==================== design 1
`config.mk`:
```
export PLATFORM = sky130hd
export DESIGN_NAME = rom_image_loader
export DESIGN_NICKNAME = d
export VERILOG_FILES = /design/src/rtl/rom_image_loader.sv
export SDC_FILE = /design/constraint.sdc
export NUM_CORES = 1
export LEC_CHECK = 0
export CAP_MARGIN = 20
export CORE_MARGIN = 1.5
export CORE_UTILIZATION = 45
export CTS_BUF_LIST = sky130_fd_sc_hd__clkbuf_8
export DETAILED_ROUTE_END_ITERATION = 10
export GPL_TIMING_DRIVEN = 0
export PLACE_DENSITY = 0.66
export SYNTH_ARGS = -nofsm -noshare
export SYNTH_HDL_FRONTEND = slang
export SYNTH_SLANG_ARGS = --single-unit
```
`constraint.sdc`:
```
create_clock -name clk -period 4.32 [get_ports clk]
set_clock_uncertainty 0.1 [all_clocks]
set_input_delay 0.864 -clock clk [delete_from_list [all_inputs] [get_ports clk]]
set_output_delay 0.864 -clock clk [all_outputs]
set_load 0.005 [all_outputs]
```
`src/rtl/rom_image_loader.sv`:
```
// rom_image_loader: turns a length-prefixed little-endian byte stream into
// word writes to the boot program RAM, validating the image magic word.
module rom_image_loader #(
    parameter logic [31:0] MAGIC     = 32'h4D525341,
    parameter int unsigned MAX_WORDS = 1024,
    parameter logic [29:0] ADDR_BASE = 30'h0
) (
    input  logic        clk,
    input  logic        reset,
    input  logic        start,
    input  logic [7:0]  in_data,
    input  logic        in_valid,
    output logic        in_ready,
    output logic [29:0] mem_addr,
    output logic [31:0] mem_data,
    output logic        mem_write,
    output logic        busy,
    output logic        done,
    output logic        error
);
    typedef enum logic [2:0] {IDLE, LEN, DATA, WRITE, DONE, ERROR} state_t;
    state_t      state_q;
    logic [1:0]  bcnt_q;
    logic [29:0] wcnt_q;
    logic [31:0] asm_q, len_q, mem_data_q;
    logic [29:0] mem_addr_q;
    logic        mem_write_q, busy_q, done_q, error_q;
    logic        xfer, last_byte;
    logic [31:0] word_d;
    logic [29:0] wcnt_d;
    assign in_ready  = state_q == LEN || state_q == DATA;
    assign xfer      = in_valid && in_ready;
    assign last_byte = xfer && bcnt_q == 2'd3;
    // Bytes arrive LSB first, so shift each new byte in at the top.
    assign word_d    = {in_data, asm_q[31:8]};
    assign wcnt_d    = wcnt_q + 30'd1;
    assign mem_addr  = mem_addr_q;
    assign mem_data  = mem_data_q;
    assign mem_write = mem_write_q;
    assign busy      = busy_q;
    assign done      = done_q;
    assign error     = error_q;
    always_ff @(posedge clk or negedge reset) begin
        if (!reset) begin
            state_q     <= IDLE;
            bcnt_q      <= '0;
            wcnt_q      <= '0;
            asm_q       <= '0;
            len_q       <= '0;
            mem_addr_q  <= '0;
            mem_data_q  <= '0;
            mem_write_q <= 1'b0;
            busy_q      <= 1'b0;
            done_q      <= 1'b0;
            error_q     <= 1'b0;
        end else begin
            mem_write_q <= 1'b0;
            if (xfer) begin
                asm_q  <= word_d;
                bcnt_q <= bcnt_q + 2'd1;
            end
            case (state_q)
                IDLE, DONE, ERROR: if (start) begin
                    state_q <= LEN;
                    busy_q  <= 1'b1;
                    done_q  <= 1'b0;
                    error_q <= 1'b0;
                    bcnt_q  <= '0;
                    wcnt_q  <= '0;
                end
                LEN: if (last_byte) begin
                    len_q <= word_d;
                    if (word_d == 32'd0 || word_d > 32'(MAX_WORDS)) begin
                        state_q <= ERROR;
                        busy_q  <= 1'b0;
                        error_q <= 1'b1;
                    end else begin
                        state_q <= DATA;
                    end
                end
                DATA: if (last_byte) begin
                    if (wcnt_q == '0 && word_d != MAGIC) begin
                        state_q <= ERROR;
                        busy_q  <= 1'b0;
                        error_q <= 1'b1;
                    end else begin
                        state_q     <= WRITE;
                        mem_write_q <= 1'b1;
                        mem_addr_q  <= ADDR_BASE + wcnt_q;
                        mem_data_q  <= word_d;
                    end
                end
                WRITE: begin
                    wcnt_q <= wcnt_d;
                    if ({2'b00, wcnt_d} == len_q) begin
                        state_q <= DONE;
                        busy_q  <= 1'b0;
                        done_q  <= 1'b1;
                    end else begin
                        state_q <= DATA;
                    end
                end
                default: state_q <= IDLE;
            endcase
        end
    end
endmodule

```
Fig. 1: design 1, sequential cells grouped by signal name
The bar under the picture is 50 µm long. Other sequential cells in the stronger grey, the rest of the logic in the fainter grey.
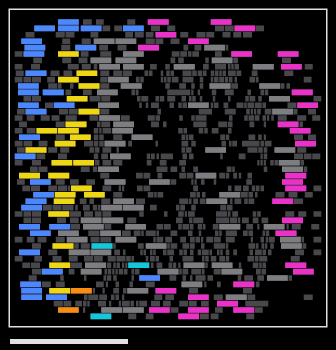
| name in the netlist | colour | flops |
|---|---|---|
| `asm_q` | yellow | 24 |
| `mem_data` | blue | 32 |
| `state_q` | cyan | 3 |
| `mem_addr` | magenta | 30 |
| `bcnt_q` | orange | 2 |
not coloured: 66

Fig. 2: design 1, the metal 3 layer
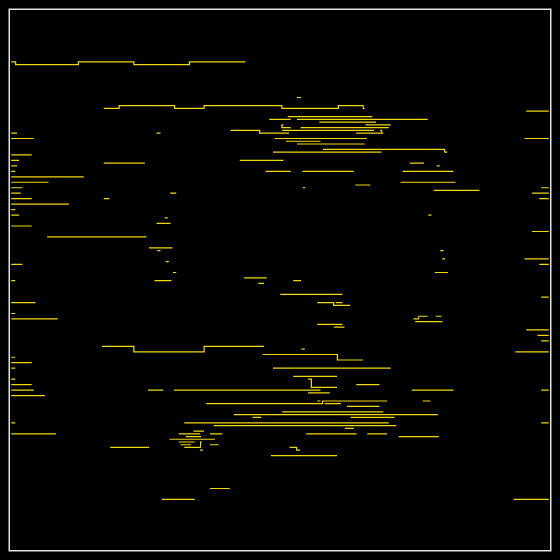
nets with wire on the layer: 107
main direction: horizontal
longest straight run: 50.6 µm
DRT Wirelength: 21100 µm
met3 usage: 0.0533
vias: 5923

==> results.json <==
{
  "dominantRegCellSynth": "dfrtp_1",
  "startpoint_type": "register",
  "place_ws_ns": 0.243,
  "mux_share": 0.175,
  "cts.clk_slew.worst_paths_ns": 0.10,
  "final_core_util": 0.553,
  "rrSetupSlack_ns": 0.67,
  "final_cell_mix": "dfrtp_1 (157), mux2_2 (118), clkdlybuf4s50_1 (77)",
  "r2r-start": "wcnt_q[1]",
  "cpPeakStageDelay_ns": 0.58,
  "cts_hold_buffers": 0,
  "fp_nets": 709,
  "dp_cells": 993,
  "clockPowerShare": 0.260,
  "ir_drop_uv": 244,
  "cp_data_arrival_time_ns": 3.93,
  "netlist_top_cells_count": "dfrtp_1 (157), mux2_2 (118), o21ai_0 (48), nand2_1 (39), nor2_1 (33)",
  "antenna_left": 0,
  "timing.hold.ws_ns": 0.267,
  "drive_above_1_share": 0.227,
  "power_frac_seq": 0.506,
  "rows": 47,
  "synthToLayoutAreaGrowth_pct": 19.0,
  "via_per_inst": 5.78,
  "top_layer_used": "met4",
  "crit_path_cell_trace": "ha_1, buf_4, and4_1, clkbuf_1, nand4_1, or4_1, o311ai_0, a21oi_1, nor4_1, or3b_1, o211ai_1",
  "xor_share": 0.0384,
  "cp_slowest_cell": "or4_1",
  "first_global_vias": 5805,
  "cts.sinks": 157,
  "numSynthFlops": 157,
  "flops": 157,
  "hpwl_um": 15200,
  "logic_area_um2": 3550,
  "final_net_count": 807,
  "setup_tns_ns": 0,
  "critPathLaunch": "wcnt_q[1]",
  "adder_share": 0.00613,
  "yosys_warnings": 0,
  "slew_viol_final": 0,
  "n_antenna_cell": 0,
  "worstSetupEndpointType": "register",
  "status": "finished, final reports clean",
  "cts_setup_buffers": 0
}
critical path, delay by kind of cell, from the launching register on:
kind	cells	cell delay [ns]
simple gates	5	1.99
flops	1	0.47
buf+inv	2	0.45
compound gates	3	0.36
fa+ha+maj	1	0.18
flip-flops by register name (all words and copies together), names as in the netlist:
signal     cells
mem_write      1
len_q         32
done           1
error          1
asm_q         24
bcnt_q         2
mem_data      32
busy           1
wcnt_q        30
state_q        3
mem_addr      30

==================== design 2
Fig. 3: design 2, nets reached from selected ports
The bar under the picture is 10 µm long.
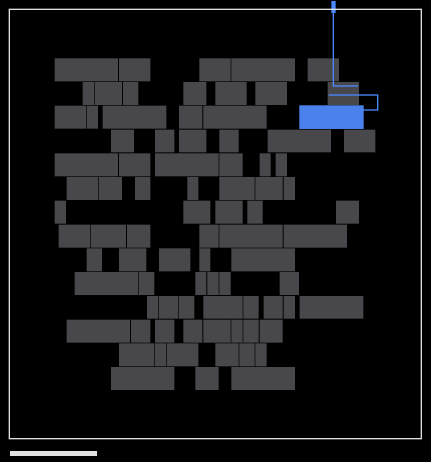
Fig. 4: design 2, metal 2
The bar under the picture is 10 µm long.
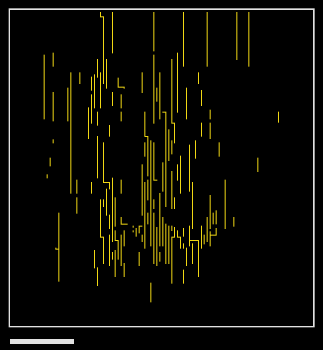
[config.mk]
export PLATFORM = sky130hd
export DESIGN_NAME = digit_serial_addsub
export DESIGN_NICKNAME = d
export VERILOG_FILES = /design/src/rtl/serial_arith_pkg.sv /design/src/rtl/digit_serial_addsub_digit_adder.sv /design/src/rtl/digit_serial_addsub.sv
export SDC_FILE = /design/constraint.sdc
export NUM_CORES = 1
export LEC_CHECK = 0
export CORE_AREA = 5 5 42 44
export DETAILED_ROUTE_END_ITERATION = 10
export DIE_AREA = 0 0 47 49
export GPL_TIMING_DRIVEN = 0
export PLACE_DENSITY_LB_ADDON = 0.25
export SYNTH_ARGS = -nofsm -noshare
export SYNTH_HDL_FRONTEND = slang
export SYNTH_SLANG_ARGS = --single-unit
[constraint.sdc]
create_clock -name clk -period 5 [get_ports clk]
set_input_delay 1 -clock clk [delete_from_list [all_inputs] [get_ports clk]]
set_output_delay 1 -clock clk [all_outputs]
set_load 0.02 [all_outputs]
[src/rtl/serial_arith_pkg.sv]
// ---------------------------------------------------------------------------
// serial_arith_pkg
// Shared definitions for the digit-serial arithmetic blocks: the word FSM
// state encoding and default width parameters.
// ---------------------------------------------------------------------------
package serial_arith_pkg;

  typedef enum logic {
    IDLE = 1'b0,
    BUSY = 1'b1
  } dsa_state_t;

  localparam int DEF_DIGIT_W = 1;
  localparam int DEF_WORD_W  = 32;

endpackage : serial_arith_pkg

[src/rtl/digit_serial_addsub_digit_adder.sv]
// ---------------------------------------------------------------------------
// digit_adder
// Combinational W-bit ripple-carry adder.
//   a, b     : W-bit addends
//   cin      : carry into bit 0
//   sum      : W-bit sum
//   cout     : carry out of the MSB
//   msb_cin  : carry into the MSB (used for signed-overflow detection)
// ---------------------------------------------------------------------------
module digit_adder #(
  parameter int W = 1
) (
  input  logic [W-1:0] a,
  input  logic [W-1:0] b,
  input  logic         cin,
  output logic [W-1:0] sum,
  output logic         cout,
  output logic         msb_cin
);

  logic [W:0] carry;

  // NOTE: every signal written in always_comb is given a value before any
  // conditional or loop, so no latch can be inferred.
  always_comb begin
    carry    = '0;
    sum      = '0;
    carry[0] = cin;
    for (int i = 0; i < W; i++) begin
      sum[i]     = a[i] ^ b[i] ^ carry[i];
      carry[i+1] = (a[i] & b[i]) | (a[i] & carry[i]) | (b[i] & carry[i]);
    end
    cout    = carry[W];
    msb_cin = carry[W-1];
  end

endmodule : digit_adder

[src/rtl/digit_serial_addsub.sv]
// ---------------------------------------------------------------------------
// digit_serial_addsub
// Digit-serial adder/subtractor. Operands arrive LSB-first, DIGIT_W bits per
// cycle; a word is WORD_W/DIGIT_W digits. All outputs are registered, so the
// result digit of an accepted input appears one cycle later.
//
// Ports
//   clk, rst              : clock (rising edge), synchronous active-high reset
//   in_valid              : x_digit/y_digit/in_first/sub valid this cycle
//   in_first              : digit is the LSB digit of a new word
//   sub                   : 0 = X+Y, 1 = X-Y (sampled with in_valid&in_first)
//   x_digit, y_digit      : operand digits
//   out_valid, out_digit  : result digit
//   out_last              : result digit is the MSB digit of the word
//   cout                  : carry out of the word MSB (sub: 1 = no borrow)
//   frame_err             : one-cycle pulse on a framing violation
//   ovf                   : signed overflow of the word (DSA_OVF_FLAG_EN only)
//
// Configuration macro: DSA_OVF_FLAG_EN adds the ovf output and its logic.
// ---------------------------------------------------------------------------
module digit_serial_addsub
  import serial_arith_pkg::*;
#(
  parameter int DIGIT_W = DEF_DIGIT_W,
  parameter int WORD_W  = DEF_WORD_W
) (
  input  logic               clk,
  input  logic               rst,
  input  logic               in_valid,
  input  logic               in_first,
  input  logic               sub,
  input  logic [DIGIT_W-1:0] x_digit,
  input  logic [DIGIT_W-1:0] y_digit,
  output logic               out_valid,
  output logic [DIGIT_W-1:0] out_digit,
  output logic               out_last,
  output logic               cout,
`ifdef DSA_OVF_FLAG_EN
  output logic               ovf,
`endif
  output logic               frame_err
);

  localparam int NDIG  = WORD_W / DIGIT_W;
  localparam int CNT_W = $clog2(NDIG) + 1;
  localparam logic [CNT_W-1:0] LAST_CNT = CNT_W'(NDIG - 1);
  localparam bit SINGLE = (NDIG == 1);

  if (WORD_W % DIGIT_W != 0) begin : g_bad_width
    $error("digit_serial_addsub: WORD_W must be a multiple of DIGIT_W");
  end

  dsa_state_t         state_q, state_d;
  logic [CNT_W-1:0]   cnt_q, cnt_d;
  logic               carry_q, carry_d;
  logic               sub_q, sub_d;

  logic               out_valid_q, out_valid_d;
  logic [DIGIT_W-1:0] out_digit_q, out_digit_d;
  logic               out_last_q, out_last_d;
  logic               cout_q, cout_d;
  logic               frame_err_q, frame_err_d;

  logic               start, cont, accept, is_last;
  logic               add_sub, add_cin;
  logic [DIGIT_W-1:0] y_eff, sum;
  logic               sum_cout;

  // A new word always wins, even mid-word; continuation digits only count
  // while a word is open.
  assign start   = in_valid & in_first;
  assign cont    = in_valid & ~in_first & (state_q == BUSY);
  assign accept  = start | cont;
  assign is_last = start ? SINGLE : (cnt_q == LAST_CNT);

  // Subtraction is X + ~Y + 1: the +1 enters as the first digit's carry-in.
  assign add_sub = start ? sub : sub_q;
  assign add_cin = start ? sub : carry_q;
  assign y_eff   = y_digit ^ {DIGIT_W{add_sub}};

`ifdef DSA_OVF_FLAG_EN
  logic msb_cin;
  logic ovf_q, ovf_d;
`else
  logic msb_cin_unused;
`endif

  digit_adder #(.W(DIGIT_W)) u_adder (
    .a       (x_digit),
    .b       (y_eff),
    .cin     (add_cin),
    .sum     (sum),
    .cout    (sum_cout),
`ifdef DSA_OVF_FLAG_EN
    .msb_cin (msb_cin)
`else
    .msb_cin (msb_cin_unused)
`endif
  );

  always_comb begin
    state_d     = state_q;
    cnt_d       = cnt_q;
    carry_d     = carry_q;
    sub_d       = sub_q;
    if (start) begin
      sub_d   = sub;
      carry_d = sum_cout;
      cnt_d   = CNT_W'(1);
      state_d = SINGLE ? IDLE : BUSY;
    end else if (cont) begin
      carry_d = sum_cout;
      if (is_last) begin
        cnt_d   = '0;
        state_d = IDLE;
      end else begin
        cnt_d = cnt_q + CNT_W'(1);
      end
    end

    out_valid_d = accept;
    out_digit_d = accept ? sum : '0;
    out_last_d  = accept & is_last;
    cout_d      = accept & is_last & sum_cout;
    // Restart while a word is open, or a continuation digit with none open.
    frame_err_d = in_valid & ((in_first & (state_q == BUSY)) |
                              (~in_first & (state_q == IDLE)));
`ifdef DSA_OVF_FLAG_EN
    ovf_d       = accept & is_last & (msb_cin ^ sum_cout);
`endif
  end

  // NOTE: sequential state uses non-blocking assignments only, so every
  // register samples the pre-edge value of every other register.
  always_ff @(posedge clk) begin
    if (rst) begin
      state_q     <= IDLE;
      cnt_q       <= '0;
      carry_q     <= 1'b0;
      sub_q       <= 1'b0;
      out_valid_q <= 1'b0;
      out_digit_q <= '0;
      out_last_q  <= 1'b0;
      cout_q      <= 1'b0;
      frame_err_q <= 1'b0;
`ifdef DSA_OVF_FLAG_EN
      ovf_q       <= 1'b0;
`endif
    end else begin
      state_q     <= state_d;
      cnt_q       <= cnt_d;
      carry_q     <= carry_d;
      sub_q       <= sub_d;
      out_valid_q <= out_valid_d;
      out_digit_q <= out_digit_d;
      out_last_q  <= out_last_d;
      cout_q      <= cout_d;
      frame_err_q <= frame_err_d;
`ifdef DSA_OVF_FLAG_EN
      ovf_q       <= ovf_d;
`endif
    end
  end

  assign out_valid = out_valid_q;
  assign out_digit = out_digit_q;
  assign out_last  = out_last_q;
  assign cout      = cout_q;
  assign frame_err = frame_err_q;
`ifdef DSA_OVF_FLAG_EN
  assign ovf       = ovf_q;
`endif

endmodule : digit_serial_addsub

==> results.json <==
{
  "die_w_um": 47,
  "syn_avg_cell_area_um2": 9.46,
  "layout_worst_path_cycle_share": 0.529,
  "min_path_cells": 2,
  "yosysUniqueCellTypes": 33,
  "cts_setup_buffers": 0,
  "pg_comb_uw": 31.3,
  "cp.required_ns": 5.16,
  "pg_seq_uw": 117,
  "overflow": 0,
  "cp_data_arrival_time_ns": 2.81,
  "ir_drop_uv": 145,
  "status": "finished, final reports clean",
  "min_from": "cnt_q[5]",
  "top_register": "cnt_q",
  "nFillCells": 137,
  "intPower_uw": 159,
  "flop_area_um2": 280,
  "logic_gate_count": 52,
  "lay_top_count": "dfxtp_1",
  "grt_max_degree": 11,
  "final_net_count": 95,
  "wl_per_cell_um": 11.9,
  "top_layer_used": "met4",
  "clk-power_uw": 63.0,
  "buf_share": 0.164,
  "wl_met3_um": 79,
  "top_logic_kind": "simple AND/OR/NAND/NOR gates",
  "num_vias": 545,
  "critPathLaunch": "in_valid"
}
## Picture notes: Fig. 3
| port | colour | direction | edge | end cells | buffers | wire |
|---|---|---|---|---|---|---|
| `out_valid` | blue | output | top | 1 | 1 | 20.1 µm |
Port Buffers: 10
Ports: 12

## Picture notes: Fig. 4
share of all routed wire: 45%
main direction: vertical
nets with wire on the layer: 82
longest straight run: 18.7 µm
wire length on this layer: 533 µm

[critical path: stages]
cell and delay [ns]:
clkdlybuf4s50_1 0.54, buf_6 0.17, nand2_1 0.13, a21oi_1 0.24
xnor2_1 0.11, fa_1 0.41, mux2i_1 0.15, nor2_1 0.05
[synthesized netlist by cell type (2+ instances only)]
cell type  number  area share
nor2_1          7       0.039
buf_6           2       0.034
a21oi_1         5       0.037
o211ai_1        2       0.022
dfxtp_1        14        0.42
a311oi_1        2       0.026
nand3_1         2       0.015
nand2_1         7       0.039
mux2i_1         2       0.030
or3_1           2       0.019
a31oi_1         2       0.019
a21o_1          2       0.022
and2_1          2       0.019

==================== design 3
Fig. 5: design 3, the metal 3 layer
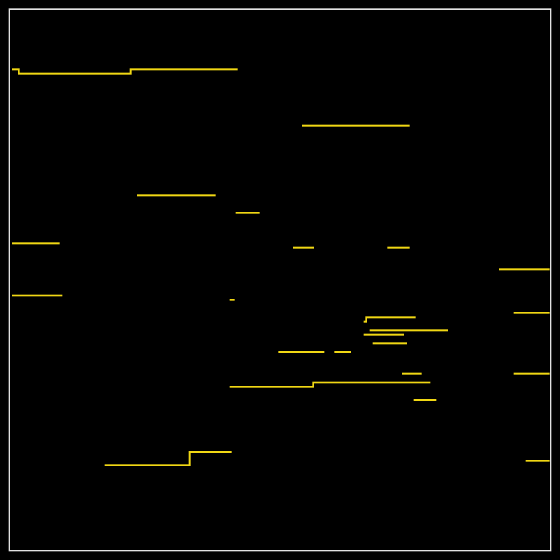
Fig. 6: design 3, sequential cells grouped by signal name
The bar under the picture is 20 µm long. Other sequential cells in the stronger grey, the rest of the logic in the fainter grey.
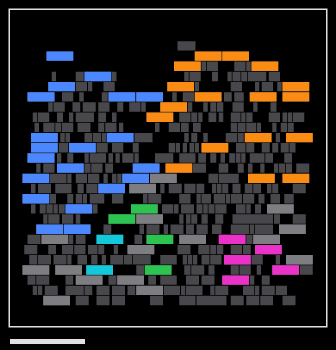
Fig. 7: design 3, gate-type map
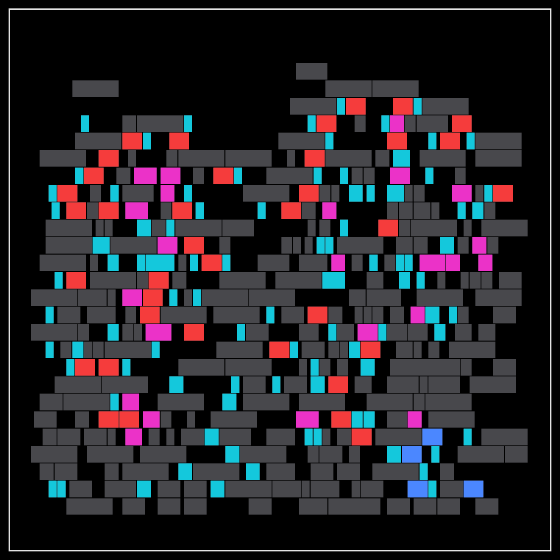
### src/rtl/escaner_teclado_pkg.sv
// Shared calculator definitions: key codes, scanner states and small decode helpers.
// Used by the keypad scanner and by the reset/accumulator logic of the calculator.
`timescale 1ns/1ps
package escaner_teclado_pkg;

  typedef enum logic [1:0] {
    SCAN     = 2'd0,
    DEBOUNCE = 2'd1,
    HELD     = 2'd2,
    RELEASE  = 2'd3
  } estado_e;

  localparam logic [4:0] TECLA_0       = 5'd0;
  localparam logic [4:0] TECLA_1       = 5'd1;
  localparam logic [4:0] TECLA_2       = 5'd2;
  localparam logic [4:0] TECLA_3       = 5'd3;
  localparam logic [4:0] TECLA_4       = 5'd4;
  localparam logic [4:0] TECLA_5       = 5'd5;
  localparam logic [4:0] TECLA_6       = 5'd6;
  localparam logic [4:0] TECLA_7       = 5'd7;
  localparam logic [4:0] TECLA_8       = 5'd8;
  localparam logic [4:0] TECLA_9       = 5'd9;
  localparam logic [4:0] TECLA_A       = 5'd10;
  localparam logic [4:0] TECLA_B       = 5'd11;
  localparam logic [4:0] TECLA_C       = 5'd12;
  localparam logic [4:0] TECLA_D       = 5'd13;
  localparam logic [4:0] TECLA_AST     = 5'd14;
  localparam logic [4:0] TECLA_IGUAL   = 5'd15;
  localparam logic [4:0] TECLA_NINGUNA = 5'd31;

  // Exactly one bit set: a single key in the driven column.
  function automatic logic es_onehot(input logic [3:0] v);
    return (v != 4'd0) && ((v & (v - 4'd1)) == 4'd0);
  endfunction

  function automatic logic [1:0] indice(input logic [3:0] v);
    logic [1:0] r;
    r = 2'd0;
    case (v)
      4'b0001: r = 2'd0;
      4'b0010: r = 2'd1;
      4'b0100: r = 2'd2;
      4'b1000: r = 2'd3;
      default: r = 2'd0;
    endcase
    return r;
  endfunction

  function automatic logic [4:0] codigo_tecla(input logic [1:0] fila, input logic [1:0] col);
    logic [4:0] k;
    k = TECLA_NINGUNA;
    case ({fila, col})
      4'b00_00: k = TECLA_1;
      4'b00_01: k = TECLA_2;
      4'b00_10: k = TECLA_3;
      4'b00_11: k = TECLA_A;
      4'b01_00: k = TECLA_4;
      4'b01_01: k = TECLA_5;
      4'b01_10: k = TECLA_6;
      4'b01_11: k = TECLA_B;
      4'b10_00: k = TECLA_7;
      4'b10_01: k = TECLA_8;
      4'b10_10: k = TECLA_9;
      4'b10_11: k = TECLA_C;
      4'b11_00: k = TECLA_AST;
      4'b11_01: k = TECLA_0;
      4'b11_10: k = TECLA_IGUAL;
      4'b11_11: k = TECLA_D;
      default:  k = TECLA_NINGUNA;
    endcase
    return k;
  endfunction

endpackage

### src/rtl/escaner_teclado_filtro_estable.sv
// Row synchronizer plus stable-cycle counter, shared by press and release debouncing.
// alcanzado flags the cycle in which the N-th consecutive matching cycle is seen.
`timescale 1ns/1ps
module filtro_estable #(
  parameter int N = 500_000
) (
  input  logic       clk,
  input  logic       reset,
  input  logic [3:0] din,
  input  logic       en,
  input  logic [3:0] patron,
  output logic [3:0] fs,
  output logic       igual,
  output logic       alcanzado
);

  localparam int CW = $clog2(N) + 1;
  localparam logic [CW-1:0] CMAX = CW'(N);

  logic [3:0]    s1;
  logic [CW-1:0] cnt;

  assign igual     = (fs == patron);
  assign alcanzado = en && igual && (cnt == CMAX - CW'(1));

  always_ff @(posedge clk) begin
    if (reset) begin
      s1  <= 4'd0;
      fs  <= 4'd0;
      cnt <= '0;
    end else begin
      s1 <= din;
      fs <= s1;
      // Counts only while enabled and matching; saturates instead of wrapping.
      if (en && igual) begin
        if (cnt != CMAX) cnt <= cnt + CW'(1);
      end else begin
        cnt <= '0;
      end
    end
  end

endmodule

### src/rtl/escaner_teclado.sv
// 4x4 keypad scanner: rotates column drive, debounces a single key press and its release,
// and reports the key code with a one-cycle event. estado exposes the FSM for observation.
`timescale 1ns/1ps
module escaner_teclado
  import escaner_teclado_pkg::*;
#(
  parameter int SCAN_DIV        = 50_000,
  parameter int DEBOUNCE_CYCLES = 500_000
) (
  input  logic       clk,
  input  logic       reset,
  input  logic [3:0] filas,
  output logic [3:0] columnas,
  output logic [4:0] tecla,
  output logic       evento_tecla,
  output logic       tecla_presionada,
  output estado_e    estado
);

  localparam int DW = $clog2(SCAN_DIV) + 1;
  localparam logic [DW-1:0] DLAST = DW'(SCAN_DIV - 1);

  logic [DW-1:0] div_cnt;
  logic [1:0]    col_idx;
  logic [3:0]    fila_lat;
  logic [3:0]    fs;
  logic          igual;
  logic          alcanzado;
  logic          filtro_en;
  logic [3:0]    filtro_patron;
  logic [3:0]    columnas_sig;

  // Press debouncing compares against the latched row; release compares against all-zero.
  assign filtro_en     = (estado == DEBOUNCE) || (estado == RELEASE);
  assign filtro_patron = (estado == RELEASE) ? 4'd0 : fila_lat;
  assign columnas_sig  = {columnas[2:0], columnas[3]};

  filtro_estable #(
    .N(DEBOUNCE_CYCLES)
  ) u_filtro (
    .clk       (clk),
    .reset     (reset),
    .din       (filas),
    .en        (filtro_en),
    .patron    (filtro_patron),
    .fs        (fs),
    .igual     (igual),
    .alcanzado (alcanzado)
  );

  always_ff @(posedge clk) begin
    if (reset) begin
      estado           <= SCAN;
      columnas         <= 4'b0001;
      tecla            <= TECLA_NINGUNA;
      evento_tecla     <= 1'b0;
      tecla_presionada <= 1'b0;
      div_cnt          <= '0;
      col_idx          <= 2'd0;
      fila_lat         <= 4'd0;
    end else begin
      evento_tecla <= 1'b0;
      case (estado)
        SCAN: begin
          if (div_cnt == DLAST) begin
            div_cnt <= '0;
            if (es_onehot(fs)) begin
              fila_lat <= fs;
              col_idx  <= indice(columnas);
              estado   <= DEBOUNCE;
            end else begin
              columnas <= columnas_sig;
            end
          end else begin
            div_cnt <= div_cnt + DW'(1);
          end
        end
        DEBOUNCE: begin
          if (!igual) begin
            columnas <= columnas_sig;
            estado   <= SCAN;
          end else if (alcanzado) begin
            tecla            <= codigo_tecla(indice(fila_lat), col_idx);
            evento_tecla     <= 1'b1;
            tecla_presionada <= 1'b1;
            estado           <= HELD;
          end
        end
        HELD: begin
          if (fs == 4'd0) estado <= RELEASE;
        end
        RELEASE: begin
          if (fs != 4'd0) begin
            estado <= HELD;
          end else if (alcanzado) begin
            tecla_presionada <= 1'b0;
            columnas         <= columnas_sig;
            estado           <= SCAN;
          end
        end
        default: estado <= SCAN;
      endcase
    end
  end

endmodule

### config.mk
export PLATFORM = sky130hd
export DESIGN_NAME = escaner_teclado
export DESIGN_NICKNAME = d
export VERILOG_FILES = /design/src/rtl/escaner_teclado_pkg.sv /design/src/rtl/escaner_teclado_filtro_estable.sv /design/src/rtl/escaner_teclado.sv
export SDC_FILE = /design/constraint.sdc
export NUM_CORES = 1
export LEC_CHECK = 0
export CORE_MARGIN = 3
export CORE_UTILIZATION = 50
export CTS_CLUSTER_SIZE = 16
export DETAILED_ROUTE_END_ITERATION = 16
export PLACE_DENSITY_LB_ADDON = 0.25
export SYNTH_ARGS = -nofsm -noshare
export SYNTH_HDL_FRONTEND = slang
export SYNTH_SLANG_ARGS = --single-unit
### constraint.sdc
create_clock -name clk -period 2.5 [get_ports clk]
set_clock_uncertainty 0.05 [all_clocks]
set_input_delay 0.25 -clock clk [delete_from_list [all_inputs] [get_ports clk]]
set_output_delay 0.25 -clock clk [all_outputs]
set_load 0.02 [all_outputs]
==> results.json <==
{
  "warning_count": 31,
  "initial_utilization": 0.538,
  "max_freq_mhz": 446,
  "final_cell_mix": "dfxtp_1 (64), nor2_1 (61), xor2_1 (21)",
  "yosysTopAreaCellShare": 0.417,
  "met1_usage": 0.241,
  "clkbuf_count": 12,
  "switchingPower_uw": 422,
  "pg_comb_uw": 52.7,
  "grt-busiest-layer": "met2",
  "buf_share": 0.0584,
  "grt_first_pass_wirelength_um": 10400,
  "seq_share": 0.369,
  "path_depth": 5,
  "die_w_um": 84.4,
  "slew_headroom": 0.588,
  "antenna_left": 0,
  "power_leader": "registers",
  "yosys_area_um2": 3070,
  "yosysTopAreaCell": "dfxtp_1",
  "timing.hold.ws_ns": 0.392,
  "critPathLaunch": "estado[1]",
  "numSynthFlops": 64,
  "largestClassByArea": "combinational gates",
  "antenna_found_initial": 0,
  "flops": 64,
  "layout_worst_path_cycle_share": 0.897,
  "cap_viol_max_count": 0,
  "synth-edff-count": 0,
  "drt_iter0_markers": 149,
  "async_flop_share": 0,
  "setup_tns_ns": 0,
  "synth-simple-area-share": 0.275,
  "cts_buffers": 9,
  "final_net_count": 382,
  "status": "finished, final reports clean"
}
## Picture notes: Fig. 5
main direction: horizontal
share of all routed wire: 3.6%
longest straight run: 18.2 µm
nets with wire on the layer: 17
DRT Wirelength: 5880 µm
vias: 2355
met3 usage: 0.0579

## Picture notes: Fig. 6
| name in the netlist | colour | flops |
|---|---|---|
| `div_cnt` | orange | 17 |
| `col_idx` | cyan | 2 |
| `u_filtro.fs` | green | 4 |
| `tecla` | magenta | 5 |
| `u_filtro.cnt` | blue | 20 |
not coloured: 16
post-layout util: 0.608
Reg area: 1280 µm²

## Picture notes: Fig. 7
| family | colour | cells | most used |
|---|---|---|---|
| AND and OR gates | magenta | 23 | and4_1 |
| NOR gates | cyan | 90 | nor2_1 |
| XOR/XNOR gates | red | 37 | xor2_1 |
| AND-OR and OR-AND gates | blue | 4 | a211o_1 |

## per-stage QoR
stage	setup slack, ns	total power [mW]	instances
after global placement	0.446	1.11	429
after floorplan	0.514	1.10	350
after global routing	0.0704	2.01	445
after detailed placement	0.381	1.12	429
final	0.257	1.93	445
after CTS	0.250	1.96	445
## registers in the layout, summed over array words and instances (netlist names)
register	count
estado	2
tecla_presionada	1
evento_tecla	1
u_filtro.fs	4
columnas	4
u_filtro.s1	4
col_idx	2
tecla	5
fila_lat	4
div_cnt	17
u_filtro.cnt	20

==================== design 4
File: src/rtl/tick_sched_pkg.sv
// Shared constants and state encoding for the tick scheduler.
package tick_sched_pkg;

    // Half-period terminal count width: covers 100 MHz down to 1 Hz.
    localparam int unsigned HP_W = 27;
    // 1 Hz output at the nominal system clock.
    localparam logic [HP_W-1:0] DEFAULT_HP = 27'd49_999_999;
    localparam int unsigned CLK_HZ = 100_000_000;

    // FSM encoding kept as plain constants for compatibility with older tools.
    typedef logic [0:0] state_t;
    localparam state_t STOP = 1'b0;
    localparam state_t RUN  = 1'b1;

endpackage

File: src/rtl/rr_arbiter2.sv
// Two-way round-robin arbiter; the pointer flips to the loser after each grant.
module rr_arbiter2 (
    input  logic       clk_in,
    input  logic       reset,
    input  logic [1:0] req,
    input  logic       advance,
    output logic [1:0] grant
);

    // 0 favours requester 0, 1 favours requester 1.
    logic ptr_q;

    // One-hot (or zero) grant; the pointer only matters when both request.
    always_comb begin
        grant = req;
        if (req == 2'b11) begin
            grant = ptr_q ? 2'b10 : 2'b01;
        end
    end

    // Move priority to the requester that did not win.
    always_ff @(posedge clk_in) begin
        if (!reset) begin
            ptr_q <= 1'b0;
        end else if (advance) begin
            ptr_q <= grant[0];
        end
    end

endmodule

File: src/rtl/tick_scheduler.sv
// Programmable square clock-enable / tick generator with glitch-free rate changes.
module tick_scheduler
    import tick_sched_pkg::*;
(
    input  logic            clk_in,
    input  logic            reset,
    input  logic            en,
    input  logic [1:0]      req_valid,
    input  logic [HP_W-1:0] req0_hp,
    input  logic [HP_W-1:0] req1_hp,
    output logic [1:0]      req_ready,
    output logic            clk_out,
    output logic            tick,
    output logic [HP_W-1:0] active_hp,
    output logic            pending
);

    state_t          state_q, state_d;
    logic [HP_W-1:0] count_q, count_d;
    logic            clk_out_q, clk_out_d;
    logic            tick_q, tick_d;
    logic [HP_W-1:0] active_hp_q, active_hp_d;
    logic            pending_q, pending_d;
    logic [HP_W-1:0] pend_hp_q, pend_hp_d;

    logic [1:0] arb_req;
    logic [1:0] grant;
    logic       transfer;

    // A full pending slot masks both requesters, so accept and apply never coincide.
    assign arb_req  = pending_q ? 2'b00 : req_valid;
    assign transfer = |grant;

    rr_arbiter2 u_arb (
        .clk_in  (clk_in),
        .reset   (reset),
        .req     (arb_req),
        .advance (transfer),
        .grant   (grant)
    );

    // Next-state: request capture, run/stop control, counting and rate apply.
    always_comb begin
        state_d     = state_q;
        count_d     = count_q;
        clk_out_d   = clk_out_q;
        tick_d      = 1'b0;
        active_hp_d = active_hp_q;
        pending_d   = pending_q;
        pend_hp_d   = pend_hp_q;

        if (transfer) begin
            pending_d = 1'b1;
            pend_hp_d = grant[1] ? req1_hp : req0_hp;
        end

        case (state_q)
            RUN: begin
                if (!en) begin
                    // Freeze the output level; the half period restarts on re-enable.
                    state_d = STOP;
                    count_d = '0;
                end else if (count_q == active_hp_q) begin
                    count_d   = '0;
                    clk_out_d = ~clk_out_q;
                    tick_d    = ~clk_out_q;
                    if (pending_q) begin
                        active_hp_d = pend_hp_q;
                        pending_d   = 1'b0;
                    end
                end else begin
                    count_d = count_q + 1'b1;
                end
            end
            default: begin
                count_d = '0;
                if (pending_q) begin
                    active_hp_d = pend_hp_q;
                    pending_d   = 1'b0;
                end
                if (en) begin
                    state_d = RUN;
                end
            end
        endcase
    end

    // State and output registers with synchronous active-low reset.
    always_ff @(posedge clk_in) begin
        if (!reset) begin
            state_q     <= STOP;
            count_q     <= '0;
            clk_out_q   <= 1'b0;
            tick_q      <= 1'b0;
            active_hp_q <= DEFAULT_HP;
            pending_q   <= 1'b0;
            pend_hp_q   <= '0;
        end else begin
            state_q     <= state_d;
            count_q     <= count_d;
            clk_out_q   <= clk_out_d;
            tick_q      <= tick_d;
            active_hp_q <= active_hp_d;
            pending_q   <= pending_d;
            pend_hp_q   <= pend_hp_d;
        end
    end

    assign req_ready = grant;
    assign clk_out   = clk_out_q;
    assign tick      = tick_q;
    assign active_hp = active_hp_q;
    assign pending   = pending_q;

endmodule

File: config.mk
export PLATFORM = sky130hd
export DESIGN_NAME = tick_scheduler
export DESIGN_NICKNAME = d
export VERILOG_FILES = /design/src/rtl/tick_sched_pkg.sv /design/src/rtl/rr_arbiter2.sv /design/src/rtl/tick_scheduler.sv
export SDC_FILE = /design/constraint.sdc
export NUM_CORES = 1
export LEC_CHECK = 0
export CORE_ASPECT_RATIO = 0.6
export CORE_MARGIN = 2
export CORE_UTILIZATION = 50
export DETAILED_ROUTE_END_ITERATION = 8
export PLACE_DENSITY = 0.83
export REMOVE_ABC_BUFFERS = 1
export SLEW_MARGIN = 40
export SYNTH_ARGS = -nofsm -noshare
export SYNTH_HDL_FRONTEND = slang
export SYNTH_SLANG_ARGS = --single-unit
File: constraint.sdc
create_clock -name clk_in -period 2.35 [get_ports clk_in]
set_input_delay 0.235 -clock clk_in [delete_from_list [all_inputs] [get_ports clk_in]]
set_output_delay 0.235 -clock clk_in [all_outputs]
set_load 0.01 [all_outputs]
Fig. 8: design 4, gate-type map
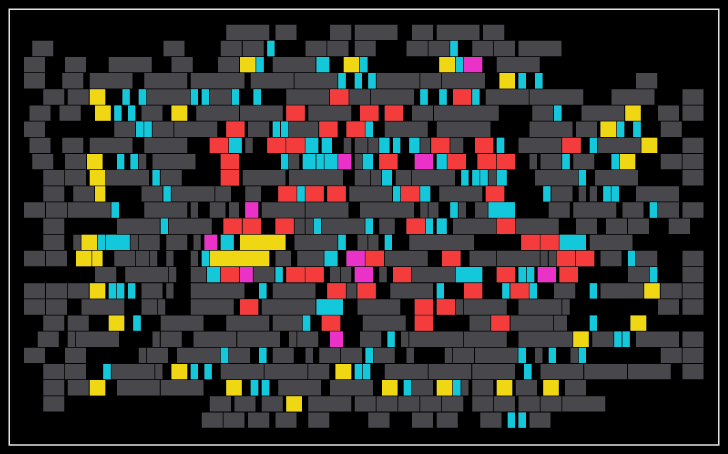
| family | colour | cells | most used |
|---|---|---|---|
| inverting AOI/OAI gates | yellow | 33 | a211oi_1 |
| XOR/XNOR gates | red | 52 | xor2_1 |
| AND and OR gates | magenta | 10 | and4_1 |
| NOR gates | cyan | 119 | nor2_1 |
fin cells: 636
Commonest Layout Cell: nor2_1

Fig. 9: design 4, metal 2
The bar under the picture is 20 µm long.
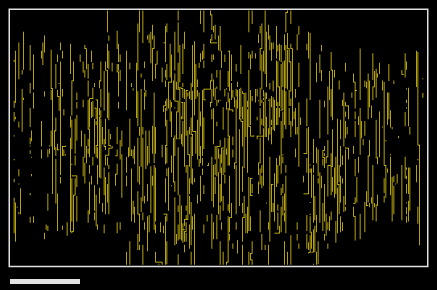
wire length on this layer: 4350 µm
longest straight run: 32.3 µm
vias: 3321
DRT Wirelength: 9530 µm
met2 global-route usage: 0.383

==> results.json <==
{
  "overflow": 0,
  "path_depth": 6,
  "layout_worst_path_cycle_share": 0.923,
  "drive_above_1_share": 0.0682,
  "slew_headroom": 0.694,
  "synth-edff-count": 0,
  "post-route-min-period_ns": 2.17,
  "path_max_fanout": 14,
  "r2r_cells": 6,
  "status": "finished, final reports clean",
  "r2r-start": "active_hp[1]",
  "hold_viol": 0,
  "netlist_instances": 437,
  "dieArea_um2": 8720,
  "warning_count": 25,
  "worstSetupEndpointType": "register",
  "slew_viol_final": 0,
  "cpPeakStageDelay_ns": 0.37,
  "pg_seq_mw": 1.62,
  "cts-htree-levels": 3,
  "placed_area_um2": 5010,
  "rows": 25,
  "rrSetupSlack_ns": 0.18,
  "grt.total_usage": 0.230,
  "endpoint": "active_hp[8]",
  "timing.hold.ws_ns": 0.458,
  "drc": 0,
  "top_logic_kind": "simple AND/OR/NAND/NOR gates",
  "ys_seq_share": 0.432,
  "grt_first_pass_wirelength_um": 15700,
  "n_antenna_cell": 0,
  "largestClassByArea": "combinational gates",
  "ir_drop_uv": 352,
  "intPower_mw": 2.82,
  "netlist_area_um2": 3980,
  "cp_data_arrival_time_ns": 2.42,
  "yosysUniqueCellTypes": 32,
  "cts_hold_buffers": 0,
  "place_congestion": 0.818,
  "adder_share": 0.00314,
  "critPathBufInv": 1,
  "syn_avg_cell_area_um2": 9.11
}
Fig. 10: design 4, the metal 3 layer
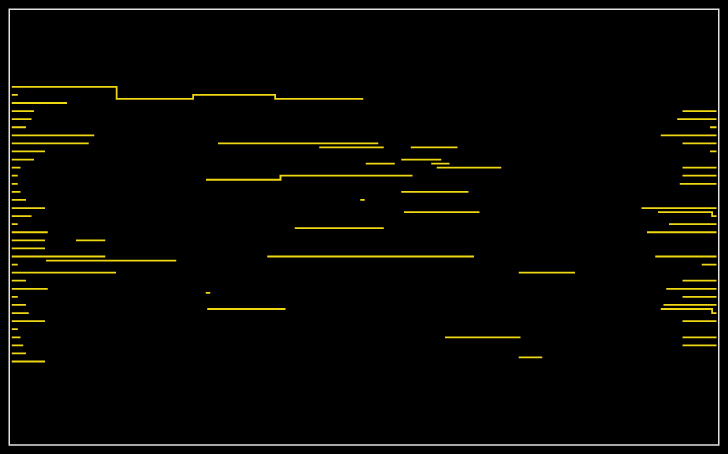
wire length on this layer: 603 µm
share of all routed wire: 6.3%
nets with wire on the layer: 70
main direction: horizontal

-- metrics by stage --
stage	util	worst slack, ns	setup TNS (ns)	power, mW	cells
after global routing	0.686	0.0169	0	3.81	636
after detailed placement	0.644	0.0421	0	2.17	621
final	0.686	0.180	0	3.67	636
after floorplan	-	-0.749	-35.66	1.90	412
after CTS	0.685	0.000392	0	3.70	636
after global placement	0.644	0.0854	0	2.15	621
-- worst min-delay path: stages, from the launching register on --
cell and delay, ns:
dfxtp_1 0.31, nand2_1 0.05, mux2i_1 0.06

==================== design 5
Fig. 11: design 5, sequential cells grouped by signal name
The bar under the picture is 20 µm long. Other sequential cells in the stronger grey, the rest of the logic in the fainter grey.
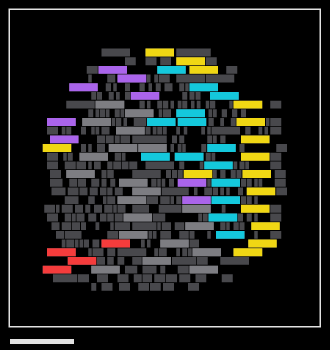
--- src/rtl/bch_rx_framer_if.sv ---
// Serial-in / word-out bus of the BCH(15,7) receive framer.
// The bit stream is carried from the line side and the assembled word is offered downstream.
interface bch_rx_framer_if;
  logic        bit_in;
  logic        bit_valid;
  logic        sof;
  logic [14:0] word_out;
  logic [7:0]  rem_out;
  logic        err_flag;
  logic        word_valid;
  logic        word_ready;

  // Framer side: consumes bits, produces words.
  modport slave (
    input  bit_in,
    input  bit_valid,
    input  sof,
    input  word_ready,
    output word_out,
    output rem_out,
    output err_flag,
    output word_valid
  );

  // Environment side: drives bits, consumes words.
  modport master (
    output bit_in,
    output bit_valid,
    output sof,
    output word_ready,
    input  word_out,
    input  rem_out,
    input  err_flag,
    input  word_valid
  );
endinterface

--- src/rtl/bch_rx_framer.sv ---
// BCH(15,7) receive framer: deserializes MSB-first codewords, computes the remainder
// modulo g(x) on the fly and hands complete words to a valid/ready output register.
module bch_rx_framer #(
  parameter logic [8:0]  GEN_POLY = 9'h1D1,
  parameter int unsigned OVR_W    = 8
) (
  input  logic             clk,
  input  logic             rst_n,
  input  logic             ena,
  bch_rx_framer_if.slave   bus,
  output logic             overrun,
  output logic             frame_err,
  output logic [OVR_W-1:0] ovr_cnt,
  output logic [3:0]       bit_cnt
);

  localparam logic [3:0] LastBit = 4'd14;

  logic [13:0]      sh_q, sh_d;
  logic [7:0]       r_q, r_d;
  logic [3:0]       cnt_q, cnt_d;
  logic [14:0]      word_q, word_d;
  logic [7:0]       rem_q, rem_d;
  logic             err_q, err_d;
  logic             valid_q, valid_d;
  logic             overrun_q, overrun_d;
  logic             frame_err_q, frame_err_d;
  logic [OVR_W-1:0] ovr_cnt_q, ovr_cnt_d;

  logic        accept;
  logic        start;
  logic [13:0] sh_base;
  logic [7:0]  r_base;
  logic [3:0]  cnt_base;
  logic [7:0]  r_shift;
  logic        complete;
  logic        load_ok;

  // Bit-level datapath: shift register, remainder LFSR and frame position counter.
  always_comb begin
    accept   = ena & bus.bit_valid;
    // A frame starts on sof or on any bit taken while no frame is open.
    start    = bus.sof | (cnt_q == 4'd0);
    sh_base  = start ? 14'd0 : sh_q;
    r_base   = start ? 8'd0 : r_q;
    cnt_base = start ? 4'd0 : cnt_q;
    r_shift  = {r_base[6:0], bus.bit_in} ^ (r_base[7] ? GEN_POLY[7:0] : 8'h00);
    complete = accept & (cnt_base == LastBit);

    sh_d        = sh_q;
    r_d         = r_q;
    cnt_d       = cnt_q;
    frame_err_d = 1'b0;
    if (accept) begin
      sh_d        = {sh_base[12:0], bus.bit_in};
      r_d         = r_shift;
      cnt_d       = complete ? 4'd0 : cnt_base + 4'd1;
      frame_err_d = bus.sof & (cnt_q != 4'd0);
    end
  end

  // Output register: load a completed word when free or being drained, else drop it.
  always_comb begin
    load_ok   = ~valid_q | bus.word_ready;
    word_d    = word_q;
    rem_d     = rem_q;
    err_d     = err_q;
    valid_d   = valid_q & ~bus.word_ready;
    overrun_d = 1'b0;
    ovr_cnt_d = ovr_cnt_q;
    if (complete) begin
      if (load_ok) begin
        word_d  = {sh_base, bus.bit_in};
        rem_d   = r_shift;
        err_d   = |r_shift;
        valid_d = 1'b1;
      end else begin
        overrun_d = 1'b1;
        ovr_cnt_d = (ovr_cnt_q == {OVR_W{1'b1}}) ? ovr_cnt_q : ovr_cnt_q + OVR_W'(1);
      end
    end
  end

  // State registers.
  always_ff @(posedge clk or negedge rst_n) begin
    if (!rst_n) begin
      sh_q        <= '0;
      r_q         <= '0;
      cnt_q       <= '0;
      word_q      <= '0;
      rem_q       <= '0;
      err_q       <= 1'b0;
      valid_q     <= 1'b0;
      overrun_q   <= 1'b0;
      frame_err_q <= 1'b0;
      ovr_cnt_q   <= '0;
    end else begin
      sh_q        <= sh_d;
      r_q         <= r_d;
      cnt_q       <= cnt_d;
      word_q      <= word_d;
      rem_q       <= rem_d;
      err_q       <= err_d;
      valid_q     <= valid_d;
      overrun_q   <= overrun_d;
      frame_err_q <= frame_err_d;
      ovr_cnt_q   <= ovr_cnt_d;
    end
  end

  assign bus.word_out   = word_q;
  assign bus.rem_out    = rem_q;
  assign bus.err_flag   = err_q;
  assign bus.word_valid = valid_q;
  assign overrun        = overrun_q;
  assign frame_err      = frame_err_q;
  assign ovr_cnt        = ovr_cnt_q;
  assign bit_cnt        = cnt_q;

endmodule
--- src/flat_wrapper.sv ---
// flat-port wrapper written by rule: the top's interface ports become plain ports
module bch_rx_framer_flat 
#(
  parameter logic [8:0]  GEN_POLY = 9'h1D1,
  parameter int unsigned OVR_W    = 8
)
  (clk, rst_n, ena, overrun, frame_err, ovr_cnt, bit_cnt, bus_bit_in, bus_bit_valid, bus_sof, bus_word_ready, bus_word_out, bus_rem_out, bus_err_flag, bus_word_valid);
  bch_rx_framer_if bus_i ();
  input  logic clk;
  input  logic rst_n;
  input  logic ena;
  output logic overrun;
  output logic frame_err;
  output logic [OVR_W-1:0] ovr_cnt;
  output logic [3:0] bit_cnt;
  input wire logic [$bits(bus_i.bit_in)-1:0] bus_bit_in;
  input wire logic [$bits(bus_i.bit_valid)-1:0] bus_bit_valid;
  input wire logic [$bits(bus_i.sof)-1:0] bus_sof;
  input wire logic [$bits(bus_i.word_ready)-1:0] bus_word_ready;
  output wire logic [$bits(bus_i.word_out)-1:0] bus_word_out;
  output wire logic [$bits(bus_i.rem_out)-1:0] bus_rem_out;
  output wire logic [$bits(bus_i.err_flag)-1:0] bus_err_flag;
  output wire logic [$bits(bus_i.word_valid)-1:0] bus_word_valid;
  assign bus_i.bit_in = bus_bit_in;
  assign bus_i.bit_valid = bus_bit_valid;
  assign bus_i.sof = bus_sof;
  assign bus_i.word_ready = bus_word_ready;
  assign bus_word_out = bus_i.word_out;
  assign bus_rem_out = bus_i.rem_out;
  assign bus_err_flag = bus_i.err_flag;
  assign bus_word_valid = bus_i.word_valid;
  bch_rx_framer #(.GEN_POLY(GEN_POLY), .OVR_W(OVR_W)) u_core (.clk(clk), .rst_n(rst_n), .ena(ena), .bus(bus_i), .overrun(overrun), .frame_err(frame_err), .ovr_cnt(ovr_cnt), .bit_cnt(bit_cnt));
endmodule
--- config.mk ---
export PLATFORM = sky130hd
export DESIGN_NAME = bch_rx_framer_flat
export DESIGN_NICKNAME = d
export VERILOG_FILES = /design/src/rtl/bch_rx_framer_if.sv /design/src/rtl/bch_rx_framer.sv /design/src/flat_wrapper.sv
export SDC_FILE = /design/constraint.sdc
export NUM_CORES = 1
export LEC_CHECK = 0
export ABC_AREA = 0
export CORE_AREA = 10 10 87 89
export CTS_BUF_LIST = sky130_fd_sc_hd__clkbuf_16
export DETAILED_ROUTE_END_ITERATION = 7
export DIE_AREA = 0 0 97 99
export PLACE_DENSITY = 0.75
export REMOVE_ABC_BUFFERS = 1
export SYNTH_ARGS = -nofsm -noshare
export SYNTH_HDL_FRONTEND = slang
export SYNTH_SLANG_ARGS = --single-unit
--- constraint.sdc ---
create_clock -name clk -period 2.2 [get_ports clk]
set_input_delay 0.22 -clock clk [delete_from_list [all_inputs] [get_ports clk]]
set_output_delay 0.22 -clock clk [all_outputs]
set_load 0.005 [all_outputs]
==> results.json <==
{
  "status": "finished, final reports clean",
  "place_congestion": 0.814,
  "synth-simple-area-share": 0.206,
  "power_leader": "clock",
  "die_w_um": 97,
  "power_mw": 3.02,
  "power_frac_seq": 0.403,
  "slew_viol_final": 0,
  "largest_reg_flops": 15,
  "synthTopCellsByArea": "dfrtp_1 (57%), o21ai_0 (8.6%), nand2_1 (7.0%)",
  "ir_drop_uv": 482,
  "worst_path_dominant_cell_family": "simple AND/OR/NAND/NOR gates",
  "worst_slew_pin_slew_ns": 0.582,
  "cp_slowest_cell": "or4b_4",
  "clockBufferDepth": 2,
  "post-synth-top-count-cell": "dfrtp_1",
  "dp_cells": 405,
  "met1_usage": 0.133,
  "pg_seq_mw": 1.22,
  "ys_seq_share": 0.568,
  "drt_iter0_markers": 108,
  "drive_above_1_share": 0.153,
  "num_vias": 2131,
  "overflow": 0
}
Notes on Fig. 11 above:
| name in the netlist | colour | flops |
|---|---|---|
| `u_core.sh_q` | cyan | 14 |
| `u_core.bus.rem_out` | purple | 8 |
| `u_core.bit_cnt` | red | 4 |
| `u_core.bus.word_out` | yellow | 15 |
not coloured: 20
Reg area: 1530 µm²
Seq/total area: 0.411

## cell families after synthesis
| kind of cell | count (synthesis) |
|---|---|
| AND-OR/OR-AND | 52 |
| XOR/XNOR | 9 |
| adder cells (fa/ha/maj) | 3 |
| buffers and inverters | 41 |
| flip-flops | 61 |
| multiplexers | 5 |
| AND/OR/NAND/NOR | 109 |
## cell type report
cell class	instances	area share
multi-input cells	178	0.283
clock buffers	9	0.0607
flip-flops and latches	61	0.411
inverters	24	0.0243
well taps	75	0.0253
repair buffers	69	0.174
clock inverters	6	0.0212

==================== design 6
Fig. 12: design 6, the metal 3 layer
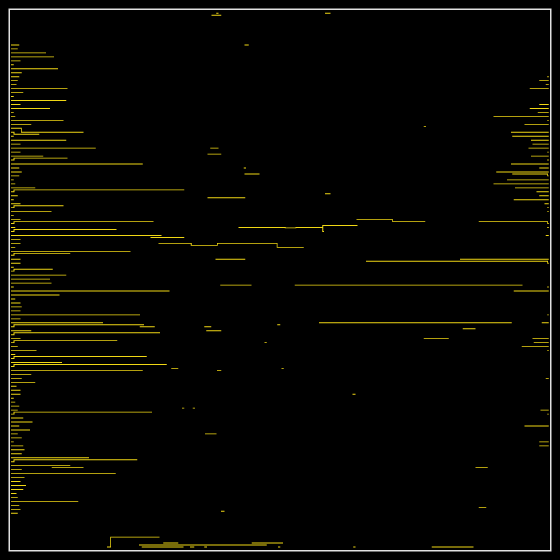
Fig. 13: design 6, gate-type map
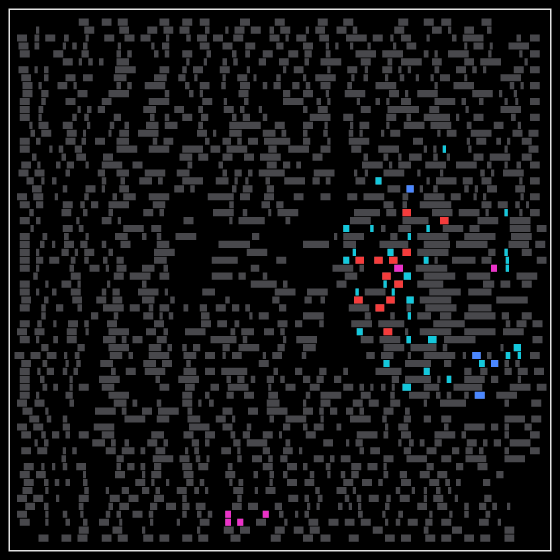
$ cat config.mk
export PLATFORM = sky130hd
export DESIGN_NAME = fx_mul_arbiter_flat
export DESIGN_NICKNAME = d
export VERILOG_FILES = /design/src/rtl/fx_mul_arb_pkg.sv /design/src/rtl/fx_mul_arbiter_if.sv /design/src/rtl/fx_tag_fifo.sv /design/src/rtl/fx_mul_arbiter.sv /design/src/flat_wrapper.sv
export SDC_FILE = /design/constraint.sdc
export NUM_CORES = 1
export LEC_CHECK = 0
export CELL_PAD_IN_SITES_DETAIL_PLACEMENT = 2
export CELL_PAD_IN_SITES_GLOBAL_PLACEMENT = 2
export CORE_UTILIZATION = 22
export DETAILED_ROUTE_END_ITERATION = 8
export PLACE_DENSITY_LB_ADDON = 0.1
export SLEW_MARGIN = 20
export SYNTH_ARGS = -nofsm -noshare
export SYNTH_HDL_FRONTEND = slang
export SYNTH_SLANG_ARGS = --single-unit
$ cat constraint.sdc
create_clock -name clk -period 8.5 [get_ports clk]
set_input_delay 1.7 -clock clk [delete_from_list [all_inputs] [get_ports clk]]
set_output_delay 1.7 -clock clk [all_outputs]
set_load 0.02 [all_outputs]
$ cat src/rtl/fx_mul_arb_pkg.sv
// Shared helpers and default-configuration types for the fixed-point multiplier arbiter.
// The tag and count widths here follow the default N_REQ / MAX_INFLIGHT.
package fx_mul_arb_pkg;

   localparam int unsigned N_REQ_DEF        = 4;
   localparam int unsigned MAX_INFLIGHT_DEF = 8;

   // $clog2(1) is 0, but a tag still needs at least one bit.
   function automatic int unsigned id_width(input int unsigned n);
      return (n <= 1) ? 1 : $clog2(n);
   endfunction

   localparam int unsigned IDW  = id_width(N_REQ_DEF);
   localparam int unsigned CNTW = $clog2(MAX_INFLIGHT_DEF) + 1;

   typedef logic [IDW-1:0]  tag_t;
   typedef logic [CNTW-1:0] cnt_t;

endpackage

$ cat src/rtl/fx_mul_arbiter_if.sv
// Requester-side bus of fx_mul_arbiter: per-requester operand handshake and shared response.
// master = requester cluster, slave = arbiter.
interface fx_mul_arbiter_if #(
   parameter int unsigned WIDTH = 32,
   parameter int unsigned N_REQ = 4
) ();

   logic [N_REQ-1:0]       req_valid;
   logic [N_REQ-1:0]       req_ready;
   logic [N_REQ*WIDTH-1:0] req_a;
   logic [N_REQ*WIDTH-1:0] req_b;
   logic [N_REQ-1:0]       rsp_valid;
   logic [WIDTH-1:0]       rsp_data;

   modport master (
      output req_valid, req_a, req_b,
      input  req_ready, rsp_valid, rsp_data
   );

   modport slave (
      input  req_valid, req_a, req_b,
      output req_ready, rsp_valid, rsp_data
   );

endinterface

$ cat src/rtl/fx_tag_fifo.sv
// In-order tag FIFO recording which requester owns each in-flight product.
// Synchronous reset; push is accepted when full only if a pop happens in the same cycle.
module fx_tag_fifo
   import fx_mul_arb_pkg::*;
#(
   parameter int unsigned DEPTH = 8,
   parameter int unsigned W     = 2
) (
   input  logic         clk,
   input  logic         rst,
   input  logic         push,
   input  logic         pop,
   input  logic [W-1:0] din,
   output logic [W-1:0] dout,
   output logic         empty,
   output logic         full
);

   localparam int unsigned AW = $clog2(DEPTH);
   localparam int unsigned PW = AW + 1;

   logic [W-1:0]  mem_q [DEPTH];
   logic [PW-1:0] wr_ptr_q, wr_ptr_d;
   logic [PW-1:0] rd_ptr_q, rd_ptr_d;
   logic          do_push, do_pop;

   // Extra pointer MSB distinguishes full from empty when the indices match.
   assign empty   = (wr_ptr_q == rd_ptr_q);
   assign full    = (wr_ptr_q[AW] != rd_ptr_q[AW]) &&
                    (wr_ptr_q[AW-1:0] == rd_ptr_q[AW-1:0]);
   assign do_pop  = pop && !empty;
   assign do_push = push && (!full || do_pop);
   assign dout    = mem_q[rd_ptr_q[AW-1:0]];

   always_comb begin
      wr_ptr_d = wr_ptr_q + PW'(do_push);
      rd_ptr_d = rd_ptr_q + PW'(do_pop);
   end

   always_ff @(posedge clk) begin
      if (rst) begin
         wr_ptr_q <= '0;
         rd_ptr_q <= '0;
      end else begin
         wr_ptr_q <= wr_ptr_d;
         rd_ptr_q <= rd_ptr_d;
      end
   end

   always_ff @(posedge clk) begin
      if (do_push) begin
         mem_q[wr_ptr_q[AW-1:0]] <= din;
      end
   end

endmodule

$ cat src/rtl/fx_mul_arbiter.sv
// Round-robin arbiter sharing one pipelined fixed-point multiplier among N_REQ requesters.
// Defining FX_MUL_ARB_STATS_EN adds saturating stat_busy / stat_stall cycle counters.
module fx_mul_arbiter
   import fx_mul_arb_pkg::*;
#(
   parameter int unsigned WIDTH        = 32,
   parameter int unsigned N_REQ        = 4,
   parameter int unsigned MAX_INFLIGHT = 8
) (
   input  logic                          clk,
   input  logic                          rst,
   fx_mul_arbiter_if.slave               bus,
   output logic                          mul_valid_in,
   output logic [WIDTH-1:0]              mul_a,
   output logic [WIDTH-1:0]              mul_b,
   input  logic [WIDTH-1:0]              mul_result,
   input  logic                          mul_valid_out,
   output logic [$clog2(MAX_INFLIGHT):0] inflight,
   output logic                          err_orphan
`ifdef FX_MUL_ARB_STATS_EN
   ,
   output logic [31:0]                   stat_busy,
   output logic [31:0]                   stat_stall
`endif
);

   localparam int unsigned TAGW = id_width(N_REQ);
   localparam int unsigned INFW = $clog2(MAX_INFLIGHT) + 1;

   logic [TAGW-1:0]  rr_ptr_q, rr_ptr_d;
   logic [INFW-1:0]  inflight_q, inflight_d;
   logic             mul_valid_in_q, mul_valid_in_d;
   logic [WIDTH-1:0] mul_a_q, mul_a_d;
   logic [WIDTH-1:0] mul_b_q, mul_b_d;
   logic [N_REQ-1:0] rsp_valid_q, rsp_valid_d;
   logic [WIDTH-1:0] rsp_data_q, rsp_data_d;
   logic             err_orphan_q, err_orphan_d;

   logic             can_issue;
   logic             grant_found;
   logic [TAGW-1:0]  grant_idx;
   logic [TAGW-1:0]  cand;
   logic [N_REQ-1:0] req_ready;
   logic [WIDTH-1:0] win_a, win_b;
   logic             xfer;
   logic             fifo_push, fifo_pop;
   logic             fifo_empty, fifo_full;
   logic [TAGW-1:0]  fifo_dout;

   // A pop in this cycle only frees its credit on the following cycle.
   assign can_issue = (inflight_q < INFW'(MAX_INFLIGHT)) && !fifo_full;

   always_comb begin
      grant_found = 1'b0;
      grant_idx   = '0;
      cand        = '0;
      for (int unsigned k = 0; k < N_REQ; k++) begin
         cand = TAGW'((32'(rr_ptr_q) + k) % N_REQ);
         if (!grant_found && bus.req_valid[cand]) begin
            grant_found = 1'b1;
            grant_idx   = cand;
         end
      end
   end

   // Ready is held low under reset so no transfer is lost to the reset edge.
   always_comb begin
      req_ready = '0;
      win_a     = '0;
      win_b     = '0;
      for (int unsigned i = 0; i < N_REQ; i++) begin
         if (grant_idx == TAGW'(i)) begin
            win_a        = bus.req_a[i*WIDTH +: WIDTH];
            win_b        = bus.req_b[i*WIDTH +: WIDTH];
            req_ready[i] = grant_found && can_issue && !rst;
         end
      end
   end

   assign xfer      = |(req_ready & bus.req_valid);
   assign fifo_push = xfer;
   assign fifo_pop  = mul_valid_out && !fifo_empty;

   always_comb begin
      rr_ptr_d       = rr_ptr_q;
      mul_valid_in_d = xfer;
      mul_a_d        = mul_a_q;
      mul_b_d        = mul_b_q;
      if (xfer) begin
         mul_a_d  = win_a;
         mul_b_d  = win_b;
         rr_ptr_d = (grant_idx == TAGW'(N_REQ - 1)) ? '0 : grant_idx + TAGW'(1);
      end

      rsp_valid_d = '0;
      rsp_data_d  = rsp_data_q;
      if (fifo_pop) begin
         for (int unsigned i = 0; i < N_REQ; i++) begin
            rsp_valid_d[i] = (fifo_dout == TAGW'(i));
         end
         rsp_data_d = mul_result;
      end

      err_orphan_d = err_orphan_q || (mul_valid_out && fifo_empty);
      inflight_d   = inflight_q + INFW'(fifo_push) - INFW'(fifo_pop);
   end

   always_ff @(posedge clk) begin
      if (rst) begin
         rr_ptr_q       <= '0;
         inflight_q     <= '0;
         mul_valid_in_q <= 1'b0;
         mul_a_q        <= '0;
         mul_b_q        <= '0;
         rsp_valid_q    <= '0;
         rsp_data_q     <= '0;
         err_orphan_q   <= 1'b0;
      end else begin
         rr_ptr_q       <= rr_ptr_d;
         inflight_q     <= inflight_d;
         mul_valid_in_q <= mul_valid_in_d;
         mul_a_q        <= mul_a_d;
         mul_b_q        <= mul_b_d;
         rsp_valid_q    <= rsp_valid_d;
         rsp_data_q     <= rsp_data_d;
         err_orphan_q   <= err_orphan_d;
      end
   end

   fx_tag_fifo #(
      .DEPTH (MAX_INFLIGHT),
      .W     (TAGW)
   ) u_tag_fifo (
      .clk   (clk),
      .rst   (rst),
      .push  (fifo_push),
      .pop   (fifo_pop),
      .din   (grant_idx),
      .dout  (fifo_dout),
      .empty (fifo_empty),
      .full  (fifo_full)
   );

   assign bus.req_ready = req_ready;
   assign bus.rsp_valid = rsp_valid_q;
   assign bus.rsp_data  = rsp_data_q;
   assign mul_valid_in  = mul_valid_in_q;
   assign mul_a         = mul_a_q;
   assign mul_b         = mul_b_q;
   assign inflight      = inflight_q;
   assign err_orphan    = err_orphan_q;

`ifdef FX_MUL_ARB_STATS_EN
   logic [31:0] stat_busy_q, stat_busy_d;
   logic [31:0] stat_stall_q, stat_stall_d;

   always_comb begin
      stat_busy_d  = stat_busy_q;
      stat_stall_d = stat_stall_q;
      if ((inflight_q != '0) && (stat_busy_q != '1)) begin
         stat_busy_d = stat_busy_q + 32'd1;
      end
      if ((|bus.req_valid) && !can_issue && (stat_stall_q != '1)) begin
         stat_stall_d = stat_stall_q + 32'd1;
      end
   end

   always_ff @(posedge clk) begin
      if (rst) begin
         stat_busy_q  <= '0;
         stat_stall_q <= '0;
      end else begin
         stat_busy_q  <= stat_busy_d;
         stat_stall_q <= stat_stall_d;
      end
   end

   assign stat_busy  = stat_busy_q;
   assign stat_stall = stat_stall_q;
`endif

endmodule

$ cat src/flat_wrapper.sv
// flat-port wrapper written by rule: the top's interface ports become plain ports
module fx_mul_arbiter_flat import fx_mul_arb_pkg::*;
#(
   parameter int unsigned WIDTH        = 32,
   parameter int unsigned N_REQ        = 4,
   parameter int unsigned MAX_INFLIGHT = 8
)
  (clk, rst, mul_valid_in, mul_a, mul_b, mul_result, mul_valid_out, inflight, err_orphan, bus_req_valid, bus_req_a, bus_req_b, bus_req_ready, bus_rsp_valid, bus_rsp_data);
  fx_mul_arbiter_if #(.WIDTH(WIDTH), .N_REQ(N_REQ)) bus_i ();
  input  logic clk;
  input  logic rst;
  output logic mul_valid_in;
  output logic [WIDTH-1:0] mul_a;
  output logic [WIDTH-1:0] mul_b;
  input  logic [WIDTH-1:0] mul_result;
  input  logic mul_valid_out;
  output logic [$clog2(MAX_INFLIGHT):0] inflight;
  output logic err_orphan;
  input wire logic [$bits(bus_i.req_valid)-1:0] bus_req_valid;
  input wire logic [$bits(bus_i.req_a)-1:0] bus_req_a;
  input wire logic [$bits(bus_i.req_b)-1:0] bus_req_b;
  output wire logic [$bits(bus_i.req_ready)-1:0] bus_req_ready;
  output wire logic [$bits(bus_i.rsp_valid)-1:0] bus_rsp_valid;
  output wire logic [$bits(bus_i.rsp_data)-1:0] bus_rsp_data;
  assign bus_i.req_valid = bus_req_valid;
  assign bus_i.req_a = bus_req_a;
  assign bus_i.req_b = bus_req_b;
  assign bus_req_ready = bus_i.req_ready;
  assign bus_rsp_valid = bus_i.rsp_valid;
  assign bus_rsp_data = bus_i.rsp_data;
  fx_mul_arbiter #(.WIDTH(WIDTH), .N_REQ(N_REQ), .MAX_INFLIGHT(MAX_INFLIGHT)) u_core (.clk(clk), .rst(rst), .bus(bus_i), .mul_valid_in(mul_valid_in), .mul_a(mul_a), .mul_b(mul_b), .mul_result(mul_result), .mul_valid_out(mul_valid_out), .inflight(inflight), .err_orphan(err_orphan));
endmodule
==> results.json <==
{
  "cap_viol_max_count": 0,
  "setup_ws_ns": 2.09,
  "switchingPower_mw": 1.01,
  "slew_viol_final": 0,
  "first_global_vias": 8901,
  "io-pin-count": 405,
  "crit_path_cell_trace": "clkdlybuf4s50_1, a21oi_1, o21a_1, o22a_1, inv_1, ha_2, and3_1, clkdlybuf4s50_1",
  "synthAoiAreaFrac": 0.371,
  "cts-root-buf": "clkbuf_16",
  "drive_above_1_share": 0.0758,
  "top_logic_kind": "AND-OR/OR-AND gates",
  "max_freq_mhz": 156,
  "met1_usage": 0.224,
  "synth-simple-area-share": 0.0988,
  "drc": 0,
  "r2r-end": "u_core.inflight[2]",
  "status": "finished, final reports clean",
  "seq_share": 0.227,
  "place_congestion": 0.774,
  "final_area_um2": 12300
}
Notes on Fig. 12 above:
share of all routed wire: 6.6%
main direction: horizontal

Notes on Fig. 13 above:
| family | colour | cells |
|---|---|---|
| AND and OR gates | magenta | 6 |
| AND-OR and OR-AND gates | blue | 4 |
| NOR gates | cyan | 31 |
| XOR/XNOR gates | red | 12 |
fin cells: 1741
logic share of the area: 0.318
Commonest Layout Cell: clkdlybuf4s50_1

[flip-flops by register name, summed over array words and instances (netlist names)]
register	count
u_core.inflight	4
u_core.u_tag_fifo.mem_q	16
u_core.bus.rsp_data	32
u_core.rr_ptr_q	2
u_core.u_tag_fifo.wr_ptr_q	4
u_core.bus.rsp_valid	4
u_core.err_orphan	1
u_core.u_tag_fifo.rd_ptr_q	4
u_core.mul_b	32
u_core.mul_valid_in	1
u_core.mul_a	32

==================== design 7
Fig. 14: design 7, sequential cells grouped by signal name
The bar under the picture is 20 µm long. Other sequential cells in the stronger grey, the rest of the logic in the fainter grey.
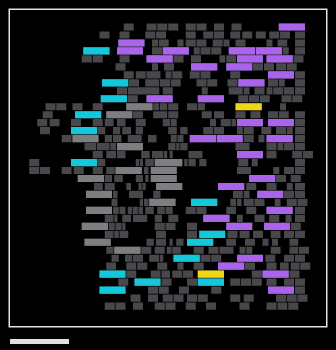
<file path="config.mk">
export PLATFORM = sky130hd
export DESIGN_NAME = sram_sp_arb2_ctrl_flat
export DESIGN_NICKNAME = d
export VERILOG_FILES = /design/src/rtl/sram_arb_pkg.sv /design/src/rtl/sram_sp_arb2_ctrl_if.sv /design/src/rtl/rr_arb2.sv /design/src/rtl/sram_sp_arb2_ctrl.sv /design/src/flat_wrapper.sv
export SDC_FILE = /design/constraint.sdc
export NUM_CORES = 1
export LEC_CHECK = 0
export ABC_AREA = 0
export CORE_MARGIN = 4
export CORE_UTILIZATION = 36
export CTS_BUF_LIST = sky130_fd_sc_hd__clkbuf_4 sky130_fd_sc_hd__clkbuf_8
export CTS_CLUSTER_DIAMETER = 200
export DETAILED_ROUTE_END_ITERATION = 10
export PLACE_DENSITY_LB_ADDON = 0.3
export SLEW_MARGIN = 10
export SYNTH_ARGS = -nofsm -noshare
export SYNTH_HDL_FRONTEND = slang
export SYNTH_SLANG_ARGS = --single-unit
</file>
<file path="constraint.sdc">
create_clock -name clk -period 5.2 [get_ports clk]
set_clock_uncertainty 0.1 [all_clocks]
set_input_delay 1.04 -clock clk [delete_from_list [all_inputs] [get_ports clk]]
set_output_delay 1.04 -clock clk [all_outputs]
set_load 0.02 [all_outputs]
</file>
<file path="src/rtl/sram_arb_pkg.sv">
// Shared types and constants for the two-port SRAM arbitration controller.
package sram_arb_pkg;

  localparam int ADDR_WIDTH_DEF = 14;
  localparam int DATA_WIDTH_DEF = 32;
  localparam int BE_WIDTH       = DATA_WIDTH_DEF / 8;

  // Controller phases: zero-fill sequencer, then normal request service.
  typedef enum logic {
    ST_INIT  = 1'b0,
    ST_SERVE = 1'b1
  } state_t;

  // Requester indices, used for the arbiter's last-winner pointer.
  localparam logic PORT0 = 1'b0;
  localparam logic PORT1 = 1'b1;

endpackage

</file>
<file path="src/rtl/sram_sp_arb2_ctrl_if.sv">
// One requester's req/gnt/rvalid memory port. The requester drives the
// master side; the controller sits on the slave side.
interface sram_sp_arb2_ctrl_if
  import sram_arb_pkg::*;
#(
  parameter int ADDR_WIDTH = ADDR_WIDTH_DEF,
  parameter int DATA_WIDTH = DATA_WIDTH_DEF
);

  logic                    req;
  logic                    gnt;
  logic [ADDR_WIDTH-1:0]   addr;
  logic                    we;
  logic [DATA_WIDTH/8-1:0] be;
  logic [DATA_WIDTH-1:0]   wdata;
  logic                    rvalid;
  logic [DATA_WIDTH-1:0]   rdata;

  modport master (
    output req, addr, we, be, wdata,
    input  gnt, rvalid, rdata
  );

  modport slave (
    input  req, addr, we, be, wdata,
    output gnt, rvalid, rdata
  );

endinterface

</file>
<file path="src/rtl/rr_arb2.sv">
// Two-requester round-robin arbiter: combinational one-hot grant, with a
// registered pointer to the most recent winner so that contention always
// goes to the other port.
module rr_arb2
  import sram_arb_pkg::*;
(
  input  logic       clk,
  input  logic       rst,
  input  logic       en,
  input  logic [1:0] req,
  output logic [1:0] gnt
);

  logic last_r;

  // Grant a lone requester outright; on contention grant the port that did not win last.
  always_comb begin
    gnt = 2'b00;
    if (en) begin
      case (req)
        2'b01:   gnt = 2'b01;
        2'b10:   gnt = 2'b10;
        2'b11:   gnt = (last_r == PORT1) ? 2'b01 : 2'b10;
        default: gnt = 2'b00;
      endcase
    end else begin
      gnt = 2'b00;
    end
  end

  // Track the last winner on every grant; reset makes port 0 win the first contention.
  always_ff @(posedge clk or posedge rst) begin
    if (rst) begin
      last_r <= PORT1;
    end else if (gnt[0]) begin
      last_r <= PORT0;
    end else if (gnt[1]) begin
      last_r <= PORT1;
    end else begin
      last_r <= last_r;
    end
  end

endmodule

</file>
<file path="src/rtl/sram_sp_arb2_ctrl.sv">
// Shares one single-port byte-enable SRAM macro between an instruction-fetch
// port (p0) and a data/debug port (p1). After reset an optional sequencer
// zero-fills the whole array before any grant is issued.
module sram_sp_arb2_ctrl
  import sram_arb_pkg::*;
#(
  parameter int ADDR_WIDTH = ADDR_WIDTH_DEF,
  parameter int DATA_WIDTH = DATA_WIDTH_DEF,
  parameter bit INIT_EN    = 1'b1
) (
  input  logic                    clk,
  input  logic                    rst,
  output logic                    init_done_o,
  sram_sp_arb2_ctrl_if.slave      p0,
  sram_sp_arb2_ctrl_if.slave      p1,
  output logic                    sram_cen_o,
  output logic                    sram_gwen_o,
  output logic [DATA_WIDTH/8-1:0] sram_ben_o,
  output logic [ADDR_WIDTH-1:0]   sram_a_o,
  output logic [DATA_WIDTH-1:0]   sram_d_o,
  input  logic [DATA_WIDTH-1:0]   sram_q_i
);

  localparam int                    BEW         = DATA_WIDTH / 8;
  localparam logic [ADDR_WIDTH-1:0] LAST_ADDR   = '1;
  localparam state_t                RESET_STATE = INIT_EN ? ST_INIT : ST_SERVE;

  state_t                state_r;
  state_t                state_next;
  logic [ADDR_WIDTH-1:0] cnt_r;
  logic [ADDR_WIDTH-1:0] a_hold_r;
  logic [DATA_WIDTH-1:0] d_hold_r;
  logic [1:0]            req_s;
  logic [1:0]            gnt_s;
  logic [1:0]            rvalid_r;
  logic                  serve_s;
  logic                  init_act_s;

  // Reset is folded in so that nothing is granted or driven while it is held,
  // even though the state register already sits at its reset value.
  assign serve_s    = (state_r == ST_SERVE) && !rst;
  assign init_act_s = (state_r == ST_INIT) && !rst;
  assign req_s      = {p1.req, p0.req};

  rr_arb2 u_arb (
    .clk (clk),
    .rst (rst),
    .en  (serve_s),
    .req (req_s),
    .gnt (gnt_s)
  );

  assign init_done_o = serve_s;
  assign p0.gnt      = gnt_s[0];
  assign p1.gnt      = gnt_s[1];
  assign p0.rvalid   = rvalid_r[0];
  assign p1.rvalid   = rvalid_r[1];
  assign p0.rdata    = sram_q_i;
  assign p1.rdata    = sram_q_i;

  // Phase register; reset selects zero-fill or direct service.
  always_ff @(posedge clk or posedge rst) begin
    if (rst) begin
      state_r <= RESET_STATE;
    end else begin
      state_r <= state_next;
    end
  end

  // Leave the fill phase once the last address has been written.
  always_comb begin
    state_next = state_r;
    case (state_r)
      ST_INIT: begin
        if (cnt_r == LAST_ADDR) begin
          state_next = ST_SERVE;
        end else begin
          state_next = ST_INIT;
        end
      end
      ST_SERVE: state_next = ST_SERVE;
      default:  state_next = ST_SERVE;
    endcase
  end

  // Fill address counter, advancing one word per cycle during the fill phase.
  always_ff @(posedge clk or posedge rst) begin
    if (rst) begin
      cnt_r <= '0;
    end else if (state_r == ST_INIT) begin
      cnt_r <= cnt_r + ADDR_WIDTH'(1);
    end else begin
      cnt_r <= cnt_r;
    end
  end

  // Macro pins: fill write, granted access, or idle with address/data parked.
  always_comb begin
    sram_cen_o  = 1'b1;
    sram_gwen_o = 1'b1;
    sram_ben_o  = {BEW{1'b1}};
    sram_a_o    = a_hold_r;
    sram_d_o    = d_hold_r;
    if (init_act_s) begin
      sram_cen_o  = 1'b0;
      sram_gwen_o = 1'b0;
      sram_ben_o  = {BEW{1'b0}};
      sram_a_o    = cnt_r;
      sram_d_o    = '0;
    end else if (gnt_s[0]) begin
      sram_cen_o  = 1'b0;
      sram_gwen_o = ~p0.we;
      sram_ben_o  = p0.we ? ~p0.be : {BEW{1'b0}};
      sram_a_o    = p0.addr;
      sram_d_o    = p0.wdata;
    end else if (gnt_s[1]) begin
      sram_cen_o  = 1'b0;
      sram_gwen_o = ~p1.we;
      sram_ben_o  = p1.we ? ~p1.be : {BEW{1'b0}};
      sram_a_o    = p1.addr;
      sram_d_o    = p1.wdata;
    end else begin
      sram_cen_o  = 1'b1;
      sram_gwen_o = 1'b1;
    end
  end

  // Park the last driven address and data so idle cycles do not toggle the bus.
  always_ff @(posedge clk or posedge rst) begin
    if (rst) begin
      a_hold_r <= '0;
      d_hold_r <= '0;
    end else begin
      a_hold_r <= sram_a_o;
      d_hold_r <= sram_d_o;
    end
  end

  // Response valid follows each grant by exactly one cycle, reads and writes alike.
  always_ff @(posedge clk or posedge rst) begin
    if (rst) begin
      rvalid_r <= 2'b00;
    end else begin
      rvalid_r <= gnt_s;
    end
  end

endmodule
</file>
<file path="src/flat_wrapper.sv">
// flat-port wrapper written by rule: the top's interface ports become plain ports
module sram_sp_arb2_ctrl_flat import sram_arb_pkg::*;
#(
  parameter int ADDR_WIDTH = ADDR_WIDTH_DEF,
  parameter int DATA_WIDTH = DATA_WIDTH_DEF,
  parameter bit INIT_EN    = 1'b1
)
  (clk, rst, init_done_o, sram_cen_o, sram_gwen_o, sram_ben_o, sram_a_o, sram_d_o, sram_q_i, p0_req, p0_addr, p0_we, p0_be, p0_wdata, p0_gnt, p0_rvalid, p0_rdata, p1_req, p1_addr, p1_we, p1_be, p1_wdata, p1_gnt, p1_rvalid, p1_rdata);
  sram_sp_arb2_ctrl_if #(.ADDR_WIDTH(ADDR_WIDTH), .DATA_WIDTH(DATA_WIDTH)) p0_i ();
  sram_sp_arb2_ctrl_if #(.ADDR_WIDTH(ADDR_WIDTH), .DATA_WIDTH(DATA_WIDTH)) p1_i ();
  input  logic clk;
  input  logic rst;
  output logic init_done_o;
  output logic sram_cen_o;
  output logic sram_gwen_o;
  output logic [DATA_WIDTH/8-1:0] sram_ben_o;
  output logic [ADDR_WIDTH-1:0] sram_a_o;
  output logic [DATA_WIDTH-1:0] sram_d_o;
  input  logic [DATA_WIDTH-1:0] sram_q_i;
  input wire logic [$bits(p0_i.req)-1:0] p0_req;
  input wire logic [$bits(p0_i.addr)-1:0] p0_addr;
  input wire logic [$bits(p0_i.we)-1:0] p0_we;
  input wire logic [$bits(p0_i.be)-1:0] p0_be;
  input wire logic [$bits(p0_i.wdata)-1:0] p0_wdata;
  output wire logic [$bits(p0_i.gnt)-1:0] p0_gnt;
  output wire logic [$bits(p0_i.rvalid)-1:0] p0_rvalid;
  output wire logic [$bits(p0_i.rdata)-1:0] p0_rdata;
  input wire logic [$bits(p1_i.req)-1:0] p1_req;
  input wire logic [$bits(p1_i.addr)-1:0] p1_addr;
  input wire logic [$bits(p1_i.we)-1:0] p1_we;
  input wire logic [$bits(p1_i.be)-1:0] p1_be;
  input wire logic [$bits(p1_i.wdata)-1:0] p1_wdata;
  output wire logic [$bits(p1_i.gnt)-1:0] p1_gnt;
  output wire logic [$bits(p1_i.rvalid)-1:0] p1_rvalid;
  output wire logic [$bits(p1_i.rdata)-1:0] p1_rdata;
  assign p0_i.req = p0_req;
  assign p0_i.addr = p0_addr;
  assign p0_i.we = p0_we;
  assign p0_i.be = p0_be;
  assign p0_i.wdata = p0_wdata;
  assign p0_gnt = p0_i.gnt;
  assign p0_rvalid = p0_i.rvalid;
  assign p0_rdata = p0_i.rdata;
  assign p1_i.req = p1_req;
  assign p1_i.addr = p1_addr;
  assign p1_i.we = p1_we;
  assign p1_i.be = p1_be;
  assign p1_i.wdata = p1_wdata;
  assign p1_gnt = p1_i.gnt;
  assign p1_rvalid = p1_i.rvalid;
  assign p1_rdata = p1_i.rdata;
  sram_sp_arb2_ctrl #(.ADDR_WIDTH(ADDR_WIDTH), .DATA_WIDTH(DATA_WIDTH), .INIT_EN(INIT_EN)) u_core (.clk(clk), .rst(rst), .init_done_o(init_done_o), .p0(p0_i), .p1(p1_i), .sram_cen_o(sram_cen_o), .sram_gwen_o(sram_gwen_o), .sram_ben_o(sram_ben_o), .sram_a_o(sram_a_o), .sram_d_o(sram_d_o), .sram_q_i(sram_q_i));
endmodule
</file>
==> results.json <==
{
  "ys_cells": 323,
  "fp_nets": 462,
  "layout_worst_path_cycle_share": 0.879,
  "critPathLaunch": "rst",
  "yosysTopAreaCellShare": 0.440,
  "yosysTopAreaCell": "dfrtp_1",
  "cp_slowest_cell": "clkdlybuf4s50_1",
  "grt_first_pass_wirelength_um": 16700,
  "max_freq_mhz": 219,
  "async_flop_share": 1.00,
  "first_pass_iters": 4,
  "cts-htree-levels": 3,
  "wl_per_cell_um": 19.7,
  "finalSetupViolations": 0,
  "first_global_vias": 3015,
  "pg_comb_uw": 136,
  "r2r_cells": 3,
  "hold_viol": 0,
  "placed_area_um2": 4780,
  "power_frac_seq": 0.476,
  "buffers_excl_clock": 170,
  "timing.hold.ws_ns": 0.388,
  "cp_common_cell": "clkdlybuf4s50_1",
  "cts_tree": "done",
  "overflow": 0,
  "status": "finished, final reports clean",
  "cts_buffers": 9,
  "buf_share": 0.338,
  "wirelength_met1_um": 4430,
  "initial_utilization": 0.369,
  "drive_above_1_share": 0.0745,
  "slew_viol_final": 0,
  "netlist_instances": 323,
  "path_depth": 5,
  "antenna_found_initial": 0,
  "cap_viol_max_count": 0,
  "dieArea_um2": 11600
}
## Picture notes: Fig. 14
| name in the netlist | colour | flops |
|---|---|---|
| `u_core.d_hold_r` | purple | 32 |
| `u_core.rvalid_r` | yellow | 2 |
| `u_core.a_hold_r` | cyan | 14 |
not coloured: 16
post-layout util: 0.511
Seq/total area: 0.323
total sequential power: 502 µW
Reg area: 1600 µm²

==> cells by family (layout without fill, tap and decap cells) <==
family	Yosys count	count (layout)	share of synthesized area
adders and majority gates	1	1	0.00349
buffers and inverters	95	188	0.186
muxes	1	1	0.00314
AOI/OAI and AO/OA	68	68	0.186
xor gates and xnor gates	13	13	0.0318
and+or+nand+nor	81	81	0.143
DFF	64	64	0.447
==> state kept, by name, indices dropped and copies added (netlist names) <==
name / cells
u_core.cnt_r: 14
u_core.a_hold_r: 14
u_core.state_r: 1
u_core.d_hold_r: 32
u_core.rvalid_r: 2
u_core.u_arb.last_r: 1

==================== design 8
**src/rtl/fetch_sequencer.sv**
```systemverilog
// ---------------------------------------------------------------------------
// fetch_sequencer
//
// Owns the instruction-fetch program counter. Each cycle it picks the next PC
// from a BR register target, a B/BL target, a taken conditional-branch
// target, the held PC (stall) or PC+4. Handles halt and boot, raises flush
// when a resolved branch redirects fetch, and keeps a sticky misalignment
// flag and a count of PC advances.
//
// Ports:
//   clk          in   system clock, rising edge
//   reset        in   asynchronous reset, active low
//   stall        in   hold PC (load-use hazard)
//   halt         in   stop fetching until reset
//   br_valid     in   a branch resolves this cycle
//   br_taken     in   conditional branch outcome
//   uncond_br    in   resolved branch is B/BL (imm26 target)
//   br_reg       in   resolved branch is BR (reg_target)
//   br_pc        in   PC of the resolving branch
//   imm19        in   conditional branch word offset
//   imm26        in   unconditional branch word offset
//   reg_target   in   register value for BR
//   pc           out  current fetch address (registered)
//   fetch_valid  out  instruction at pc is a real fetch
//   flush        out  combinational; kill IF/ID and ID/EX at next edge
//   misalign     out  sticky; a BR target had nonzero low bits
//   fetch_count  out  number of PC advances since reset (wraps)
// ---------------------------------------------------------------------------
module fetch_sequencer #(
    parameter logic [63:0] RESET_PC = 64'h0
) (
    input  logic        clk,
    input  logic        reset,
    input  logic        stall,
    input  logic        halt,
    input  logic        br_valid,
    input  logic        br_taken,
    input  logic        uncond_br,
    input  logic        br_reg,
    input  logic [63:0] br_pc,
    input  logic [18:0] imm19,
    input  logic [25:0] imm26,
    input  logic [63:0] reg_target,
    output logic [63:0] pc,
    output logic        fetch_valid,
    output logic        flush,
    output logic        misalign,
    output logic [31:0] fetch_count
);

    localparam logic [1:0] ST_BOOT = 2'd0;
    localparam logic [1:0] ST_RUN  = 2'd1;
    localparam logic [1:0] ST_HALT = 2'd2;

    logic [1:0]  state_reg, state_next;
    logic [63:0] pc_reg, pc_next;
    logic        fetch_valid_reg, fetch_valid_next;
    logic        misalign_reg, misalign_next;
    logic [31:0] fetch_count_reg, fetch_count_next;

    logic        redirect;
    logic [63:0] offset26;
    logic [63:0] offset19;

    // Sign-extended word offsets, already scaled by 4.
    assign offset26 = {{36{imm26[25]}}, imm26, 2'b00};
    assign offset19 = {{43{imm19[18]}}, imm19, 2'b00};

    assign redirect = br_valid & (br_reg | uncond_br | br_taken);
    assign flush    = (state_reg == ST_RUN) & redirect;

    always_comb begin
        state_next       = state_reg;
        pc_next          = pc_reg;
        fetch_valid_next = fetch_valid_reg;
        misalign_next    = misalign_reg;
        fetch_count_next = fetch_count_reg;

        case (state_reg)
            ST_BOOT: begin
                state_next       = ST_RUN;
                fetch_valid_next = 1'b1;
            end
            ST_RUN: begin
                // A redirect wins over halt and stall: whatever raised them
                // is on the wrong path.
                if (br_valid && br_reg) begin
                    pc_next          = {reg_target[63:2], 2'b00};
                    misalign_next    = misalign_reg | (|reg_target[1:0]);
                    fetch_count_next = fetch_count_reg + 32'd1;
                end else if (br_valid && uncond_br) begin
                    pc_next          = br_pc + offset26;
                    fetch_count_next = fetch_count_reg + 32'd1;
                end else if (br_valid && br_taken) begin
                    pc_next          = br_pc + offset19;
                    fetch_count_next = fetch_count_reg + 32'd1;
                end else if (halt) begin
                    state_next       = ST_HALT;
                    fetch_valid_next = 1'b0;
                end else if (!stall) begin
                    pc_next          = pc_reg + 64'd4;
                    fetch_count_next = fetch_count_reg + 32'd1;
                end
            end
            ST_HALT: begin
                fetch_valid_next = 1'b0;
            end
            default: begin
                state_next       = ST_BOOT;
                pc_next          = RESET_PC;
                fetch_valid_next = 1'b0;
            end
        endcase
    end

    always_ff @(posedge clk or negedge reset) begin
        if (!reset) begin
            state_reg       <= ST_BOOT;
            pc_reg          <= RESET_PC;
            fetch_valid_reg <= 1'b0;
            misalign_reg    <= 1'b0;
            fetch_count_reg <= 32'd0;
        end else begin
            state_reg       <= state_next;
            pc_reg          <= pc_next;
            fetch_valid_reg <= fetch_valid_next;
            misalign_reg    <= misalign_next;
            fetch_count_reg <= fetch_count_next;
        end
    end

    assign pc          = pc_reg;
    assign fetch_valid = fetch_valid_reg;
    assign misalign    = misalign_reg;
    assign fetch_count = fetch_count_reg;

endmodule
```
**config.mk**
```make
export PLATFORM = sky130hd
export DESIGN_NAME = fetch_sequencer
export DESIGN_NICKNAME = d
export VERILOG_FILES = /design/src/rtl/fetch_sequencer.sv
export SDC_FILE = /design/constraint.sdc
export NUM_CORES = 1
export LEC_CHECK = 0
export CAP_MARGIN = 20
export CORE_ASPECT_RATIO = 0.75
export CORE_MARGIN = 1
export CORE_UTILIZATION = 54
export DETAILED_ROUTE_END_ITERATION = 7
export GPL_TIMING_DRIVEN = 0
export PLACE_DENSITY_LB_ADDON = 0.05
export SLEW_MARGIN = 20
export SYNTH_ARGS = -nofsm -noshare
export SYNTH_HDL_FRONTEND = slang
export SYNTH_SLANG_ARGS = --single-unit
```
**constraint.sdc**
```tcl
create_clock -name clk -period 3.4 [get_ports clk]
set_input_delay 0.51 -clock clk [delete_from_list [all_inputs] [get_ports clk]]
set_output_delay 0.51 -clock clk [all_outputs]
set_load 0.05 [all_outputs]
```
Fig. 15: design 8, sequential cells grouped by signal name
The bar under the picture is 50 µm long. Other sequential cells in the stronger grey, the rest of the logic in the fainter grey.
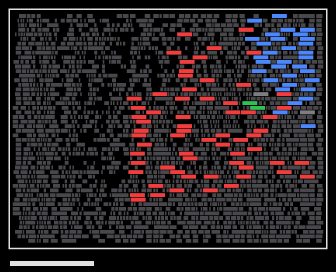
| name in the netlist | colour | flops |
|---|---|---|
| `state_reg` | green | 2 |
| `fetch_count` | blue | 32 |
| `pc` | red | 64 |
Seq/total area: 0.131
post-layout util: 0.763
total sequential power: 2.32 mW
Reg area: 2500 µm²

==> results.json <==
{
  "fin_skew_ns": 0.00932,
  "instances_no_fill": 2560,
  "rows": 50,
  "drt_wl_total_um": 65000,
  "drive_above_1_share": 0.126,
  "power_frac_seq": 0.232,
  "yosys_warnings": 0,
  "clk_share": 0.0169,
  "cts_resized": 118,
  "via_per_inst": 6.98,
  "wl_per_cell_um": 25.4,
  "comb_area_share": 0.632,
  "finalSetupViolations": 6,
  "violations": "negative setup slack",
  "numSynthFlops": 100,
  "met3_usage": 0.149,
  "drc": 0,
  "status": "finished, violations left",
  "io-pin-count": 280,
  "power_mw": 9.99,
  "mux_share": 0.0103,
  "place_congestion": 1.10,
  "yosysTopAreaCell": "dfrtp_1",
  "synthTopCellsByArea": "dfrtp_1 (18%), ha_1 (11%), a21oi_1 (6.6%)",
  "flops": 100,
  "nFillCells": 1833,
  "power_leader": "combinational cells",
  "lay_top_count": "clkdlybuf4s50_1",
  "crit_type": "in2reg",
  "port_buffers": 279,
  "setup_ws_ns": -0.0556,
  "wl_met2_um": 26300,
  "leakage_nw": 7.85,
  "final_cell_mix": "clkdlybuf4s50_1 (236), nand2_1 (208), nor2_1 (171)",
  "pg_comb_mw": 6.51,
  "syn_avg_cell_area_um2": 7.35
}
final timing paths:
path / from / to / slack (ns) / cells past startpoint
worst min-delay path: reset / fetch_count[23] / 0.09 / 1
worst max-delay path: br_valid / pc[8] / -0.06 / 7
max in group asynchronous: reset / pc[41] / 2.67 / 2
min in group clk: misalign / misalign / 0.47 / 1
worst min register to register: misalign / misalign / 0.47 / 1
worst max register to register: state_reg[1] / pc[32] / 0.16 / 7
worst max-delay path, stage by stage:
cell	delay (ns)
clkdlybuf4s50_1	0.63
and2_1	0.22
clkbuf_1	0.76
clkbuf_1	0.78
o21ai_0	0.35
a32oi_1	0.32
o21ai_0	0.10

==================== design 9
[src/rtl/pp_fsm_array.sv]
// NCH independent copies of the SA/SB/SC/SD x/y Moore controller with per-channel enable and
// HOLD-cycle dwell in SD. Define PP_FSM_CNT_EN to build the per-channel SD->SA return counters.
module pp_fsm_array #(
   parameter int unsigned NCH  = 4,
   parameter int unsigned HOLD = 1,
   parameter int unsigned CW   = 8
) (
   input  logic                Clk,
   input  logic                Rst,
   input  logic [NCH-1:0]      en,
   input  logic [NCH-1:0]      x,
   input  logic [NCH-1:0]      y,
   input  logic                cnt_clr,
   output logic [NCH-1:0]      q,
   output logic [2*NCH-1:0]    state,
   output logic [NCH*CW-1:0]   cnt
);

   localparam int unsigned DW = $clog2(HOLD + 1);
   localparam logic [DW-1:0] DLAST = DW'(HOLD - 1);

   typedef enum logic [1:0] {
      SA = 2'd0,
      SB = 2'd1,
      SC = 2'd2,
      SD = 2'd3
   } st_t;

   function automatic logic out_of(input st_t s);
      return (s == SA) || (s == SD);
   endfunction

`ifndef PP_FSM_CNT_EN
   logic unused_cnt_clr;
   assign unused_cnt_clr = cnt_clr;
`endif

   for (genvar i = 0; i < NCH; i++) begin : g_ch
      st_t           st;
      logic [DW-1:0] dwell;
      logic          q_r;
      logic          leave_sd;

      // Last dwell cycle of SD on an enabled edge: the SD->SA return.
      assign leave_sd = en[i] && (st == SD) && (dwell == DLAST);

      always_ff @(posedge Clk) begin
         if (Rst) begin
            st    <= SA;
            q_r   <= 1'b1;
            dwell <= '0;
         end else if (en[i]) begin
            q_r <= out_of(st);
            case (st)
               SA: st <= (x[i] | y[i]) ? SB : SC;
               SB: if (y[i]) st <= SC;
               SC: begin
                  if (!y[i]) begin
                     st    <= SD;
                     dwell <= '0;
                  end else if (x[i]) begin
                     st <= SA;
                  end
               end
               SD: begin
                  if (dwell == DLAST) begin
                     st    <= SA;
                     dwell <= '0;
                  end else begin
                     dwell <= dwell + 1'b1;
                  end
               end
               default: begin
                  st  <= SA;
                  q_r <= 1'b1;
               end
            endcase
         end
      end

      assign state[2*i +: 2] = st;
      assign q[i]            = q_r;

`ifdef PP_FSM_CNT_EN
      logic [CW-1:0] c;

      // Clear beats a coincident increment; counter saturates at all ones.
      always_ff @(posedge Clk) begin
         if (Rst || cnt_clr) begin
            c <= '0;
         end else if (leave_sd && (c != '1)) begin
            c <= c + 1'b1;
         end
      end

      assign cnt[CW*i +: CW] = c;
`else
      logic unused_leave_sd;
      assign unused_leave_sd = leave_sd;
      assign cnt[CW*i +: CW] = '0;
`endif
   end

endmodule

[config.mk]
export PLATFORM = sky130hd
export DESIGN_NAME = pp_fsm_array
export DESIGN_NICKNAME = d
export VERILOG_FILES = /design/src/rtl/pp_fsm_array.sv
export SDC_FILE = /design/constraint.sdc
export NUM_CORES = 1
export LEC_CHECK = 0
export CORE_ASPECT_RATIO = 1.75
export CORE_MARGIN = 10
export CORE_UTILIZATION = 30
export CTS_CLUSTER_SIZE = 10
export DETAILED_ROUTE_END_ITERATION = 6
export PLACE_DENSITY = 0.67
export RECOVER_POWER = 100
export SLEW_MARGIN = 20
export SYNTH_ARGS = -nofsm -noshare
export SYNTH_HDL_FRONTEND = slang
export SYNTH_SLANG_ARGS = --single-unit
[constraint.sdc]
create_clock -name Clk -period 1.6 [get_ports Clk]
set_input_delay 0.16 -clock Clk [delete_from_list [all_inputs] [get_ports Clk]]
set_output_delay 0.16 -clock Clk [all_outputs]
set_load 0.01 [all_outputs]
==> results.json <==
{
  "r2r_cells": 6,
  "async_flop_share": 0,
  "num_vias": 920,
  "final_cell_mix": "conb_1 (32), inv_1 (15), clkdlybuf4s50_1 (13)",
  "dieArea_um2": 6630,
  "adder_share": 0.135,
  "logic_area_um2": 664,
  "cts.clk_slew.worst_paths_ns": 0.05,
  "status": "finished, final reports clean",
  "drive_above_1_share": 0.142,
  "cts_hold_buffers": 0,
  "intPower_uw": 720,
  "max_freq_mhz": 645,
  "r2r-end": "g_ch[2].st[0]",
  "initial_utilization": 0.309,
  "min_from": "g_ch[3].st[0]",
  "grt_max_degree": 13,
  "p_per_area_nw_per_um2": 726,
  "cts-htree-levels": 1
}
[metrics by stage]
stage	std cells	worst slack (ns)	util	power, mW	instance area [µm²]
2_1_floorplan	173	0.000838	-	0.622	1230
3_3_place_gp	216	-0.0346	0.370	0.704	1330
3_5_place_dp	216	-0.0547	0.370	0.707	1330
4_1_cts	221	0.0190	0.388	1.05	1400
5_1_grt	222	-0.0165	0.395	1.11	1420
6_report	222	0.0498	0.395	1.03	1420
[worst max-delay path, stage by stage, from the launching register on]
cell     delay, ns
dfxtp_2       0.34
inv_2         0.04
ha_2          0.16
nor2b_4       0.12
a311o_1       0.33
or3b_1        0.37
a21oi_2       0.12
Fig. 16: design 9, congestion heat map
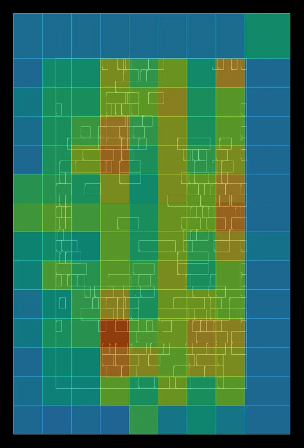
WL/cell: 11.2 µm
post-layout util: 0.395
met3 usage: 0.0267

Fig. 17: design 9, gate-type map
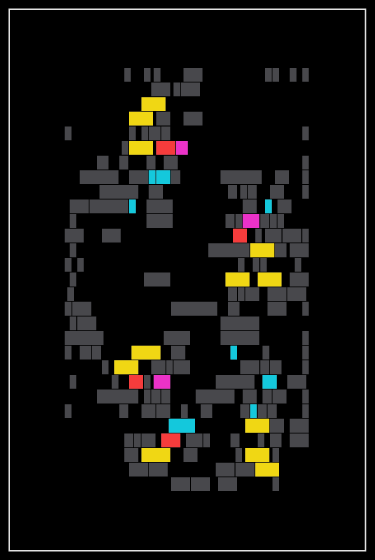
| family | colour | cells |
|---|---|---|
| AND-OR and OR-AND gates | red | 4 |
| NOR gates | cyan | 8 |
| adder and majority cells | yellow | 12 |
| AND and OR gates | magenta | 3 |


==================== design 10
File: config.mk
export PLATFORM = sky130hd
export DESIGN_NAME = pipo_register
export DESIGN_NICKNAME = d
export VERILOG_FILES = /design/src/rtl/pipo_register.sv
export SDC_FILE = /design/constraint.sdc
export NUM_CORES = 1
export LEC_CHECK = 0
export CORE_AREA = 2 2 39 41
export DETAILED_ROUTE_END_ITERATION = 10
export DIE_AREA = 0 0 41 43
export GPL_ROUTABILITY_DRIVEN = 1
export PLACE_DENSITY = 0.43
export SETUP_SLACK_MARGIN = 0.3
export SLEW_MARGIN = 10
export SYNTH_ARGS = -nofsm -noshare
export SYNTH_HDL_FRONTEND = slang
export SYNTH_SLANG_ARGS = --single-unit
export TNS_END_PERCENT = 30
File: constraint.sdc
create_clock -name clk -period 1.5 [get_ports clk]
set_input_delay 0.225 -clock clk [delete_from_list [all_inputs] [get_ports clk]]
set_output_delay 0.225 -clock clk [all_outputs]
set_load 0.03 [all_outputs]
File: src/rtl/pipo_register.sv
// Parallel-in/parallel-out holding register with load enable and
// asynchronous active-high reset to a parameterised value.
module pipo_register #(
  parameter int unsigned            WIDTH       = 4,
  parameter logic [WIDTH-1:0]       RESET_VALUE = '0
) (
  input  logic             clk,
  input  logic             rst,
  input  logic             load,
  input  logic [WIDTH-1:0] pin,
  output logic [WIDTH-1:0] pout
);

  always_ff @(posedge clk or posedge rst) begin
    if (rst) begin
      pout <= RESET_VALUE;
    end else if (load) begin
      pout <= pin;
    end
  end

endmodule

Fig. 18: design 10, the metal 3 layer
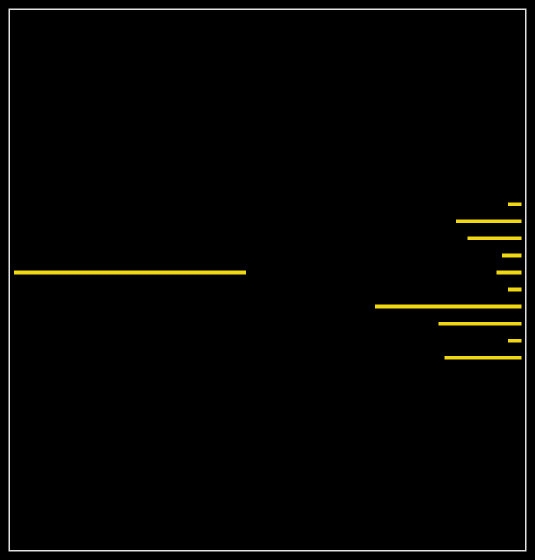
wire length on this layer: 56.2 µm
nets with wire on the layer: 11
share of all routed wire: 16%
main direction: horizontal
longest straight run: 18.2 µm

Fig. 19: design 10, metal 2
The bar under the picture is 10 µm long.
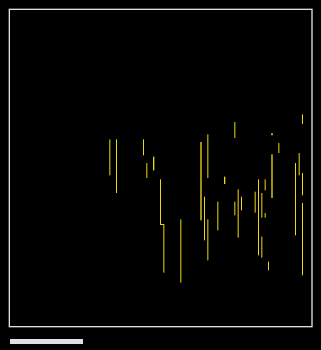
share of all routed wire: 38%
main direction: vertical

Fig. 20: design 10, nets reached from selected ports
The bar under the picture is 10 µm long.
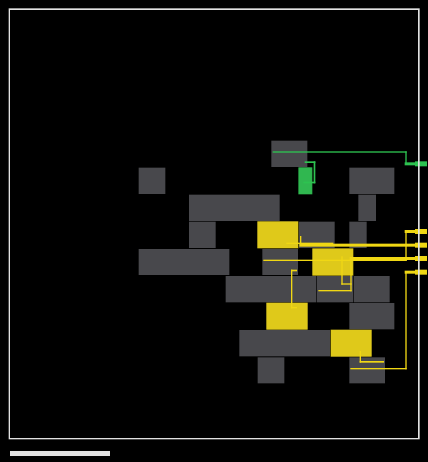
| port | colour | direction | edge | end cells | buffers | wire |
|---|---|---|---|---|---|---|
| `rst` | green | input | right | 1 | 1 | 19.3 µm |
| `pin` | yellow | input | right | 4 | 4 | 75.2 µm |

## routing by layer
layer  part of all wire  vias up
li1                   -       57
met3               0.16        0
met1               0.46       61
met5                  0        -
met2               0.38       11
met4                  0        0
## logic make-up after synthesis
| family | after synthesis | share of synthesized area |
|---|---|---|
| multiplexers | 4 | 0.302 |
| flip-flops | 4 | 0.672 |
| buffers and inverters | 1 | 0.0252 |
## power breakdown
group,switching [mW],internal (mW),total (mW)
clock,0.0398,0.0892,0.129
sequential,0.00518,0.119,0.125
combinational,0.0346,0.0347,0.0692
total,0.0796,0.243,0.323
==> results.json <==
{
  "yosysTopAreaCellShare": 0.672,
  "netlist_area_um2": 149,
  "yosys_warnings": 0,
  "dp_cells": 35,
  "netlist_instances": 9,
  "path_depth": 1,
  "critPathLaunch": "pout[3]",
  "rsz0062_at_grt": "false",
  "logic_gate_count": 4,
  "setup_ws_ns": 0.431,
  "yosys_area_um2": 149,
  "drc": 0,
  "slew_viol_final": 0,
  "overflow": 0,
  "worst_slew_pin_slew_ns": 0.323,
  "hold_class": "in2async",
  "num_vias": 129,
  "largestClassByArea": "registers",
  "io-pin-count": 11,
  "synth-edff-count": 0,
  "core_region_area_um2": 1380,
  "status": "finished, final reports clean",
  "grt-busiest-layer": "met3",
  "cts_buffers": 3,
  "cts_setup_buffers": 0,
  "taps": 16,
  "inv_count": 1,
  "top_register": "pout",
  "final_net_count": 31,
  "cpPeakStageDelay_ns": 0.32
}


==> notes/layouts.md <==
Pictures saved along the way, in no particular order.

The metal 3 layer.
Plate I
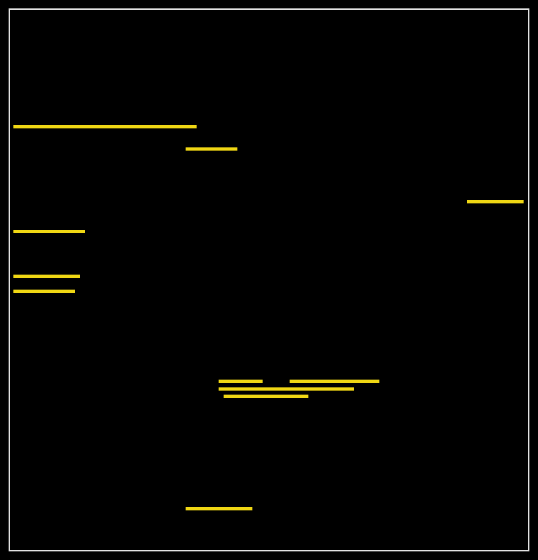
Plate II
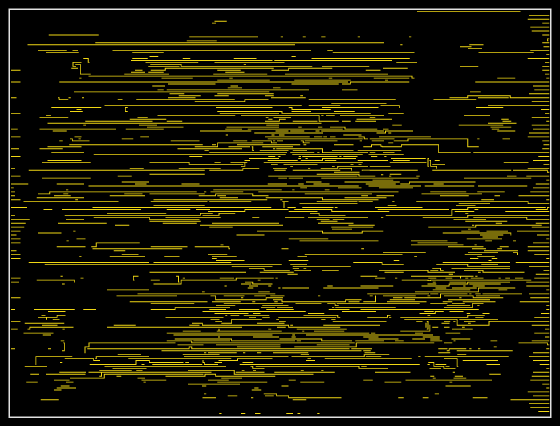
Plate III
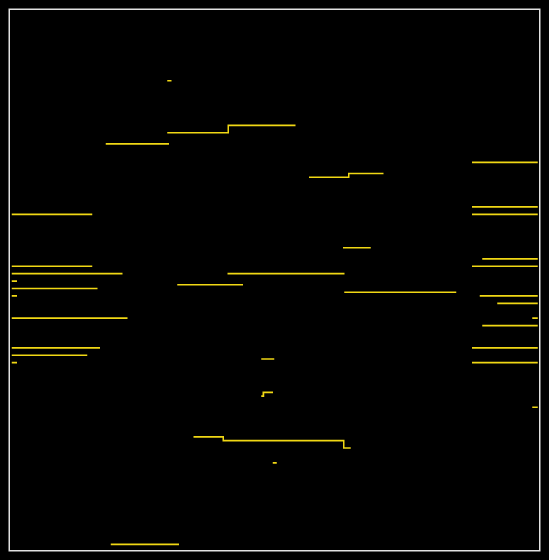
Plate IV
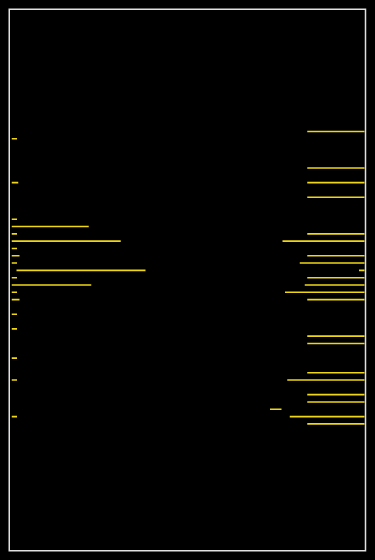
Plate V
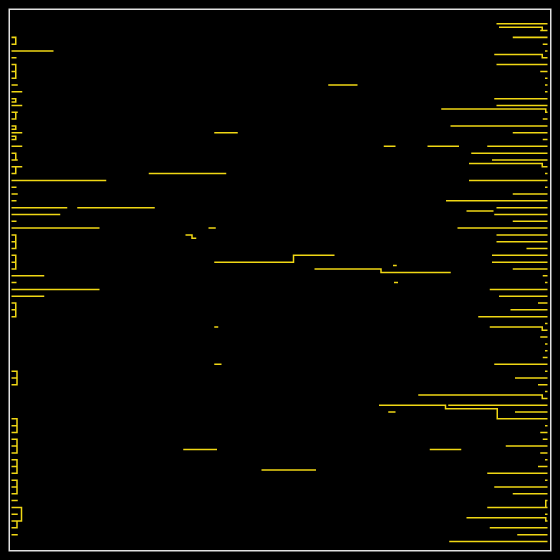
- Plate II = design 8
- Plate V = design 7
- Plate III = design 5
- Plate I = design 2
- Plate IV = design 9

Key to Plate I:
longest straight run: 16.3 µm
nets with wire on the layer: 10
main direction: horizontal


==> gallery <==
Metal 2.
(a)
The bar under the picture is 20 µm long.
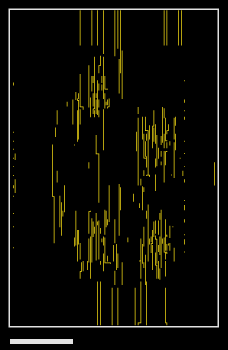
(b)
The bar under the picture is 20 µm long.
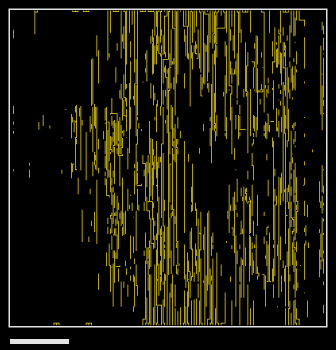
(c)
The bar under the picture is 20 µm long.
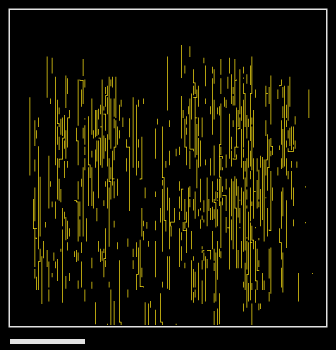
(d)
The bar under the picture is 50 µm long.
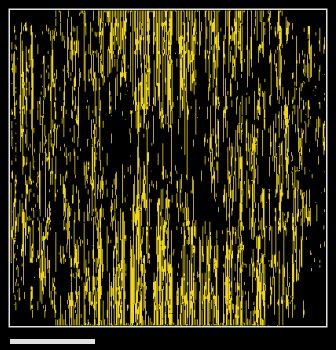
(e)
The bar under the picture is 20 µm long.
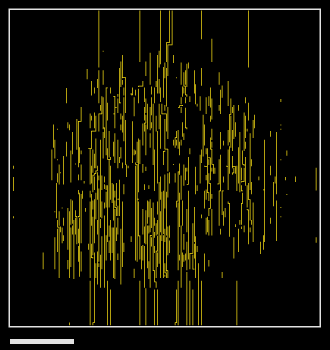
(f)
The bar under the picture is 50 µm long.
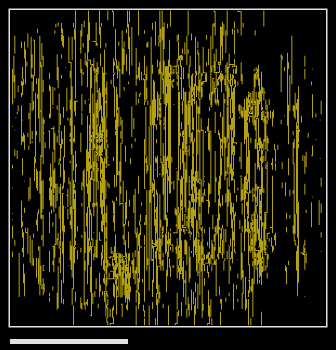
(e) comes from design 5.
(b) comes from design 7.
(d) comes from design 6.
(f) comes from design 1.
(c) comes from design 3.
(a) comes from design 9.

Key to (a):
main direction: vertical
longest straight run: 21.4 µm
wire length on this layer: 1210 µm

No activity file was given, so power comes from the tool's default toggle rates.
